# ---- block 1 ----
<file path="config.mk">
export PLATFORM = sky130hd
export DESIGN_NAME = ifetch_queue
export DESIGN_NICKNAME = d
export VERILOG_FILES = /design/src/rtl/ifetch_queue_pkg.sv /design/src/rtl/ifetch_queue_hw_fifo.sv /design/src/rtl/ifetch_queue.sv
export SDC_FILE = /design/constraint.sdc
export NUM_CORES = 1
export LEC_CHECK = 0
export CORE_MARGIN = 4
export CORE_UTILIZATION = 55
export CTS_CLUSTER_SIZE = 10
export DETAILED_ROUTE_END_ITERATION = 8
export PLACE_DENSITY = 0.77
export SLEW_MARGIN = 15
export SYNTH_ARGS = -nofsm -noshare
export SYNTH_HDL_FRONTEND = slang
export SYNTH_SLANG_ARGS = --single-unit
</file>
<file path="constraint.sdc">
create_clock -name i_clk -period 7.08 [get_ports i_clk]
set_input_delay 0.708 -clock i_clk [delete_from_list [all_inputs] [get_ports i_clk]]
set_output_delay 0.708 -clock i_clk [all_outputs]
set_load 0.03 [all_outputs]
</file>
<file path="src/rtl/ifetch_queue_pkg.sv">
// Shared types and constants for the instruction fetch queue.
// Fetch FSM encoding, widths and the queue entry layout.
package ifetch_queue_pkg;

    localparam int INSN_W    = 16;
    localparam int WORD_W    = 32;
    localparam int DEPTH_DEF = 4;

    typedef enum logic [1:0] {
        IDLE = 2'd0,
        REQ  = 2'd1,
        WAIT = 2'd2
    } state_t;

    typedef struct packed {
        logic [WORD_W-1:0] pc;
        logic [INSN_W-1:0] ir;
    } entry_t;

endpackage

</file>
<file path="src/rtl/ifetch_queue_hw_fifo.sv">
// Halfword instruction queue: one or two pushes and one pop per cycle.
// Flush empties the queue at the clock edge and takes priority over push/pop.
module hw_fifo
    import ifetch_queue_pkg::*;
#(
    parameter int DEPTH = DEPTH_DEF,
    parameter int CW    = $clog2(DEPTH) + 1
) (
    input  logic          i_clk,
    input  logic          i_rst,
    input  logic          i_flush,
    input  logic          i_push_lo,
    input  logic          i_push_hi,
    input  entry_t        i_lo,
    input  entry_t        i_hi,
    input  logic          i_pop,
    output entry_t        o_head,
    output logic [CW-1:0] o_count
);

    localparam int PW = $clog2(DEPTH);

    entry_t        r_mem [DEPTH];
    logic [PW-1:0] r_rd;
    logic [PW-1:0] r_wr;
    logic [CW-1:0] r_count;

    logic          w_pop;
    logic [PW-1:0] w_wr1;
    entry_t        w_first;

    assign w_pop   = i_pop && (r_count != '0);
    assign w_wr1   = r_wr + PW'(1);
    // A lone push is always the upper halfword when the lower one is skipped
    assign w_first = i_push_lo ? i_lo : i_hi;

    always_ff @(posedge i_clk) begin
        if (!i_flush) begin
            if (i_push_lo || i_push_hi)
                r_mem[r_wr] <= w_first;
            if (i_push_lo && i_push_hi)
                r_mem[w_wr1] <= i_hi;
        end
    end

    always_ff @(posedge i_clk or negedge i_rst) begin
        if (!i_rst) begin
            r_rd    <= '0;
            r_wr    <= '0;
            r_count <= '0;
        end else if (i_flush) begin
            r_rd    <= '0;
            r_wr    <= '0;
            r_count <= '0;
        end else begin
            r_wr    <= r_wr + PW'(i_push_lo) + PW'(i_push_hi);
            r_rd    <= r_rd + PW'(w_pop);
            r_count <= r_count + CW'(i_push_lo) + CW'(i_push_hi) - CW'(w_pop);
        end
    end

    assign o_head  = r_mem[r_rd];
    assign o_count = r_count;

endmodule

</file>
<file path="src/rtl/ifetch_queue.sv">
// Instruction fetch front end: word reads from unified memory, split into
// halfword instructions, queued and handed to decode over valid/ready.
module ifetch_queue
    import ifetch_queue_pkg::*;
#(
    parameter logic [31:0] RESET_PC = 32'h0000_0000,
    parameter int          DEPTH    = DEPTH_DEF
) (
    input  logic        i_clk,
    input  logic        i_rst,
    output logic        o_mem_req,
    output logic [31:0] o_mem_addr,
    input  logic        i_mem_ack,
    input  logic        i_mem_rvalid,
    input  logic [31:0] i_mem_rdata,
    output logic [15:0] o_ir,
    output logic [31:0] o_ir_pc,
    output logic        o_ir_valid,
    input  logic        i_ir_ready,
    input  logic        i_redirect,
    input  logic [31:0] i_redirect_pc
);

    localparam int CW = $clog2(DEPTH) + 1;

    state_t        r_state;
    state_t        w_next;
    logic [31:0]   r_fetch_addr;
    logic          r_skip_lo;
    logic          r_discard;

    logic [CW-1:0] w_count;
    logic [CW-1:0] w_count_next;
    logic          w_room;
    logic          w_room_next;
    logic          w_accept;
    logic          w_pop;
    logic          w_push_lo;
    entry_t        w_lo;
    entry_t        w_hi;
    entry_t        w_head;
    logic          w_unused;

    assign w_unused  = i_redirect_pc[0];

    assign w_pop     = o_ir_valid && i_ir_ready;
    assign w_accept  = (r_state == WAIT) && i_mem_rvalid
                       && !r_discard && !i_redirect;
    assign w_push_lo = w_accept && !r_skip_lo;
    assign w_lo      = {r_fetch_addr, i_mem_rdata[15:0]};
    assign w_hi      = {r_fetch_addr[31:2], 2'b10, i_mem_rdata[31:16]};

    // Request only with two free slots so a full word always fits
    assign w_count_next = i_redirect ? '0 :
        w_count + CW'(w_push_lo) + CW'(w_accept) - CW'(w_pop);
    assign w_room       = w_count <= CW'(DEPTH - 2);
    assign w_room_next  = w_count_next <= CW'(DEPTH - 2);

    hw_fifo #(
        .DEPTH(DEPTH)
    ) u_fifo (
        .i_clk    (i_clk),
        .i_rst    (i_rst),
        .i_flush  (i_redirect),
        .i_push_lo(w_push_lo),
        .i_push_hi(w_accept),
        .i_lo     (w_lo),
        .i_hi     (w_hi),
        .i_pop    (w_pop),
        .o_head   (w_head),
        .o_count  (w_count)
    );

    always_comb begin
        w_next    = r_state;
        o_mem_req = 1'b0;
        unique case (r_state)
            IDLE: if (i_redirect || w_room) w_next = REQ;
            REQ: begin
                o_mem_req = 1'b1;
                if (i_mem_ack)       w_next = WAIT;
                else if (i_redirect) w_next = IDLE;
            end
            WAIT: if (i_mem_rvalid) w_next = w_room_next ? REQ : IDLE;
            default: w_next = IDLE;
        endcase
    end

    always_ff @(posedge i_clk or negedge i_rst) begin
        if (!i_rst) begin
            r_state      <= IDLE;
            r_fetch_addr <= {RESET_PC[31:2], 2'b00};
            r_skip_lo    <= RESET_PC[1];
            r_discard    <= 1'b0;
        end else begin
            r_state <= w_next;
            if (i_redirect) begin
                r_fetch_addr <= {i_redirect_pc[31:2], 2'b00};
                r_skip_lo    <= i_redirect_pc[1];
            end else if (w_accept) begin
                r_fetch_addr <= r_fetch_addr + 32'd4;
                r_skip_lo    <= 1'b0;
            end
            // A response already in flight at redirect time belongs to the old stream
            if (r_state == REQ && i_mem_ack && i_redirect)
                r_discard <= 1'b1;
            else if (r_state == WAIT)
                r_discard <= i_mem_rvalid ? 1'b0 : (r_discard | i_redirect);
        end
    end

    assign o_mem_addr = {r_fetch_addr[31:2], 2'b00};
    assign o_ir_valid = w_count != '0;
    assign o_ir       = o_ir_valid ? w_head.ir : '0;
    assign o_ir_pc    = o_ir_valid ? w_head.pc : RESET_PC;

endmodule

</file>
# ---- block 2 ----
===== config.mk =====
export PLATFORM = sky130hd
export DESIGN_NAME = ram_fifo_ctrl
export DESIGN_NICKNAME = d
export VERILOG_FILES = /design/src/rtl/fifo_pkg.sv /design/src/rtl/DualPortRam.sv /design/src/rtl/ram_fifo_ctrl.sv
export SDC_FILE = /design/constraint.sdc
export NUM_CORES = 1
export LEC_CHECK = 0
export ABC_CLOCK_PERIOD_IN_PS = 11100
export CAP_MARGIN = 15
export CORE_UTILIZATION = 40
export DETAILED_ROUTE_END_ITERATION = 8
export HOLD_SLACK_MARGIN = 0.12
export PLACE_DENSITY = 0.57
export SYNTH_ARGS = -nofsm -noshare
export SYNTH_HDL_FRONTEND = slang
export SYNTH_HIERARCHICAL = 1
export SYNTH_SLANG_ARGS = --single-unit

===== constraint.sdc =====
create_clock -name Clk -period 11.1 [get_ports Clk]
set_input_delay 3.33 -clock Clk [delete_from_list [all_inputs] [get_ports Clk]]
set_output_delay 3.33 -clock Clk [all_outputs]
set_load 0.03 [all_outputs]

===== src/rtl/fifo_pkg.sv =====
`default_nettype none
// ============================================================================
// Module      : fifo_pkg
// Description : Shared constants and width helpers for the RAM-backed FIFO.
// Revision    : 1.0 - initial release
// ============================================================================
package fifo_pkg;

    localparam int c_DEFAULT_DATA_WIDTH = 64;
    localparam int c_DEFAULT_DEPTH      = 16;

    // Pointer width: address bits plus one wrap bit
    function automatic int ptr_width(input int depth);
        return $clog2(depth) + 1;
    endfunction

    // Occupancy width: must hold Depth+1 (RAM entries plus output stage)
    function automatic int cnt_width(input int depth);
        return $clog2(depth) + 2;
    endfunction

endpackage
`default_nettype wire


===== src/rtl/DualPortRam.sv =====
`default_nettype none
// ============================================================================
// Module      : DualPortRam
// Description : Simple dual-port RAM, one write port and one registered read
//               port. RData holds its value while REnc is low.
// Revision    : 1.0 - initial release
// ============================================================================
module DualPortRam #(
    parameter int DataWidth = 64,
    parameter int Deepth    = 16,
    localparam int AddrWidth = $clog2(Deepth)
) (
    input  logic                 WClk,
    input  logic                 WEnc,
    input  logic [AddrWidth-1:0] WAddr,
    input  logic [DataWidth-1:0] WData,
    input  logic                 RClk,
    input  logic                 REnc,
    input  logic [AddrWidth-1:0] RAddr,
    output logic [DataWidth-1:0] RData
);

    logic [DataWidth-1:0] r_mem [Deepth];

    // Write port: store payload on enable
    always_ff @(posedge WClk) begin
        if (WEnc) begin
            r_mem[WAddr] <= WData;
        end
    end

    // Read port: registered read, output held when not enabled
    always_ff @(posedge RClk) begin
        if (REnc) begin
            RData <= r_mem[RAddr];
        end
    end

endmodule
`default_nettype wire


===== src/rtl/ram_fifo_ctrl.sv =====
`default_nettype none
// ============================================================================
// Module      : ram_fifo_ctrl
// Description : Synchronous show-ahead FIFO controller around one DualPortRam.
//               The RAM read register acts as the output stage, so Count
//               covers RAM entries plus the entry presented on OutData.
// Revision    : 1.0 - initial release
// ============================================================================
module ram_fifo_ctrl
    import fifo_pkg::*;
#(
    parameter int DataWidth = c_DEFAULT_DATA_WIDTH,
    parameter int Depth     = c_DEFAULT_DEPTH,
    localparam int AddrWidth = $clog2(Depth),
    localparam int PtrWidth  = ptr_width(Depth),
    localparam int CntWidth  = cnt_width(Depth)
) (
    input  logic                 Clk,
    input  logic                 Rst,
    input  logic                 Flush,
    input  logic                 InValid,
    output logic                 InReady,
    input  logic [DataWidth-1:0] InData,
    output logic                 OutValid,
    input  logic                 OutReady,
    output logic [DataWidth-1:0] OutData,
    output logic [CntWidth-1:0]  Count,
    output logic                 Empty,
    output logic                 Full
);

    logic [PtrWidth-1:0] r_wr_ptr;
    logic [PtrWidth-1:0] r_rd_ptr;
    logic                r_out_valid;

    logic [PtrWidth-1:0] w_ram_cnt;
    logic                w_push;
    logic                w_pop;
    logic                w_rd_issue;
    logic                w_wenc;
    logic                w_renc;

    // Wrap bit keeps full (difference == Depth) distinct from empty (== 0)
    assign w_ram_cnt = r_wr_ptr - r_rd_ptr;
    assign Full      = (w_ram_cnt == PtrWidth'(Depth));
    assign InReady   = !Full;

    assign w_push     = InValid && InReady;
    assign w_pop      = r_out_valid && OutReady;
    // Refill the output stage whenever it is empty or being drained this cycle
    assign w_rd_issue = (w_ram_cnt != '0) && (!r_out_valid || w_pop);

    // A flush drops both handshakes, so the RAM is left untouched that cycle
    assign w_wenc = w_push && !Flush;
    assign w_renc = w_rd_issue && !Flush;

    assign OutValid = r_out_valid;
    assign Count    = {1'b0, w_ram_cnt} + {{(CntWidth-1){1'b0}}, r_out_valid};
    assign Empty    = (Count == '0);

    // Pointer and output-stage state; flush has priority over traffic
    always_ff @(posedge Clk or negedge Rst) begin
        if (!Rst) begin
            r_wr_ptr    <= '0;
            r_rd_ptr    <= '0;
            r_out_valid <= 1'b0;
        end else if (Flush) begin
            r_wr_ptr    <= '0;
            r_rd_ptr    <= '0;
            r_out_valid <= 1'b0;
        end else begin
            if (w_push) begin
                r_wr_ptr <= r_wr_ptr + 1'b1;
            end
            if (w_rd_issue) begin
                r_rd_ptr    <= r_rd_ptr + 1'b1;
                r_out_valid <= 1'b1;
            end else if (w_pop) begin
                r_out_valid <= 1'b0;
            end
        end
    end

    DualPortRam #(
        .DataWidth (DataWidth),
        .Deepth    (Depth)
    ) u_ram (
        .WClk  (Clk),
        .WEnc  (w_wenc),
        .WAddr (r_wr_ptr[AddrWidth-1:0]),
        .WData (InData),
        .RClk  (Clk),
        .REnc  (w_renc),
        .RAddr (r_rd_ptr[AddrWidth-1:0]),
        .RData (OutData)
    );

endmodule
`default_nettype wire


# ---- block 3 ----
`src/rtl/rom_loader_pkg.sv`:
```
// Shared definitions for the program-ROM loader: loader states,
// default frame parameters and a small sizing helper.
package rom_loader_pkg;

    localparam int         DEFAULT_WORD_WIDTH = 24;
    localparam int         DEFAULT_ADDR_BITS  = 8;
    localparam logic [7:0] DEFAULT_SYNC_BYTE  = 8'hA5;
    localparam int         BYTES_PER_WORD     = DEFAULT_WORD_WIDTH / 8;

    typedef enum logic [2:0] {
        IDLE,
        COUNT,
        DATA,
        WRITE,
        CHECK,
        DONE,
        ERR
    } loader_state_t;

    // Width of a counter that has to hold values 0..n-1, never narrower than one bit.
    function automatic int index_width(input int n);
        return (n > 1) ? $clog2(n) : 1;
    endfunction

endpackage

```
`src/rtl/rom_loader_if.sv`:
```
// Byte-stream input handshake plus program-memory write port and
// load-status outputs of the ROM loader.
interface rom_loader_if
    import rom_loader_pkg::*;
#(
    parameter int WORD_WIDTH = DEFAULT_WORD_WIDTH,
    parameter int ADDR_BITS  = DEFAULT_ADDR_BITS
);
    logic [7:0]            in_data;
    logic                  in_valid;
    logic                  in_ready;
    logic                  wr_en;
    logic [ADDR_BITS-1:0]  wr_addr;
    logic [WORD_WIDTH-1:0] wr_data;
    logic                  cpu_hold;
    logic                  done;
    logic                  error;

    // Host side: drives the byte stream, observes memory writes and status.
    modport master (
        output in_data, in_valid,
        input  in_ready, wr_en, wr_addr, wr_data, cpu_hold, done, error
    );

    // Loader side.
    modport slave (
        input  in_data, in_valid,
        output in_ready, wr_en, wr_addr, wr_data, cpu_hold, done, error
    );
endinterface

```
`src/rtl/rom_loader_word_assembler.sv`:
```
// Packs consecutive bytes, MSB byte first, into one program word and
// flags when the byte being offered is the last one of the word.
module rom_loader_word_assembler
    import rom_loader_pkg::*;
#(
    parameter int WORD_WIDTH = DEFAULT_WORD_WIDTH
) (
    input  logic                  clk,
    input  logic                  rst,
    input  logic                  clear,
    input  logic                  shift_en,
    input  logic [7:0]            byte_in,
    output logic [WORD_WIDTH-1:0] word,
    output logic                  word_complete
);
    localparam int               BPW      = WORD_WIDTH / 8;
    localparam int               IDX_W    = index_width(BPW);
    localparam logic [IDX_W-1:0] LAST_IDX = IDX_W'(BPW - 1);

    logic [IDX_W-1:0] byte_idx;

    assign word_complete = (byte_idx == LAST_IDX);

    // Shift new bytes in at the bottom and track the position inside the word.
    always_ff @(posedge clk or posedge rst) begin
        if (rst) begin
            word     <= '0;
            byte_idx <= '0;
        end else if (clear) begin
            byte_idx <= '0;
        end else if (shift_en) begin
            word     <= (word << 8) | WORD_WIDTH'(byte_in);
            byte_idx <= word_complete ? '0 : byte_idx + IDX_W'(1);
        end
    end
endmodule

```
`src/rtl/rom_loader.sv`:
```
// Writer side of the program ROM: parses SYNC/CNT/words/CHK frames from a
// byte stream, writes the words sequentially and releases the core only
// after the checksum of a complete image has matched.
module rom_loader
    import rom_loader_pkg::*;
#(
    parameter int         WORD_WIDTH = DEFAULT_WORD_WIDTH,
    parameter int         ADDR_BITS  = DEFAULT_ADDR_BITS,
    parameter logic [7:0] SYNC_BYTE  = DEFAULT_SYNC_BYTE
) (
    input logic        clk,
    input logic        rst,
    rom_loader_if.slave bus
);
    loader_state_t         state, next_state;
    logic [7:0]            word_cnt;
    logic [7:0]            word_idx;
    logic [7:0]            checksum;
    logic                  in_ready;
    logic                  accept;
    logic                  wr_en;
    logic                  shift_en;
    logic                  clear_idx;
    logic                  word_complete;
    logic [WORD_WIDTH-1:0] word;

    // The write cycle is the only one in which no byte can be taken.
    assign in_ready = (state != WRITE);
    assign accept   = bus.in_valid && in_ready;

    assign bus.in_ready = in_ready;
    assign bus.wr_en    = wr_en;
    assign bus.wr_addr  = word_idx[ADDR_BITS-1:0];
    assign bus.wr_data  = word;
    assign bus.cpu_hold = (state != DONE);
    assign bus.done     = (state == DONE);
    assign bus.error    = (state == ERR);

    rom_loader_word_assembler #(
        .WORD_WIDTH (WORD_WIDTH)
    ) u_assembler (
        .clk           (clk),
        .rst           (rst),
        .clear         (clear_idx),
        .shift_en      (shift_en),
        .byte_in       (bus.in_data),
        .word          (word),
        .word_complete (word_complete)
    );

    // State register.
    always_ff @(posedge clk or posedge rst) begin
        if (rst) state <= IDLE;
        else     state <= next_state;
    end

    // Frame sequencing and per-state strobes.
    always_comb begin
        next_state = state;
        wr_en      = 1'b0;
        shift_en   = 1'b0;
        clear_idx  = 1'b0;
        case (state)
            IDLE, DONE, ERR: begin
                if (accept && bus.in_data == SYNC_BYTE) next_state = COUNT;
            end
            COUNT: begin
                if (accept) begin
                    clear_idx  = 1'b1;
                    next_state = DATA;
                end
            end
            DATA: begin
                if (accept) begin
                    shift_en = 1'b1;
                    if (word_complete) next_state = WRITE;
                end
            end
            WRITE: begin
                wr_en      = 1'b1;
                next_state = (word_idx == word_cnt) ? CHECK : DATA;
            end
            CHECK: begin
                if (accept) next_state = (bus.in_data == checksum) ? DONE : ERR;
            end
            default: next_state = IDLE;
        endcase
    end

    // Word count, write index and running checksum of CNT plus all data bytes.
    always_ff @(posedge clk or posedge rst) begin
        if (rst) begin
            word_cnt <= '0;
            word_idx <= '0;
            checksum <= '0;
        end else begin
            case (state)
                COUNT: begin
                    if (accept) begin
                        word_cnt <= bus.in_data;
                        checksum <= bus.in_data;
                        word_idx <= '0;
                    end
                end
                DATA: begin
                    if (accept) checksum <= checksum + bus.in_data;
                end
                WRITE: word_idx <= word_idx + 8'd1;
                default: ;
            endcase
        end
    end
endmodule

```
`src/flat_wrapper.sv`:
```
// flat-port wrapper written by rule: the top's interface ports become plain ports
module rom_loader_flat import rom_loader_pkg::*;
#(
    parameter int         WORD_WIDTH = DEFAULT_WORD_WIDTH,
    parameter int         ADDR_BITS  = DEFAULT_ADDR_BITS,
    parameter logic [7:0] SYNC_BYTE  = DEFAULT_SYNC_BYTE
)
  (clk, rst, bus_in_data, bus_in_valid, bus_in_ready, bus_wr_en, bus_wr_addr, bus_wr_data, bus_cpu_hold, bus_done, bus_error);
  rom_loader_if #(.WORD_WIDTH(WORD_WIDTH), .ADDR_BITS(ADDR_BITS)) bus_i ();
  input logic clk;
  input logic rst;
  input wire logic [$bits(bus_i.in_data)-1:0] bus_in_data;
  input wire logic [$bits(bus_i.in_valid)-1:0] bus_in_valid;
  output wire logic [$bits(bus_i.in_ready)-1:0] bus_in_ready;
  output wire logic [$bits(bus_i.wr_en)-1:0] bus_wr_en;
  output wire logic [$bits(bus_i.wr_addr)-1:0] bus_wr_addr;
  output wire logic [$bits(bus_i.wr_data)-1:0] bus_wr_data;
  output wire logic [$bits(bus_i.cpu_hold)-1:0] bus_cpu_hold;
  output wire logic [$bits(bus_i.done)-1:0] bus_done;
  output wire logic [$bits(bus_i.error)-1:0] bus_error;
  assign bus_i.in_data = bus_in_data;
  assign bus_i.in_valid = bus_in_valid;
  assign bus_in_ready = bus_i.in_ready;
  assign bus_wr_en = bus_i.wr_en;
  assign bus_wr_addr = bus_i.wr_addr;
  assign bus_wr_data = bus_i.wr_data;
  assign bus_cpu_hold = bus_i.cpu_hold;
  assign bus_done = bus_i.done;
  assign bus_error = bus_i.error;
  rom_loader #(.WORD_WIDTH(WORD_WIDTH), .ADDR_BITS(ADDR_BITS), .SYNC_BYTE(SYNC_BYTE)) u_core (.clk(clk), .rst(rst), .bus(bus_i));
endmodule
```
`config.mk`:
```
export PLATFORM = sky130hd
export DESIGN_NAME = rom_loader_flat
export DESIGN_NICKNAME = d
export VERILOG_FILES = /design/src/rtl/rom_loader_pkg.sv /design/src/rtl/rom_loader_if.sv /design/src/rtl/rom_loader_word_assembler.sv /design/src/rtl/rom_loader.sv /design/src/flat_wrapper.sv
export SDC_FILE = /design/constraint.sdc
export NUM_CORES = 1
export LEC_CHECK = 0
export CORE_MARGIN = 2
export CORE_UTILIZATION = 35
export CTS_CLUSTER_SIZE = 30
export DETAILED_ROUTE_END_ITERATION = 6
export PLACE_DENSITY = 0.6
export SETUP_SLACK_MARGIN = 0.15
export SLEW_MARGIN = 20
export SYNTH_ARGS = -nofsm -noshare
export SYNTH_HDL_FRONTEND = slang
export SYNTH_SLANG_ARGS = --single-unit
```
`constraint.sdc`:
```
create_clock -name clk -period 2.8 [get_ports clk]
set_input_delay 0.7 -clock clk [delete_from_list [all_inputs] [get_ports clk]]
set_output_delay 0.7 -clock clk [all_outputs]
set_load 0.01 [all_outputs]
```
block_2/met4.png
(1 px per um) Supply wires on this layer in gray. Cells faint in the background.
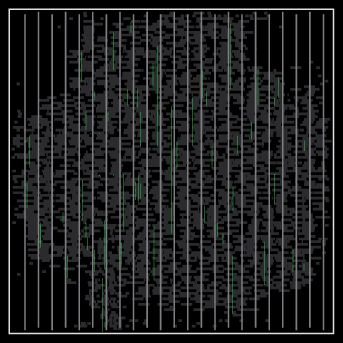
wire length on this layer: 1480 um
share of all routed wire: 1.7%
longest straight run: 127 um
nets with wire on the layer: 20
main direction: vertical
via count: 18520
Routed Wire Length: 86770 um

==> reports/summary.json, block 2 <==
{
  "worst_setup_path": {
    "crit_arrival_ps": 4780,
    "timing.critical_path.cells": "ha_1 > inv_1 > fa_1 > or3b_1 > or4_4 > a211oi_4 > clkdlybuf4s50_1",
    "critPathLaunch": "r_rd_ptr[0]",
    "end_kind": "output port"
  },
  "power_and_ir_drop": {
    "power.share.combinational_pct": 21.6,
    "pwr.group.clock_uw": 3540
  },
  "floorplan": {
    "area_of_the_core_region_um2": 101900,
    "chip_area_um2": 104200
  },
  "cts": {
    "ctsLongestPathBuffers": 3,
    "cts_htree_levels": 3
  },
  "final_layout": {
    "sh_seq_area_pct": 69.06,
    "fin_nets": 2032,
    "layout.cells.largest_class": "sequential cells"
  },
  "global_routing": {
    "antenna_found_initial": 3,
    "grt_max_degree": 169
  },
  "run_status": {
    "run_status": "finished clean"
  },
  "yosys": {
    "enable_flop_cells": 1088,
    "synth.cell_area_um2": 41170,
    "summed_standard_cell_area_reported_by_yosys_um2": 41170,
    "synth-cells-yosys": 1750,
    "largest_area_cell": "sky130_fd_sc_hd__edfxtp_1"
  },
  "place": {
    "dp_hpwl_um": 45320
  },
  "min_path": {
    "min_path_type": "flip-flop to flip-flop"
  },
  "detailed_routing": {
    "detail_route.drc_violations": 0,
    "drt_first_pass_iters": 7
  },
  "job": {
    "drv_cap": 0
  }
}
[block 2: worst paths after layout]
| check | end | slack, ps | cells after the start |
|---|---|---|---|
| worst max-delay path | Full | 2990 | 7 |
| worst min-delay path | r_wr_ptr[4] | 560 | 2 |
| worst max register to register | u_ram/r_mem[13][59] | 5630 | 10 |
| worst min register to register | r_wr_ptr[4] | 560 | 2 |
| max in group asynchronous | r_rd_ptr[0] | 7600 | 1 |
| min in group asynchronous | r_rd_ptr[4] | 3040 | 1 |
[block 2: state kept, by name, indices dropped and copies added, names as in the netlist]
signal	count
r_rd_ptr	5
u_ram/r_mem	1024
OutValid	1
u_ram/RData	64
r_wr_ptr	5
[block 2: through the flow]
step	hold slack (ps)	total power [uW]	setup WS, ps	util (%)	instances
6_report	563.6	10740	2990	46.84	3412
3_5_place_dp	556.3	7355	3593	43.46	3209
3_3_place_gp	542.8	7342	3638	43.46	3209
4_1_cts	566.5	10900	2866	46.83	3411
5_1_grt	584.8	11170	2726	46.84	3412
2_1_floorplan	531.9	6640	1778	-	1750
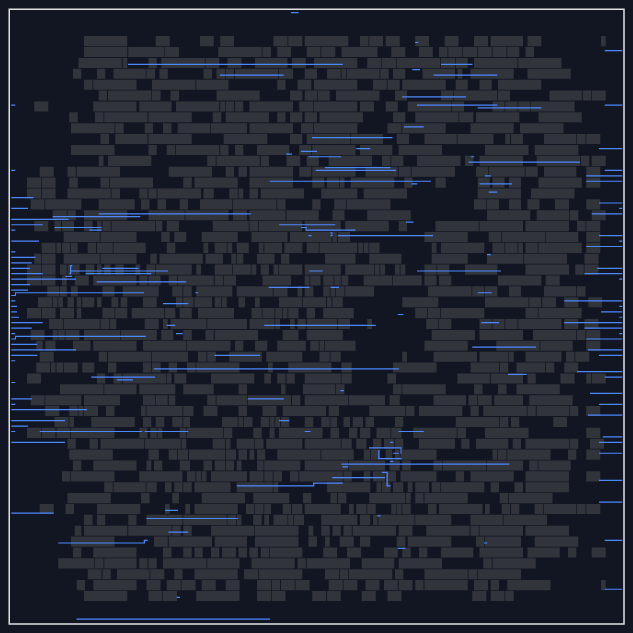
block_1/met3.png
(4 px per um) Cells faint in the background.
share of all routed wire: 5.7%
nets with wire on the layer: 125
longest straight run: 61.0 um
Routed Wire Length: 25220 um
global-route met3 utilization: 3.223%
via count: 7227

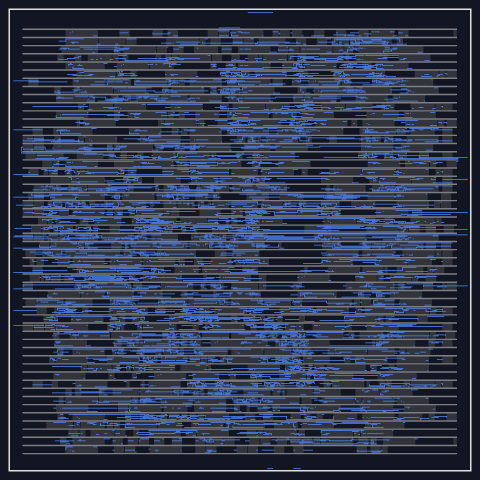
block_1/met1.png
(3 px per um) Supply wires on this layer in gray. Cells faint in the background.
longest straight run: 49.7 um
share of all routed wire: 41%
nets with wire on the layer: 945
main direction: horizontal
wire length on this layer: 10400 um

==> reports/summary.json, block 1 <==
{
  "run_status": {
    "run_status": "finished clean"
  },
  "yosys": {
    "enable_flop_cells": 184,
    "topCombFamilyByArea": "simple AND/OR/NAND/NOR gates",
    "numSynthFlops": 233,
    "top_cells_by_count": "sky130_fd_sc_hd__edfxtp_1 (184), sky130_fd_sc_hd__and2_1 (124), sky130_fd_sc_hd__a22o_1 (66)",
    "largest_area_cell": "sky130_fd_sc_hd__edfxtp_1"
  },
  "final_layout": {
    "fin_nets": 1028,
    "area_delta_synth_final_pct": 18.49
  },
  "cts": {
    "cts_tree": "yes",
    "cts_htree_levels": 1
  },
  "final_timing": {
    "layout_worst_path_cycle_share_pct": 54.33,
    "drv_slew": 0
  },
  "worst_setup_path": {
    "stages_on_worst_setup_path": 4
  },
  "detailed_routing": {
    "postRouteAntennaNets": 0,
    "detail_route.drc_violations": 0
  }
}
-- block 1: through the flow --
stage	cell area (um2)	cells	setup slack [ps]	total power [uW]	utilization, %
3_3_place_gp	13000	1190	3562	3683	63.44
4_1_cts	13760	1239	3181	4906	67.14
5_1_grt	13760	1239	3103	5069	67.14
2_1_floorplan	11620	854	3909	2917	-
3_5_place_dp	13000	1190	3539	3696	63.44
6_report	13760	1239	3233	4852	67.14
-- block 1: registers in the layout, indices dropped and copies added, names as in the netlist --
signal,cells
r_discard,1
u_fifo.r_rd,2
r_fetch_addr,30
r_skip_lo,1
u_fifo.r_wr,2
u_fifo.o_count,3
r_state,2
u_fifo.r_mem,192
-- block 1: layout make-up --
cell class / count / area (um2)
fillers: 1507 / 6734
flip-flops and latches: 233 / 6716
multi-input cells: 519 / 4359
repair buffers: 159 / 1554
clock buffers: 48 / 754.5
well taps: 270 / 337.8
inverters: 9 / 33.78
clock inverters: 1 / 5.005
-- block 1: metal layers --
metal	part of all wire, %	wire, um	track usage, %
met4	1.7	441	5.812
met1	41	10400	28.15
met2	51	12940	37.79
met5	0	0	0
met3	5.7	1445	3.223
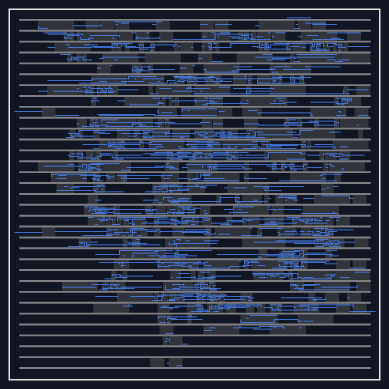
block_3/met1.png
(4 px per um) Supply wires on this layer in gray. Cells faint in the background.
longest straight run: 37.7 um
share of all routed wire: 48%
nets with wire on the layer: 347

==> reports/summary.json, block 3 <==
{
  "run_status": {
    "run_status": "finished clean"
  },
  "yosys": {
    "synth_warnings": 0,
    "synth-async-reset-ratio_pct": 100.0,
    "numSynthFlops": 53,
    "netlist.area_leader.share_pct": 48.69,
    "largest_area_cell": "sky130_fd_sc_hd__dfrtp_1",
    "synth.top_cells.by_area": "sky130_fd_sc_hd__dfrtp_1 (49%), sky130_fd_sc_hd__nand2_1 (16%), sky130_fd_sc_hd__ha_1 (3.7%), sky130_fd_sc_hd__o21ai_0 (3.5%), sky130_fd_sc_hd__xnor2_1 (2.9%)"
  },
  "global_routing": {
    "grt_first_pass_wirelength_um": 11160,
    "antenna_found_initial": 0
  },
  "worst_setup_path": {
    "maximum_fanout_count_along_the_critical_path": 9,
    "end_kind": "output port"
  },
  "job": {
    "drv_cap": 0
  },
  "power_and_ir_drop": {
    "power.net_switching_uw": 1503,
    "ir_drop_mv": 0.2799,
    "power.sequential.total_uw": 1380
  },
  "final_timing": {
    "finalSetupViolations": 0,
    "hold_slack_ps": 480.0,
    "post-route-min-period_ps": 2551,
    "postLayoutSetupSlackWorst_ps": 248.5,
    "drv_slew": 0,
    "max_freq_mhz": 391.9,
    "fin_worst_skew_ps": 5.923,
    "slew_headroom_pct": 64.52
  },
  "cts": {
    "cts_htree_levels": 2,
    "ctsLongestPathBuffers": 2
  },
  "final_layout": {
    "final-instance-count-excl-fill": 468,
    "area_delta_synth_final_pct": 27.84,
    "layout-drive-gt1-share_pct": 8.743,
    "layout.non_clock_inverters": 7,
    "clockBufferCount": 5,
    "sequential_cell_total": 53
  },
  "floorplan": {
    "well_tap_count": 102
  }
}
-- block 3: cells by family after synthesis --
logic type	count (synthesis)	synth area share [%]
AOI/OAI and AO/OA	54	12.77
DFF	53	48.69
muxes	3	1.148
and+or+nand+nor	162	26.32
xor gates and xnor gates	11	3.537
buffers and inverters	19	3.124
adders and majority gates	9	4.410
-- block 3: worst max-delay path, stage by stage, from the launching register on --
cell and delay [ps]:
sky130_fd_sc_hd__dfrtp_2 490, sky130_fd_sc_hd__nor2b_1 190, sky130_fd_sc_hd__nand2_2 150, sky130_fd_sc_hd__inv_2 160, sky130_fd_sc_hd__clkdlybuf4s50_1 550
-- block 3: what timing repair did --
item / 4_1_cts / 5_1_grt
setup buffers: 0 / 0
endpoints found under the setup margin: 0 / 2
resized: 0 / 2
-- block 3: sequential cells by signal, indices dropped and copies added (netlist names) --
signal,cells
u_core.bus.wr_addr,8
u_core.checksum,8
u_core.state,3
u_core.u_assembler.byte_idx,2
u_core.u_assembler.word,24
u_core.word_cnt,8
-- block 3: metal layers --
| layer | part of all wire, % | routed length [um] |
|---|---|---|
| met4 | 1.4 | 93 |
| met1 | 48 | 3152 |
| met3 | 2.8 | 184 |
| met5 | 0 | 0 |
| met2 | 48 | 3111 |

# ---- block 4 ----
block_4/met2.png
(4 px per um)
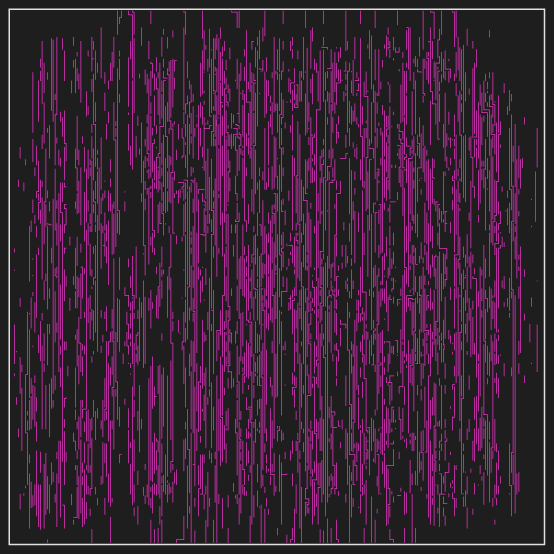

--- src/rtl/poolb_gen_pkg.sv ---
// Shared definitions for the generic pooling engine: mode encoding, controller states
// and a width helper that never returns zero.
package poolb_gen_pkg;

    localparam logic POOL_MAX = 1'b0;
    localparam logic POOL_AVG = 1'b1;

    typedef enum logic [1:0] {
        StIdle,
        StRun,
        StDrain,
        StWaitNext
    } state_e;

    function automatic int unsigned clog2_min1(input int unsigned value);
        return (value <= 2) ? 1 : $clog2(value);
    endfunction

endpackage

--- src/rtl/poolb_gen_lane.sv ---
// One pooling lane: folds a window's samples into a running max or sum and registers
// the (optionally averaged) result when the window's last sample arrives.
module poolb_gen_lane
    import poolb_gen_pkg::*;
#(
    parameter int unsigned DATA_WIDTH  = 32,
    parameter int unsigned KERNAL_SIZE = 2
) (
    input  logic                  clk,
    input  logic                  reset,
    input  logic                  in_valid,
    input  logic                  first,
    input  logic                  last,
    input  logic                  mode,
    input  logic                  active,
    input  logic [DATA_WIDTH-1:0] data_in,
    output logic [DATA_WIDTH-1:0] result
);

    localparam int unsigned SHIFT     = $clog2(KERNAL_SIZE * KERNAL_SIZE);
    localparam int unsigned ACC_WIDTH = DATA_WIDTH + SHIFT;

    logic signed [ACC_WIDTH-1:0] acc_q;
    logic signed [ACC_WIDTH-1:0] sample;
    logic signed [ACC_WIDTH-1:0] merged;
    logic signed [ACC_WIDTH-1:0] scaled;
    logic [DATA_WIDTH-1:0]       result_q;

    assign sample = ACC_WIDTH'($signed(data_in));

    always_comb begin
        merged = sample;
        if (!first) begin
            if (mode == POOL_AVG) begin
                merged = acc_q + sample;
            end else if (acc_q > sample) begin
                merged = acc_q;
            end
        end
        // Arithmetic shift gives floor division for negative sums.
        scaled = (mode == POOL_AVG) ? (merged >>> SHIFT) : merged;
    end

    always_ff @(posedge clk) begin
        if (reset) begin
            acc_q    <= '0;
            result_q <= '0;
        end else if (in_valid) begin
            acc_q <= merged;
            if (last) begin
                result_q <= active ? DATA_WIDTH'(scaled) : '0;
            end
        end
    end

    assign result = result_q;

endmodule

--- src/rtl/poolb_gen.sv ---
// Parametrised pooling engine: walks K x K windows over U channels at a time, one read per
// cycle, and hands the pooled map to the next layer with start/busy handshaking.
module poolb_gen
    import poolb_gen_pkg::*;
#(
    parameter int unsigned DATA_WIDTH      = 32,
    parameter int unsigned IFM_SIZE        = 10,
    parameter int unsigned IFM_DEPTH       = 16,
    parameter int unsigned KERNAL_SIZE     = 2,
    parameter int unsigned STRIDE          = 2,
    parameter int unsigned NUMBER_OF_UNITS = 1,
    parameter bit          AVG_ENABLE      = 1'b1,
    localparam int unsigned GROUPS =
        (IFM_DEPTH + NUMBER_OF_UNITS - 1) / NUMBER_OF_UNITS,
    localparam int unsigned IFM_SIZE_NEXT = (IFM_SIZE - KERNAL_SIZE) / STRIDE + 1,
    localparam int unsigned ADDRESS_SIZE_IFM = clog2_min1(GROUPS * IFM_SIZE * IFM_SIZE),
    localparam int unsigned ADDRESS_SIZE_NEXT_IFM =
        clog2_min1(IFM_SIZE_NEXT * IFM_SIZE_NEXT),
    localparam int unsigned SEL_WIDTH = clog2_min1(GROUPS)
) (
    input  logic                                    clk,
    input  logic                                    reset,
    input  logic                                    start_from_previous,
    input  logic                                    pool_mode,
    input  logic [NUMBER_OF_UNITS*DATA_WIDTH-1:0]   data_in_from_previous,
    output logic                                    ifm_enable_read_current,
    output logic [ADDRESS_SIZE_IFM-1:0]             ifm_address_read_current,
    output logic                                    end_to_previous,
    input  logic                                    conv_ready,
    input  logic                                    end_from_next,
    output logic                                    ifm_enable_write_next,
    output logic [ADDRESS_SIZE_NEXT_IFM-1:0]        ifm_address_write_next,
    output logic [NUMBER_OF_UNITS*DATA_WIDTH-1:0]   data_out_for_next,
    output logic [SEL_WIDTH-1:0]                    ifm_sel_next,
    output logic                                    start_to_next,
    output logic                                    busy
);

    localparam int unsigned RW = clog2_min1(IFM_SIZE_NEXT);
    localparam int unsigned KW = clog2_min1(KERNAL_SIZE);
    localparam int unsigned KK = KERNAL_SIZE * KERNAL_SIZE;

    // The shift-based average is only exact when the window holds a power-of-two count.
    if (AVG_ENABLE && ((KK & (KK - 1)) != 0)) begin : g_avg_check
        $error("average pooling needs KERNAL_SIZE*KERNAL_SIZE to be a power of two");
    end

    state_e state_q, state_d;
    logic   start_pending_q, start_pending_d;
    logic   next_busy_q;
    logic   mode_q;
    logic   go;
    logic   drain_q;
    logic   end_q;

    logic [SEL_WIDTH-1:0] g_q, g_d;
    logic [RW-1:0]        r_q, r_d, c_q, c_d;
    logic [KW-1:0]        i_q, i_d, j_q, j_d;
    logic last_j, last_i, last_c, last_r, last_g, final_read, rd_en;
    logic [31:0] rd_addr_full;
    logic [31:0] pix_addr_full;

    logic                             tag_vld_q, tag_first_q, tag_last_q;
    logic [ADDRESS_SIZE_NEXT_IFM-1:0] tag_addr_q;
    logic [SEL_WIDTH-1:0]             tag_grp_q;

    logic                             wr_en_q;
    logic [ADDRESS_SIZE_NEXT_IFM-1:0] wr_addr_q;
    logic [SEL_WIDTH-1:0]             sel_q;

    assign rd_en      = (state_q == StRun);
    assign last_j     = (j_q == KW'(KERNAL_SIZE - 1));
    assign last_i     = (i_q == KW'(KERNAL_SIZE - 1));
    assign last_c     = (c_q == RW'(IFM_SIZE_NEXT - 1));
    assign last_r     = (r_q == RW'(IFM_SIZE_NEXT - 1));
    assign last_g     = (g_q == SEL_WIDTH'(GROUPS - 1));
    assign final_read = last_j & last_i & last_c & last_r & last_g;

    // Window walk: j fastest, then i, c, r, g. Counters rest at zero outside RUN.
    always_comb begin
        g_d = g_q;
        r_d = r_q;
        c_d = c_q;
        i_d = i_q;
        j_d = j_q;
        if (rd_en) begin
            j_d = last_j ? '0 : j_q + KW'(1);
            if (last_j) begin
                i_d = last_i ? '0 : i_q + KW'(1);
                if (last_i) begin
                    c_d = last_c ? '0 : c_q + RW'(1);
                    if (last_c) begin
                        r_d = last_r ? '0 : r_q + RW'(1);
                        if (last_r) begin
                            g_d = last_g ? '0 : g_q + SEL_WIDTH'(1);
                        end
                    end
                end
            end
        end
    end

    always_comb begin
        rd_addr_full  = 32'(g_q) * IFM_SIZE * IFM_SIZE
                      + (32'(r_q) * STRIDE + 32'(i_q)) * IFM_SIZE
                      + 32'(c_q) * STRIDE + 32'(j_q);
        pix_addr_full = 32'(r_q) * IFM_SIZE_NEXT + 32'(c_q);
    end

    always_comb begin
        state_d         = state_q;
        start_to_next   = 1'b0;
        go              = 1'b0;
        start_pending_d = start_pending_q | start_from_previous;
        unique case (state_q)
            StIdle: begin
                if ((start_from_previous || start_pending_q) && !next_busy_q) begin
                    state_d         = StRun;
                    go              = 1'b1;
                    start_pending_d = 1'b0;
                end
            end
            StRun: begin
                if (final_read) state_d = StDrain;
            end
            StDrain: begin
                if (drain_q) state_d = StWaitNext;
            end
            StWaitNext: begin
                if (conv_ready && !next_busy_q) begin
                    start_to_next = 1'b1;
                    state_d       = StIdle;
                end
            end
            default: state_d = StIdle;
        endcase
    end

    always_ff @(posedge clk) begin
        if (reset) begin
            state_q         <= StIdle;
            start_pending_q <= 1'b0;
            next_busy_q     <= 1'b0;
            mode_q          <= POOL_MAX;
            drain_q         <= 1'b0;
            end_q           <= 1'b0;
            g_q             <= '0;
            r_q             <= '0;
            c_q             <= '0;
            i_q             <= '0;
            j_q             <= '0;
            tag_vld_q       <= 1'b0;
            tag_first_q     <= 1'b0;
            tag_last_q      <= 1'b0;
            tag_addr_q      <= '0;
            tag_grp_q       <= '0;
            wr_en_q         <= 1'b0;
            wr_addr_q       <= '0;
            sel_q           <= '0;
        end else begin
            state_q         <= state_d;
            start_pending_q <= start_pending_d;
            if (start_to_next) begin
                next_busy_q <= 1'b1;
            end else if (end_from_next) begin
                next_busy_q <= 1'b0;
            end
            if (go) begin
                mode_q <= AVG_ENABLE ? pool_mode : POOL_MAX;
            end
            drain_q     <= (state_q == StDrain) & ~drain_q;
            end_q       <= rd_en & final_read;
            g_q         <= g_d;
            r_q         <= r_d;
            c_q         <= c_d;
            i_q         <= i_d;
            j_q         <= j_d;
            tag_vld_q   <= rd_en;
            tag_first_q <= (i_q == '0) && (j_q == '0);
            tag_last_q  <= last_i & last_j;
            tag_addr_q  <= ADDRESS_SIZE_NEXT_IFM'(pix_addr_full);
            tag_grp_q   <= g_q;
            wr_en_q     <= tag_vld_q & tag_last_q;
            if (tag_vld_q && tag_last_q) begin
                wr_addr_q <= tag_addr_q;
                sel_q     <= tag_grp_q;
            end else if (go) begin
                sel_q <= '0;
            end
        end
    end

    for (genvar u = 0; u < NUMBER_OF_UNITS; u++) begin : g_lane
        logic lane_active;
        assign lane_active = (32'(tag_grp_q) * NUMBER_OF_UNITS + u) < IFM_DEPTH;

        poolb_gen_lane #(
            .DATA_WIDTH  (DATA_WIDTH),
            .KERNAL_SIZE (KERNAL_SIZE)
        ) u_lane (
            .clk      (clk),
            .reset    (reset),
            .in_valid (tag_vld_q),
            .first    (tag_first_q),
            .last     (tag_last_q),
            .mode     (mode_q),
            .active   (lane_active),
            .data_in  (data_in_from_previous[u*DATA_WIDTH +: DATA_WIDTH]),
            .result   (data_out_for_next[u*DATA_WIDTH +: DATA_WIDTH])
        );
    end

    assign ifm_enable_read_current  = rd_en;
    assign ifm_address_read_current = rd_en ? ADDRESS_SIZE_IFM'(rd_addr_full) : '0;
    assign end_to_previous          = end_q;
    assign ifm_enable_write_next    = wr_en_q;
    assign ifm_address_write_next   = wr_addr_q;
    assign ifm_sel_next             = sel_q;
    assign busy                     = (state_q != StIdle);

endmodule

--- config.mk ---
export PLATFORM = sky130hd
export DESIGN_NAME = poolb_gen
export DESIGN_NICKNAME = d
export VERILOG_FILES = /design/src/rtl/poolb_gen_pkg.sv /design/src/rtl/poolb_gen_lane.sv /design/src/rtl/poolb_gen.sv
export SDC_FILE = /design/constraint.sdc
export NUM_CORES = 1
export LEC_CHECK = 0
export ABC_CLOCK_PERIOD_IN_PS = 4550
export CAP_MARGIN = 20
export CORE_UTILIZATION = 53
export DETAILED_ROUTE_END_ITERATION = 10
export HOLD_SLACK_MARGIN = 0.08
export PLACE_DENSITY_LB_ADDON = 0.15
export SETUP_SLACK_MARGIN = 0.2
export SYNTH_ARGS = -nofsm -noshare
export SYNTH_HDL_FRONTEND = slang
export SYNTH_SLANG_ARGS = --single-unit
--- constraint.sdc ---
create_clock -name clk -period 4.55 [get_ports clk]
set_input_delay 0.91 -clock clk [delete_from_list [all_inputs] [get_ports clk]]
set_output_delay 0.91 -clock clk [all_outputs]
set_load 0.02 [all_outputs]
# ---- block 5 ----
`src/rtl/axum_wb_arbiter.sv`:
```
// Writeback arbiter for the Axum integer register file: pipeline port A wins, port B is buffered.
// Define AXUM_WB_STARVE_GUARD_EN to enable the port-B starvation counter and stall_o.
module axum_wb_arbiter #(
   parameter int DataWidth   = 32,
   parameter int Depth       = 2,
   parameter int StarveLimit = 4
) (
   input  logic                 clk_i,
   input  logic                 rst_i,
   input  logic                 a_we_i,
   input  logic [4:0]           a_waddr_i,
   input  logic [DataWidth-1:0] a_wdata_i,
   input  logic                 b_valid_i,
   output logic                 b_ready_o,
   input  logic [4:0]           b_waddr_i,
   input  logic [DataWidth-1:0] b_wdata_i,
   input  logic [4:0]           raddr_a_i,
   input  logic [4:0]           raddr_b_i,
   input  logic [4:0]           raddr_c_i,
   output logic                 hazard_a_o,
   output logic                 hazard_b_o,
   output logic                 hazard_c_o,
   output logic                 stall_o,
   output logic                 rf_we_o,
   output logic [4:0]           rf_waddr_o,
   output logic [DataWidth-1:0] rf_wdata_o,
   output logic                 fifo_empty_o
);

   localparam int PtrW = (Depth > 2) ? 2 : 1;
   localparam int CntW = PtrW + 1;
   localparam logic [CntW-1:0] DepthC = CntW'(Depth);

   logic [Depth-1:0]     valid_q, valid_d;
   logic [4:0]           waddr_q [Depth];
   logic [4:0]           waddr_d [Depth];
   logic [DataWidth-1:0] wdata_q [Depth];
   logic [DataWidth-1:0] wdata_d [Depth];
   logic [PtrW-1:0]      rd_ptr_q, rd_ptr_d;
   logic [PtrW-1:0]      wr_ptr_q, wr_ptr_d;
   logic [CntW-1:0]      count_q, count_d;

   logic a_win;
   logic head_alloc;
   logic pop;
   logic push;

   always_comb begin
      a_win      = a_we_i && (a_waddr_i != 5'd0);
      head_alloc = (count_q != '0);
      pop        = !rst_i && !a_win && head_alloc;
      b_ready_o  = !rst_i && (count_q != DepthC);
      push       = b_valid_i && b_ready_o && (b_waddr_i != 5'd0);
   end

   // Register-file write port: A first, then the FIFO head (killed heads drain with we low).
   always_comb begin
      rf_we_o    = 1'b0;
      rf_waddr_o = 5'd0;
      rf_wdata_o = '0;
      if (!rst_i) begin
         if (a_win) begin
            rf_we_o    = 1'b1;
            rf_waddr_o = a_waddr_i;
            rf_wdata_o = a_wdata_i;
         end else if (head_alloc) begin
            rf_we_o    = valid_q[rd_ptr_q];
            rf_waddr_o = waddr_q[rd_ptr_q];
            rf_wdata_o = wdata_q[rd_ptr_q];
         end
      end
   end

   always_comb begin
      valid_d  = valid_q;
      waddr_d  = waddr_q;
      wdata_d  = wdata_q;
      rd_ptr_d = rd_ptr_q;
      wr_ptr_d = wr_ptr_q;
      // Kill precedes push so a same-cycle B result to the A register survives.
      if (a_win) begin
         for (int i = 0; i < Depth; i++) begin
            if (waddr_q[i] == a_waddr_i) valid_d[i] = 1'b0;
         end
      end
      if (pop) begin
         valid_d[rd_ptr_q] = 1'b0;
         rd_ptr_d          = rd_ptr_q + PtrW'(1);
      end
      if (push) begin
         valid_d[wr_ptr_q] = 1'b1;
         waddr_d[wr_ptr_q] = b_waddr_i;
         wdata_d[wr_ptr_q] = b_wdata_i;
         wr_ptr_d          = wr_ptr_q + PtrW'(1);
      end
      count_d = count_q + CntW'(push) - CntW'(pop);
   end

   always_ff @(posedge clk_i) begin
      if (rst_i) begin
         valid_q  <= '0;
         rd_ptr_q <= '0;
         wr_ptr_q <= '0;
         count_q  <= '0;
      end else begin
         valid_q  <= valid_d;
         rd_ptr_q <= rd_ptr_d;
         wr_ptr_q <= wr_ptr_d;
         count_q  <= count_d;
      end
   end

   always_ff @(posedge clk_i) begin
      waddr_q <= waddr_d;
      wdata_q <= wdata_d;
   end

   always_comb begin
      hazard_a_o = 1'b0;
      hazard_b_o = 1'b0;
      hazard_c_o = 1'b0;
      for (int i = 0; i < Depth; i++) begin
         if (valid_q[i]) begin
            if (waddr_q[i] == raddr_a_i) hazard_a_o = 1'b1;
            if (waddr_q[i] == raddr_b_i) hazard_b_o = 1'b1;
            if (waddr_q[i] == raddr_c_i) hazard_c_o = 1'b1;
         end
      end
      if (raddr_a_i == 5'd0) hazard_a_o = 1'b0;
      if (raddr_b_i == 5'd0) hazard_b_o = 1'b0;
      if (raddr_c_i == 5'd0) hazard_c_o = 1'b0;
      fifo_empty_o = ~|valid_q;
   end

`ifdef AXUM_WB_STARVE_GUARD_EN
   logic [3:0] starve_q, starve_d;
   logic       stall_q, stall_d;
   logic       starve_clr;

   // Counts cycles a valid buffered write loses to port A; any pop or an empty FIFO restarts it.
   always_comb begin
      starve_clr = pop || fifo_empty_o;
      starve_d   = starve_q;
      if (starve_clr) begin
         starve_d = 4'd0;
      end else if (a_win && (starve_q != 4'hF)) begin
         starve_d = starve_q + 4'd1;
      end
      stall_d = !starve_clr && (starve_q >= 4'(StarveLimit));
   end

   always_ff @(posedge clk_i) begin
      if (rst_i) begin
         starve_q <= 4'd0;
         stall_q  <= 1'b0;
      end else begin
         starve_q <= starve_d;
         stall_q  <= stall_d;
      end
   end

   assign stall_o = stall_q;

   a_we_during_stall: assert property (@(posedge clk_i) disable iff (rst_i) !(a_we_i && stall_q));
`else
   assign stall_o = 1'b0;
`endif

endmodule

```
`config.mk`:
```
export PLATFORM = sky130hd
export DESIGN_NAME = axum_wb_arbiter
export DESIGN_NICKNAME = d
export VERILOG_FILES = /design/src/rtl/axum_wb_arbiter.sv
export SDC_FILE = /design/constraint.sdc
export NUM_CORES = 1
export LEC_CHECK = 0
export ABC_AREA = 1
export CORE_MARGIN = 5
export CORE_UTILIZATION = 50
export DETAILED_ROUTE_END_ITERATION = 16
export PLACE_DENSITY = 0.86
export SLEW_MARGIN = 20
export SYNTH_ARGS = -nofsm -noshare
export SYNTH_HDL_FRONTEND = slang
export SYNTH_SLANG_ARGS = --single-unit
```
`constraint.sdc`:
```
create_clock -name clk_i -period 4.25 [get_ports clk_i]
set_clock_uncertainty 0.2 [all_clocks]
set_input_delay 0.85 -clock clk_i [delete_from_list [all_inputs] [get_ports clk_i]]
set_output_delay 0.85 -clock clk_i [all_outputs]
set_load 0.05 [all_outputs]
```
# ---- block 6 ----
--- src/rtl/timing_measure_pkg.sv ---
// Shared types and defaults for the video timing measurement block.
package timing_measure_pkg;

    // Lock-acquisition state machine encoding.
    typedef enum logic [1:0] {
        SEARCH  = 2'd0,
        MEASURE = 2'd1,
        VERIFY  = 2'd2,
        LOCKED  = 2'd3
    } state_t;

    // Width of coordinate and measurement fields.
    localparam int unsigned DEF_COORD_W        = 10;
    // Cycles without vsync before lock is abandoned.
    localparam int unsigned DEF_TIMEOUT_CYCLES = 1048576;

endpackage : timing_measure_pkg

--- src/rtl/timing_measure.sv ---
// Recovers pixel coordinates from hsync/vsync/de and measures the active
// geometry of each frame; locks once two consecutive consistent frames agree.
module timing_measure
    import timing_measure_pkg::*;
#(
    parameter int unsigned COORD_W        = DEF_COORD_W,
    parameter int unsigned TIMEOUT_CYCLES = DEF_TIMEOUT_CYCLES
) (
    input  logic               clk,
    input  logic               reset,
    input  logic               hsync_in,
    input  logic               vsync_in,
    input  logic               de_in,
    output logic [COORD_W-1:0] x_out,
    output logic [COORD_W-1:0] y_out,
    output logic               de_out,
    output logic [COORD_W-1:0] active_width,
    output logic [COORD_W-1:0] active_height,
    output logic [COORD_W-1:0] h_total,
    output logic               frame_done,
    output logic               locked
);

    localparam logic [COORD_W-1:0] CNT_MAX  = {COORD_W{1'b1}};
    localparam logic [COORD_W-1:0] CNT_ONE  = COORD_W'(1);
    localparam int unsigned        TMO_W    = $clog2(TIMEOUT_CYCLES + 1);
    localparam logic [TMO_W-1:0]   TMO_LAST = TMO_W'(TIMEOUT_CYCLES - 1);
    localparam logic [TMO_W-1:0]   TMO_ONE  = TMO_W'(1);

    // State
    state_t state;
    state_t state_nxt;

    // Line-level counters
    logic [COORD_W-1:0] h_cnt;
    logic [COORD_W-1:0] x_cnt;
    logic               line_de;
    logic [COORD_W-1:0] last_period;

    // Frame-level accumulators
    logic [COORD_W-1:0] y_cnt;
    logic [COORD_W-1:0] first_w;
    logic               have_first;
    logic               mismatch;
    logic               sat;

    // Vsync watchdog
    logic [TMO_W-1:0]   tmo_cnt;

    // Combinational view of the frame including the current cycle
    logic               de_eff_c;
    logic               line_has_de_c;
    logic               close_line_c;
    logic               x_ovf_c;
    logic               y_ovf_c;
    logic               h_ovf_c;
    logic [COORD_W-1:0] line_w_c;
    logic [COORD_W-1:0] y_fin_c;
    logic [COORD_W-1:0] first_fin_c;
    logic [COORD_W-1:0] period_fin_c;
    logic               mis_fin_c;
    logic               sat_fin_c;
    logic               consistent_c;
    logic               match_c;
    logic               timeout_c;

    // FSM-decoded controls
    logic               frame_close_c;
    logic               pix_blank_c;
    logic               lock_nxt_c;

    // Fold the current cycle's hsync/de into the running frame so a
    // coincident vsync sees the closing line (hsync before frame close).
    always_comb begin
        de_eff_c      = de_in && (state != SEARCH);
        x_ovf_c       = de_eff_c && (x_cnt == CNT_MAX);
        line_w_c      = x_ovf_c ? CNT_MAX : x_cnt + COORD_W'(de_eff_c);
        line_has_de_c = line_de || de_eff_c;
        close_line_c  = hsync_in && line_has_de_c;
        y_ovf_c       = close_line_c && (y_cnt == CNT_MAX);
        h_ovf_c       = !hsync_in && (h_cnt == CNT_MAX);
        y_fin_c       = y_cnt;
        if (close_line_c && !y_ovf_c) begin
            y_fin_c = y_cnt + CNT_ONE;
        end
        first_fin_c   = (close_line_c && !have_first) ? line_w_c : first_w;
        mis_fin_c     = mismatch || (close_line_c && have_first && (line_w_c != first_w));
        period_fin_c  = hsync_in ? h_cnt : last_period;
        sat_fin_c     = sat || x_ovf_c || y_ovf_c || h_ovf_c;
        consistent_c  = !mis_fin_c && !sat_fin_c && (y_fin_c != '0);
        match_c       = (first_fin_c  == active_width)  &&
                        (y_fin_c      == active_height) &&
                        (period_fin_c == h_total);
        timeout_c     = (state != SEARCH) && !vsync_in && (tmo_cnt == TMO_LAST);
    end

    // State register.
    always_ff @(posedge clk) begin
        if (reset) begin
            state <= SEARCH;
        end else begin
            state <= state_nxt;
        end
    end

    // Next-state: advance at each vsync on frame quality, drop on timeout.
    always_comb begin
        state_nxt = state;
        if (timeout_c) begin
            state_nxt = SEARCH;
        end else if (vsync_in) begin
            case (state)
                SEARCH:  state_nxt = MEASURE;
                MEASURE: state_nxt = consistent_c ? VERIFY : MEASURE;
                VERIFY,
                LOCKED:  state_nxt = (consistent_c && match_c) ? LOCKED : MEASURE;
                default: state_nxt = SEARCH;
            endcase
        end
    end

    // FSM output decode; the vsync that leaves SEARCH closes no frame.
    always_comb begin
        frame_close_c = 1'b0;
        pix_blank_c   = 1'b0;
        lock_nxt_c    = 1'b0;
        frame_close_c = vsync_in && (state != SEARCH);
        pix_blank_c   = (state == SEARCH) || (state_nxt == SEARCH);
        lock_nxt_c    = (state_nxt == LOCKED);
    end

    // Line counters: h restarts at 1 and x at 0 on every hsync.
    always_ff @(posedge clk) begin
        if (reset) begin
            h_cnt       <= '0;
            x_cnt       <= '0;
            line_de     <= 1'b0;
            last_period <= '0;
        end else if (hsync_in) begin
            h_cnt       <= CNT_ONE;
            x_cnt       <= '0;
            line_de     <= 1'b0;
            last_period <= h_cnt;
        end else begin
            h_cnt       <= h_ovf_c ? h_cnt : h_cnt + CNT_ONE;
            x_cnt       <= line_w_c;
            line_de     <= line_has_de_c;
        end
    end

    // Frame accumulators restart on vsync after the old frame is evaluated.
    always_ff @(posedge clk) begin
        if (reset) begin
            y_cnt      <= '0;
            first_w    <= '0;
            have_first <= 1'b0;
            mismatch   <= 1'b0;
            sat        <= 1'b0;
        end else if (vsync_in) begin
            y_cnt      <= '0;
            first_w    <= '0;
            have_first <= 1'b0;
            mismatch   <= 1'b0;
            sat        <= 1'b0;
        end else begin
            y_cnt      <= y_fin_c;
            first_w    <= first_fin_c;
            have_first <= have_first || close_line_c;
            mismatch   <= mis_fin_c;
            sat        <= sat_fin_c;
        end
    end

    // Cycles since the last vsync while tracking a signal.
    always_ff @(posedge clk) begin
        if (reset) begin
            tmo_cnt <= '0;
        end else if (vsync_in || (state == SEARCH)) begin
            tmo_cnt <= '0;
        end else begin
            tmo_cnt <= tmo_cnt + TMO_ONE;
        end
    end

    // Pixel coordinate outputs, one cycle behind de_in; blanked while searching.
    always_ff @(posedge clk) begin
        if (reset) begin
            x_out  <= '0;
            y_out  <= '0;
            de_out <= 1'b0;
        end else if (pix_blank_c) begin
            x_out  <= '0;
            y_out  <= '0;
            de_out <= 1'b0;
        end else begin
            de_out <= de_in;
            if (de_in) begin
                x_out <= x_cnt;
                y_out <= y_cnt;
            end
        end
    end

    // Measurement registers update together with the frame_done pulse.
    always_ff @(posedge clk) begin
        if (reset) begin
            active_width  <= '0;
            active_height <= '0;
            h_total       <= '0;
            frame_done    <= 1'b0;
            locked        <= 1'b0;
        end else begin
            frame_done <= frame_close_c;
            locked     <= lock_nxt_c;
            if (frame_close_c) begin
                active_width  <= first_fin_c;
                active_height <= y_fin_c;
                h_total       <= period_fin_c;
            end
        end
    end

endmodule : timing_measure

--- config.mk ---
export PLATFORM = sky130hd
export DESIGN_NAME = timing_measure
export DESIGN_NICKNAME = d
export VERILOG_FILES = /design/src/rtl/timing_measure_pkg.sv /design/src/rtl/timing_measure.sv
export SDC_FILE = /design/constraint.sdc
export NUM_CORES = 1
export LEC_CHECK = 0
export CAP_MARGIN = 40
export CORE_MARGIN = 4
export CORE_UTILIZATION = 55
export CTS_CLUSTER_SIZE = 30
export DETAILED_ROUTE_END_ITERATION = 12
export HOLD_SLACK_MARGIN = 0.06
export PLACE_DENSITY = 0.77
export SETUP_SLACK_MARGIN = 0.3
export SLEW_MARGIN = 0
export SYNTH_ARGS = -nofsm -noshare
export SYNTH_HDL_FRONTEND = slang
export SYNTH_SLANG_ARGS = --single-unit
--- constraint.sdc ---
create_clock -name clk -period 3.6 [get_ports clk]
set_input_delay 0.54 -clock clk [delete_from_list [all_inputs] [get_ports clk]]
set_output_delay 0.54 -clock clk [all_outputs]
set_load 0.03 [all_outputs]
# ---- block 7 ----
==> config.mk <==
export PLATFORM = sky130hd
export DESIGN_NAME = te_radio_en_sync
export DESIGN_NICKNAME = d
export VERILOG_FILES = /design/src/rtl/te_radio_pkg.sv /design/src/rtl/te_sync_filter.sv /design/src/rtl/te_radio_en_sync.sv
export SDC_FILE = /design/constraint.sdc
export NUM_CORES = 1
export LEC_CHECK = 0
export ABC_AREA = 1
export CAP_MARGIN = 5
export CORE_UTILIZATION = 51
export DETAILED_ROUTE_END_ITERATION = 10
export HOLD_SLACK_MARGIN = 0.12
export PLACE_DENSITY = 0.76
export SLEW_MARGIN = 20
export SYNTH_ARGS = -nofsm -noshare
export SYNTH_HDL_FRONTEND = slang
export SYNTH_SLANG_ARGS = --single-unit
==> constraint.sdc <==
create_clock -name ck -period 1.69 [get_ports ck]
set_clock_uncertainty 0.2 [all_clocks]
set_input_delay 0.4225 -clock ck [delete_from_list [all_inputs] [get_ports ck]]
set_output_delay 0.4225 -clock ck [all_outputs]
set_load 0.02 [all_outputs]
==> src/rtl/te_radio_pkg.sv <==
// Shared types and default timing constants for the radio enable synchronizer.
package te_radio_pkg;

  typedef enum logic [1:0] {
    OFF     = 2'd0,
    EN_ONLY = 2'd1,
    EN_RX   = 2'd2,
    DRAIN   = 2'd3
  } lane_state_t;

  localparam int SYNC_STAGES_DEF = 2;
  localparam int FILT_CYCLES_DEF = 4;

endpackage

==> src/rtl/te_sync_filter.sv <==
// One async request: SYNC_STAGES flop synchronizer, then a FILT_CYCLES stability filter.
// Latency SYNC_STAGES+FILT_CYCLES-1 edges from sample to q_filt; no backpressure.
module te_sync_filter
  import te_radio_pkg::*;
#(
  parameter int SYNC_STAGES = SYNC_STAGES_DEF,
  parameter int FILT_CYCLES = FILT_CYCLES_DEF
) (
  input  logic ck,
  input  logic arst,
  input  logic d_async,
  output logic q_filt
);

  localparam int CW = $clog2(FILT_CYCLES + 1);
  localparam logic [CW-1:0] CNT_LAST = CW'(FILT_CYCLES - 1);

  logic [SYNC_STAGES-1:0] sync_q;
  logic                   s;
  logic                   f;
  logic [CW-1:0]          cnt;

  always_ff @(posedge ck or posedge arst) begin
    if (arst) begin
      sync_q <= '0;
    end else begin
      sync_q <= {sync_q[SYNC_STAGES-2:0], d_async};
    end
  end

  assign s = sync_q[SYNC_STAGES-1];

  // Any return of s to f before the count completes restarts the count.
  always_ff @(posedge ck or posedge arst) begin
    if (arst) begin
      f   <= 1'b0;
      cnt <= '0;
    end else if (s == f) begin
      cnt <= '0;
    end else if (cnt == CNT_LAST) begin
      f   <= s;
      cnt <= '0;
    end else begin
      cnt <= cnt + 1'b1;
    end
  end

  assign q_filt = f;

endmodule

==> src/rtl/te_radio_en_sync.sv <==
// Syncs/filters per-lane radio enable and RX-enable requests, sequences them per lane.
// Latency SYNC_STAGES+FILT_CYCLES edges to the state register; outputs decoded from state, no backpressure.
module te_radio_en_sync
  import te_radio_pkg::*;
#(
  parameter int BIT_WIDTH   = 2,
  parameter int SYNC_STAGES = SYNC_STAGES_DEF,
  parameter int FILT_CYCLES = FILT_CYCLES_DEF
) (
  input  logic                 ck,
  input  logic                 arst,
  input  logic                 isolateM1M3,
  input  logic [BIT_WIDTH-1:0] radioEnableAsync,
  input  logic [BIT_WIDTH-1:0] radioRxEnAsync,
  output logic [BIT_WIDTH-1:0] radioEnableSynced,
  output logic [BIT_WIDTH-1:0] radioRxEnSynced,
  output logic [BIT_WIDTH-1:0] stateChg
);

  for (genvar i = 0; i < BIT_WIDTH; i++) begin : g_lane
    logic        fe;
    logic        fr;
    logic        chg_q;
    lane_state_t state;
    lane_state_t state_nxt;

    te_sync_filter #(
      .SYNC_STAGES (SYNC_STAGES),
      .FILT_CYCLES (FILT_CYCLES)
    ) u_en_filt (
      .ck      (ck),
      .arst    (arst),
      .d_async (radioEnableAsync[i]),
      .q_filt  (fe)
    );

    te_sync_filter #(
      .SYNC_STAGES (SYNC_STAGES),
      .FILT_CYCLES (FILT_CYCLES)
    ) u_rx_filt (
      .ck      (ck),
      .arst    (arst),
      .d_async (radioRxEnAsync[i]),
      .q_filt  (fr)
    );

    always_ff @(posedge ck or posedge arst) begin
      if (arst) begin
        state <= OFF;
        chg_q <= 1'b0;
      end else begin
        state <= state_nxt;
        chg_q <= (state_nxt != state);
      end
    end

    // EN_ONLY always sits between OFF and EN_RX, and DRAIN between EN_RX and OFF,
    // so rx can only ever be high inside an enable window.
    always_comb begin
      state_nxt = state;
      case (state)
        OFF:     if (fe) state_nxt = EN_ONLY;
        EN_ONLY: begin
          if (!fe)     state_nxt = OFF;
          else if (fr) state_nxt = EN_RX;
        end
        EN_RX: begin
          if (!fe)      state_nxt = DRAIN;
          else if (!fr) state_nxt = EN_ONLY;
        end
        DRAIN:   state_nxt = OFF;
        default: state_nxt = OFF;
      endcase
      if (isolateM1M3) state_nxt = OFF;
    end

    assign radioEnableSynced[i] = !isolateM1M3 && (state != OFF);
    assign radioRxEnSynced[i]   = !isolateM1M3 && (state == EN_RX);
    assign stateChg[i]          = chg_q;
  end

endmodule

block_4/met4.png
(3 px per um) Supply wires on this layer in gray. Cells faint in the background.
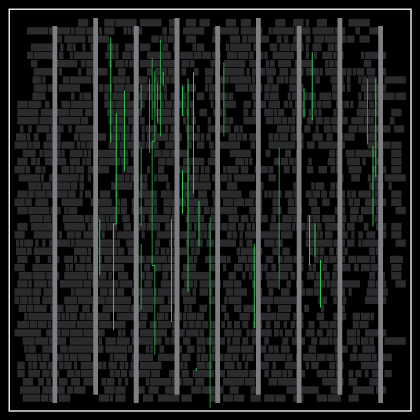
share of all routed wire: 3.0%
main direction: vertical
wire length on this layer: 901 um
longest straight run: 70.7 um

Notes on block_4/met2.png above:
share of all routed wire: 46%
nets with wire on the layer: 1245
main direction: vertical
longest straight run: 62.2 um
wire length on this layer: 13900 um
via count: 9483
global routing usage on met2: 55.47%
Routed Wire Length: 30130 um

==> reports/summary.json, block 4 <==
{
  "final_layout": {
    "antennaDiodeCount": 0,
    "combGateArea_um2": 6551
  },
  "worst_setup_path": {
    "cpMostUsedCell": "sky130_fd_sc_hd__ha_4",
    "worst-endpoint-required_ps": 3640,
    "critPathSlowestCell": "sky130_fd_sc_hd__fa_2",
    "crit_arrival_ps": 3830
  },
  "power_and_ir_drop": {
    "power.combinational.total_uw": 2080,
    "total_leakage_power_uw": 0.005096,
    "power.density_nw_per_um2": 354.0,
    "ir_drop_mv": 0.2340
  },
  "yosys": {
    "synth.cell_area_um2": 9159,
    "yosysUniqueCellTypes": 75,
    "synth-adder-area-share_pct": 17.19,
    "topCombFamilyByArea": "AND-OR/OR-AND gates",
    "synthesis.nets": 1318
  },
  "global_routing": {
    "grt.overflow.total": 0
  },
  "cts": {
    "clkLatencyLatePin_ps": 370
  },
  "detailed_routing": {
    "drt_first_pass_iters": 6,
    "drt-wirelength-per-cell_um": 19.68
  },
  "final_timing": {
    "postLayoutSetupSlackWorst_ps": -190.1,
    "finalSetupViolations": 4,
    "tightest_slew_ps": 906.4,
    "timing_hold_violations_final": 0,
    "drv_slew": 0,
    "slew_headroom_pct": 39.43,
    "post-route-min-period_ps": 4740
  },
  "floorplan": {
    "chip_area_um2": 17810,
    "core.rowCount": 47,
    "ioPinCount": 95,
    "die_w_um": 133.5
  },
  "run_status": {
    "run_status": "finished, violations left",
    "violations": "negative setup slack"
  },
  "place": {
    "gp_congestion": 0.9774,
    "pre_cts_ws_ps": -381.6
  }
}
[block 4: final timing paths]
check                                                  from                          end  slack [ps]  cells past startpoint
worst max-delay path                                 g_q[3]  ifm_address_read_current[9]        -190                     16
worst max register to register    g_lane[0].u_lane.acc_q[0]   g_lane[0].u_lane.acc_q[32]        1210                     14
worst min-delay path            g_lane[0].u_lane.result[28]  g_lane[0].u_lane.result[28]         440                      2
worst min register to register  g_lane[0].u_lane.result[28]  g_lane[0].u_lane.result[28]         440                      2
[block 4: layer usage]
metal / wire [um] / part of all wire (%) / global-route usage, % / vias up
met5: 0 / 0 / 0 / -
met4: 901 / 3.0 / 12.69 / 0
met3: 2753 / 9.1 / 5.670 / 78
met2: 13860 / 46 / 55.47 / 458
met1: 12610 / 42 / 43.82 / 4467
li1: - / - / - / 4480
[block 4: sequential cells by signal, indices dropped and copies added, names as in the netlist, 3 cells and up]
register                cells
g_lane.u_lane.result       32
r_q                         3
g_q                         4
tag_addr_q                  5
g_lane.u_lane.acc_q        34
ifm_sel_next                4
c_q                         3
tag_grp_q                   4
ifm_address_write_next      5
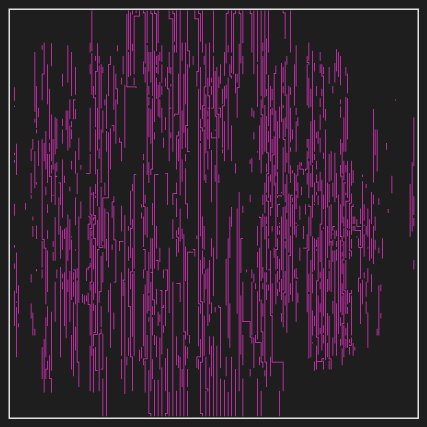
block_5/met2.png
(4 px per um)
wire length on this layer: 6210 um
nets with wire on the layer: 552
longest straight run: 57.5 um
main direction: vertical
via count: 3638
Routed Wire Length: 11760 um

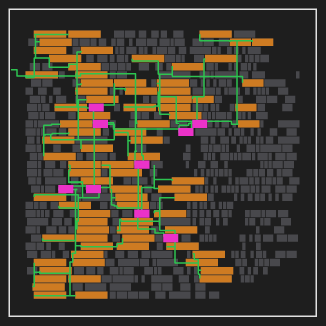
block_5/clock_map.png
(3 px per um)
legend:
  orange:
    item: flip-flops
    count: 80
  magenta:
    item: cells driving clock nets
    count: 9
  green:
    item: clock wires
    length: 914 um
routed clock nets: 10

==> reports/summary.json, block 5 <==
{
  "worst_setup_path": {
    "regToRegSetupSlack_ps": 2080,
    "end_kind": "output port",
    "timing.critical_path.max_delay_family": "buffers and inverters",
    "timing_worst_setup_path_type": "primary input to output port",
    "maximum_fanout_count_along_the_critical_path": 26
  },
  "detailed_routing": {
    "post_drt_via_cell_ratio": 5.512,
    "drt-wirelength-per-cell_um": 17.82
  },
  "min_path": {
    "hold_start": "wr_ptr_q"
  },
  "yosys": {
    "synth.cell_area_um2": 4219,
    "numSynthFlops": 80,
    "synth-seq-area-share_pct": 55.52,
    "synthAoiAreaFrac_pct": 17.20
  },
  "final_layout": {
    "clockBufferCount": 9,
    "fin_nets": 646
  },
  "run_status": {
    "run_status": "finished clean"
  },
  "final_timing": {
    "timing_hold_violations_final": 0
  },
  "power_and_ir_drop": {
    "pwr.group.clock_uw": 736
  },
  "floorplan": {
    "die_w_um": 101.9
  }
}
block 5: worst reg2reg max path, cell delays in order, from the launching register on:
cell,delay (ps)
sky130_fd_sc_hd__dfxtp_1,360
sky130_fd_sc_hd__nor2_2,300
sky130_fd_sc_hd__nor2_8,110
sky130_fd_sc_hd__inv_1,180
sky130_fd_sc_hd__nor2_1,90
sky130_fd_sc_hd__ha_1,280
sky130_fd_sc_hd__inv_1,40
sky130_fd_sc_hd__ha_1,170
sky130_fd_sc_hd__xor2_1,150
sky130_fd_sc_hd__o21ai_0,140
sky130_fd_sc_hd__a21oi_1,60
block 5: stage by stage:
stage / cells / util [%] / power, uW / hold slack, ps
floorplan: 421 / - / 1301 / 245.3
global placement: 645 / 69.79 / 1561 / 253.4
detailed placement: 645 / 69.79 / 1570 / 255.5
CTS: 660 / 73.00 / 2298 / 268.9
global route: 660 / 73.00 / 2377 / 313.7
finish: 660 / 73.00 / 2290 / 270.2
block 5: flip-flops by register name, indices dropped and copies added, names as in the netlist:
| signal | count |
|---|---|
| count_q | 2 |
| wr_ptr_q | 1 |
| rd_ptr_q | 1 |
| valid_q | 2 |
| waddr_q | 10 |
| wdata_q | 64 |
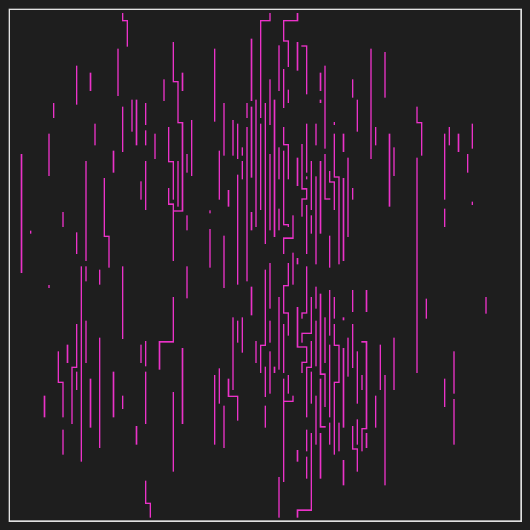
block_7/met2.png
(10 px per um)
main direction: vertical
share of all routed wire: 48%
wire length on this layer: 931 um
nets with wire on the layer: 144
longest straight run: 21.4 um

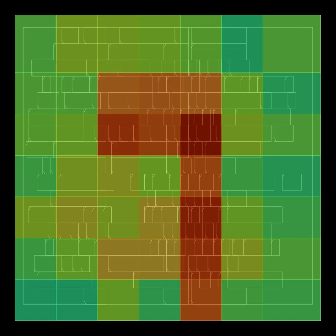
block_7/final_congestion.png
global routing usage on met2: 29.39%
global-route met3 utilization: 7.143%
WL per Instance: 10.52 um
GR Util met1: 21.33%

==> reports/summary.json, block 7 <==
{
  "run_status": {
    "run_status": "finished, violations left",
    "violations": "negative setup slack"
  },
  "final_layout": {
    "logic_gate_count": 76,
    "sh_seq_area_pct": 49.18,
    "layout-drive-gt1-share_pct": 17.72,
    "regArea_um2": 750.7
  },
  "cts": {
    "worst_setup_hold_path_clk_slew_ps": 90
  },
  "global_routing": {
    "globalRouteTotalUtil_pct": 18.81
  },
  "yosys": {
    "synth_warnings": 0,
    "synth-seq-area-share_pct": 61.22
  },
  "final_timing": {
    "finalSetupViolations": 4,
    "postLayoutSetupSlackWorst_ps": -94.55
  },
  "worst_setup_path": {
    "maximum_fanout_count_along_the_critical_path": 4,
    "end_kind": "output port",
    "regToRegStartpoint": "g_lane[1].state[0]"
  },
  "power_and_ir_drop": {
    "ir_drop_mv": 0.8484,
    "power.group.top": "registers"
  },
  "place": {
    "place.detailed.instances": 174
  }
}
==> block 7: worst max-delay path, delay by kind of cell, from the launching register on <==
kind | cells | cell delay (ps)
flip-flops | 1 | 440
AND/OR/NAND/NOR | 2 | 180
buffers and inverters | 2 | 210
==> block 7: logic make-up (layout without fill, tap and decap cells) <==
logic type	Yosys count	after routing	share of synthesized area, %
compound gates	6	6	2.653
simple gates	62	62	21.22
flops	30	30	61.22
xor+xnor	4	4	2.857
fa+ha+maj	4	4	4.082
buf+inv	24	52	7.959
==> block 7: synth_stat cells, drive strengths merged <==
cell type,instances,area [um2]
dfrtp,30,750.7
nand2,30,112.6
inv,22,82.58
nor2,16,60.06
nand3,6,30.03
nor3,6,30.03
ha,4,50.05
xnor2,4,35.03
a21oi,2,10.01
a31oi,2,12.51
buf,2,15.01
nand4,2,12.51
nor3b,2,15.01
o21ai,2,10.01
==> block 7: metrics by stage <==
step | util, % | power, uW | hold slack, ps
floorplan | - | 1631 | 131.2
global placement | 63.75 | 1850 | 132.3
detailed placement | 63.75 | 1906 | 135.7
CTS | 66.61 | 2348 | 158.5
global route | 68.35 | 2597 | 164.9
finish | 68.35 | 2409 | 157.4
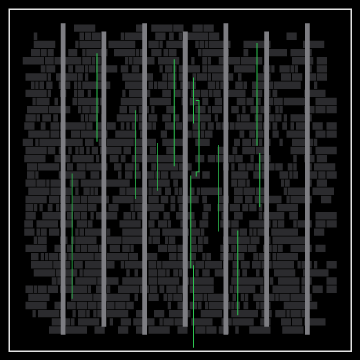
block_6/met4.png
(3 px per um) Supply wires on this layer in gray. Cells faint in the background.
main direction: vertical
longest straight run: 41.5 um
nets with wire on the layer: 9
wire length on this layer: 359 um
share of all routed wire: 2.3%
Routed Wire Length: 15570 um
via count: 5271

==> reports/summary.json, block 6 <==
{
  "power_and_ir_drop": {
    "cell_internal_pwr_uw": 2585,
    "power.density_nw_per_um2": 452.3,
    "power.combinational.total_uw": 265
  },
  "job": {
    "drv_cap": 0
  },
  "run_status": {
    "run_status": "finished clean"
  },
  "place": {
    "count_of_input_and_output_buffers": 57
  },
  "detailed_routing": {
    "detail_route.drc_violations": 0,
    "detail_route.iter0.violations": 325,
    "met3_length_um": 930
  },
  "final_layout": {
    "layout-drive-gt1-share_pct": 10.49,
    "layout.cells.most_common_list": "sky130_fd_sc_hd__nor2_1 (151), sky130_fd_sc_hd__dfxtp_1 (130), sky130_fd_sc_hd__clkdlybuf4s50_1 (57)",
    "area_delta_synth_final_pct": 22.49,
    "fin_nets": 769
  },
  "cts": {
    "tritoncts_num_sinks": 130,
    "cts_tree": "yes"
  },
  "worst_setup_path": {
    "timing_worst_setup_path_type": "primary input to flip-flop",
    "crit_arrival_ps": 3510,
    "timing.critical_path.max_delay_family": "AND-OR/OR-AND gates",
    "end_kind": "flip-flop",
    "worst-endpoint-required_ps": 4070
  },
  "floorplan": {
    "die_h_um": 113.5,
    "floorplanUtilization_pct": 56.44
  },
  "yosys": {
    "synthAoiAreaFrac_pct": 14.81,
    "enable_flop_cells": 0,
    "topCombFamilyByArea": "simple AND/OR/NAND/NOR gates"
  },
  "final_timing": {
    "drv_slew": 0,
    "fin_worst_skew_ps": 6.552,
    "tightest_slew_ps": 733.2
  }
}
==> block 6: layout make-up <==
cell class	count	area [um2]
multi-input combinational	513	3311
tap	140	175.2
fill	872	3346
clock buffer	22	452.9
clock inverter	10	108.9
sequential	130	2603
inverter	11	43.79
timing repair buffer	86	800.8
==> block 6: per-stage QoR <==
step	worst slack (ps)	hold WS (ps)	instance area, um2	std cells
3_3_place_gp	112.4	438.0	6933	880
5_1_grt	325.1	502.5	7495	912
3_5_place_dp	47.72	452.4	6933	880
4_1_cts	603.1	467.1	7495	912
2_1_floorplan	528.6	426.1	6118	690
6_report	551.3	463.6	7495	912
==> block 6: routing by layer <==
metal  track usage [%]  vias up
met5                 0        -
met4             10.18        0
met3             5.782       33
met2             41.11      146
met1             32.03     2495
li1                  -     2597
==> block 6: path summary, 6_finish.rpt <==
kind | cells past startpoint | endpoint | slack (ps) | startpoint
max | 13 | locked | 550 | de_in
min reg2reg | 1 | tmo_cnt[0] | 460 | tmo_cnt[0]
max reg2reg | 12 | locked | 590 | state[0]
min | 1 | tmo_cnt[0] | 460 | tmo_cnt[0]


==> gallery <==
Congestion heat map.
picture 1
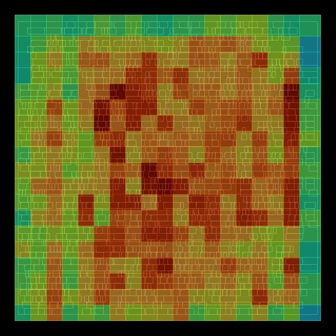
picture 2
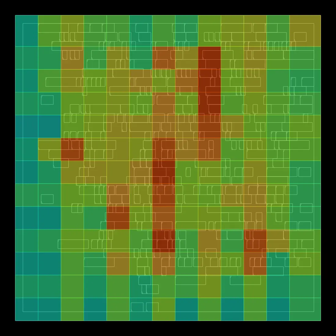
picture 3
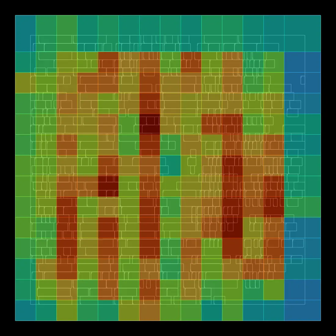
picture 4
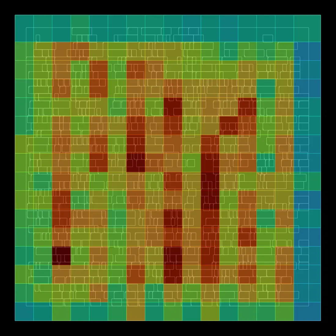
picture 5
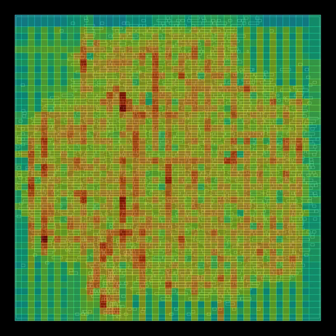
picture 6
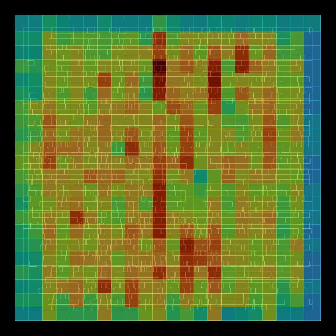
| picture | from |
|---|---|
| picture 5 | block 2 |
| picture 3 | block 5 |
| picture 1 | block 4 |
| picture 4 | block 6 |
| picture 2 | block 3 |
| picture 6 | block 1 |
Of these, most wire per cell: picture 5
Of these, least wire per cell: picture 2


==> notes/layouts.md <==
Pictures saved along the way, in no particular order.

M3 wires.
shot_01.png
(4 px per um) Cells faint in the background.
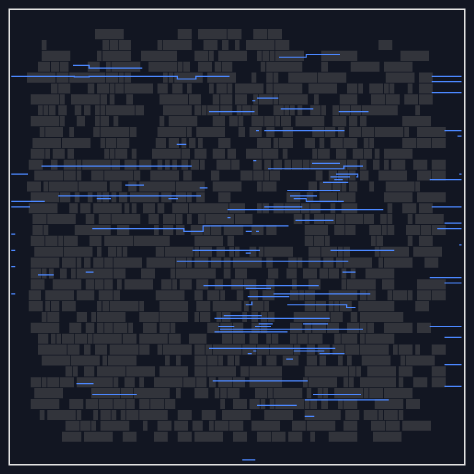
shot_02.png
(6 px per um) Cells faint in the background.
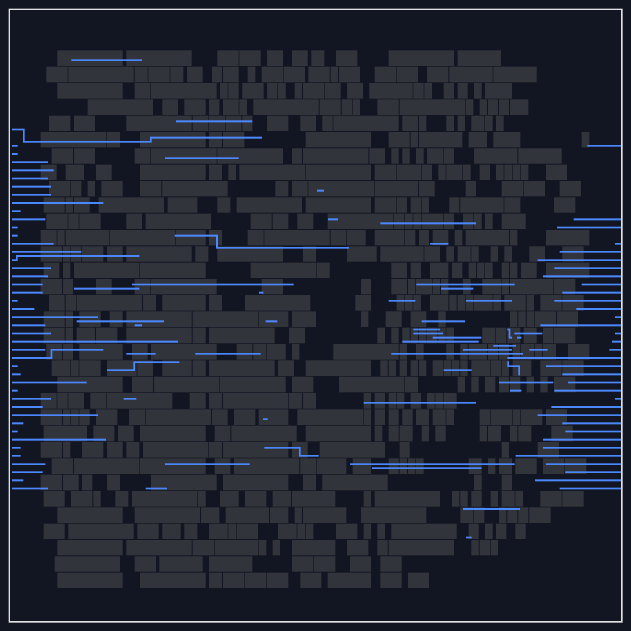
shot_03.png
(12 px per um) Cells faint in the background.
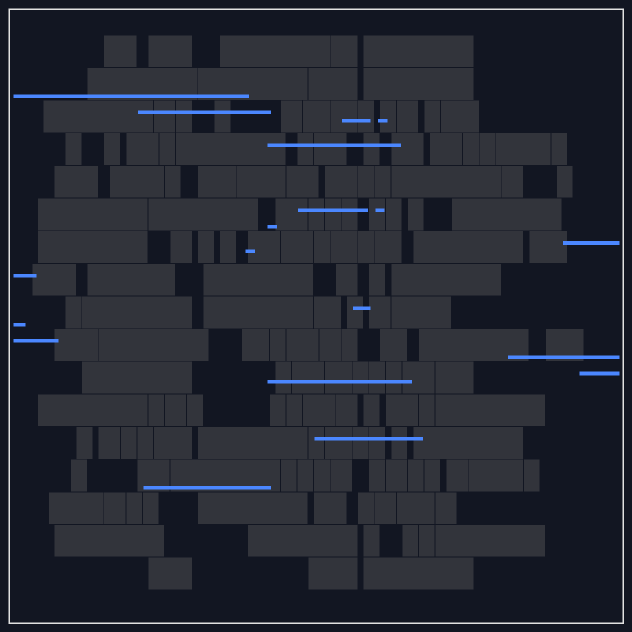
shot_04.png
(4 px per um) Cells faint in the background.
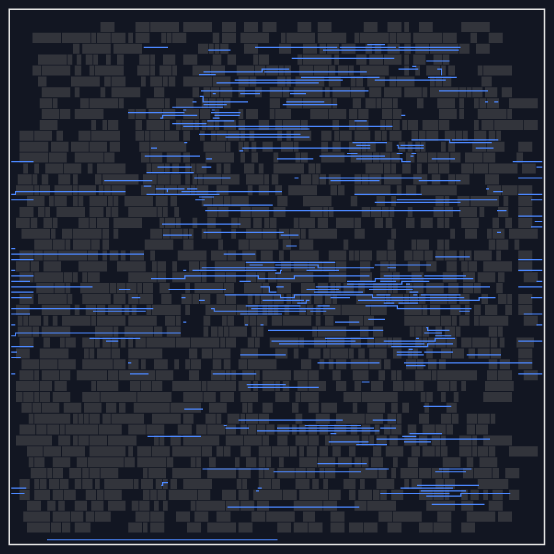
shot_05.png
(6 px per um) Cells faint in the background.
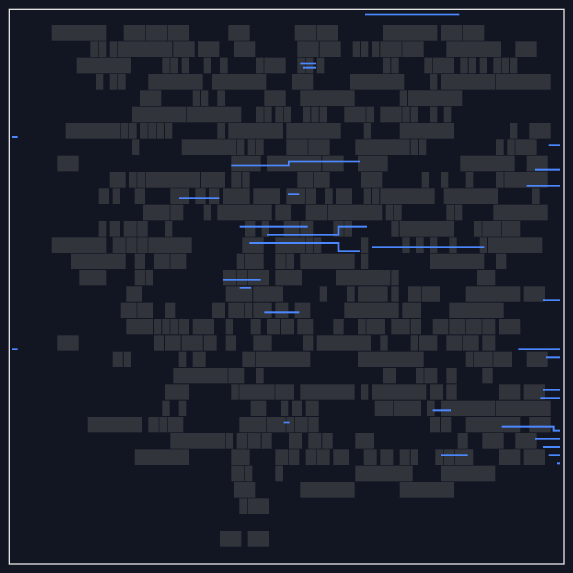
shot_06.png
(2 px per um) Cells faint in the background.
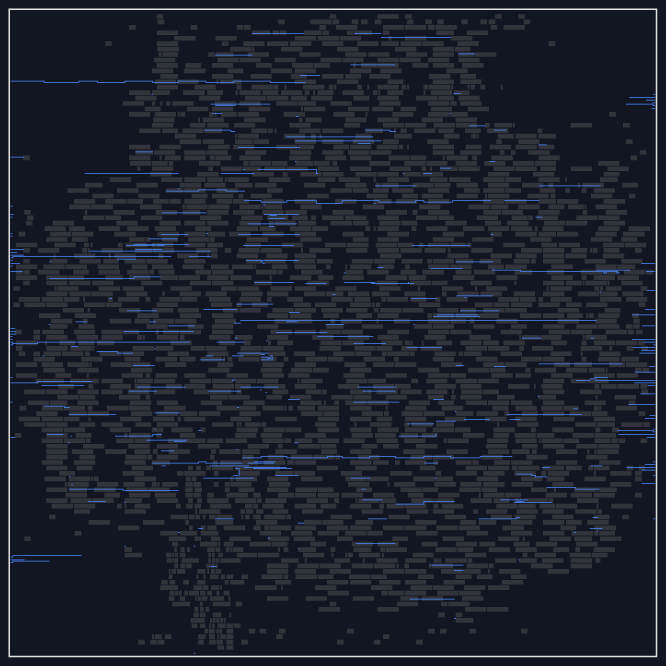
| picture | from |
|---|---|
| shot_04.png | block 4 |
| shot_01.png | block 6 |
| shot_02.png | block 5 |
| shot_05.png | block 3 |
| shot_06.png | block 2 |
| shot_03.png | block 7 |

Key to shot_03.png:
share of all routed wire: 5.3%
nets with wire on the layer: 11
longest straight run: 19.3 um

No activity file was given, so power comes from the tool's default toggle rates.
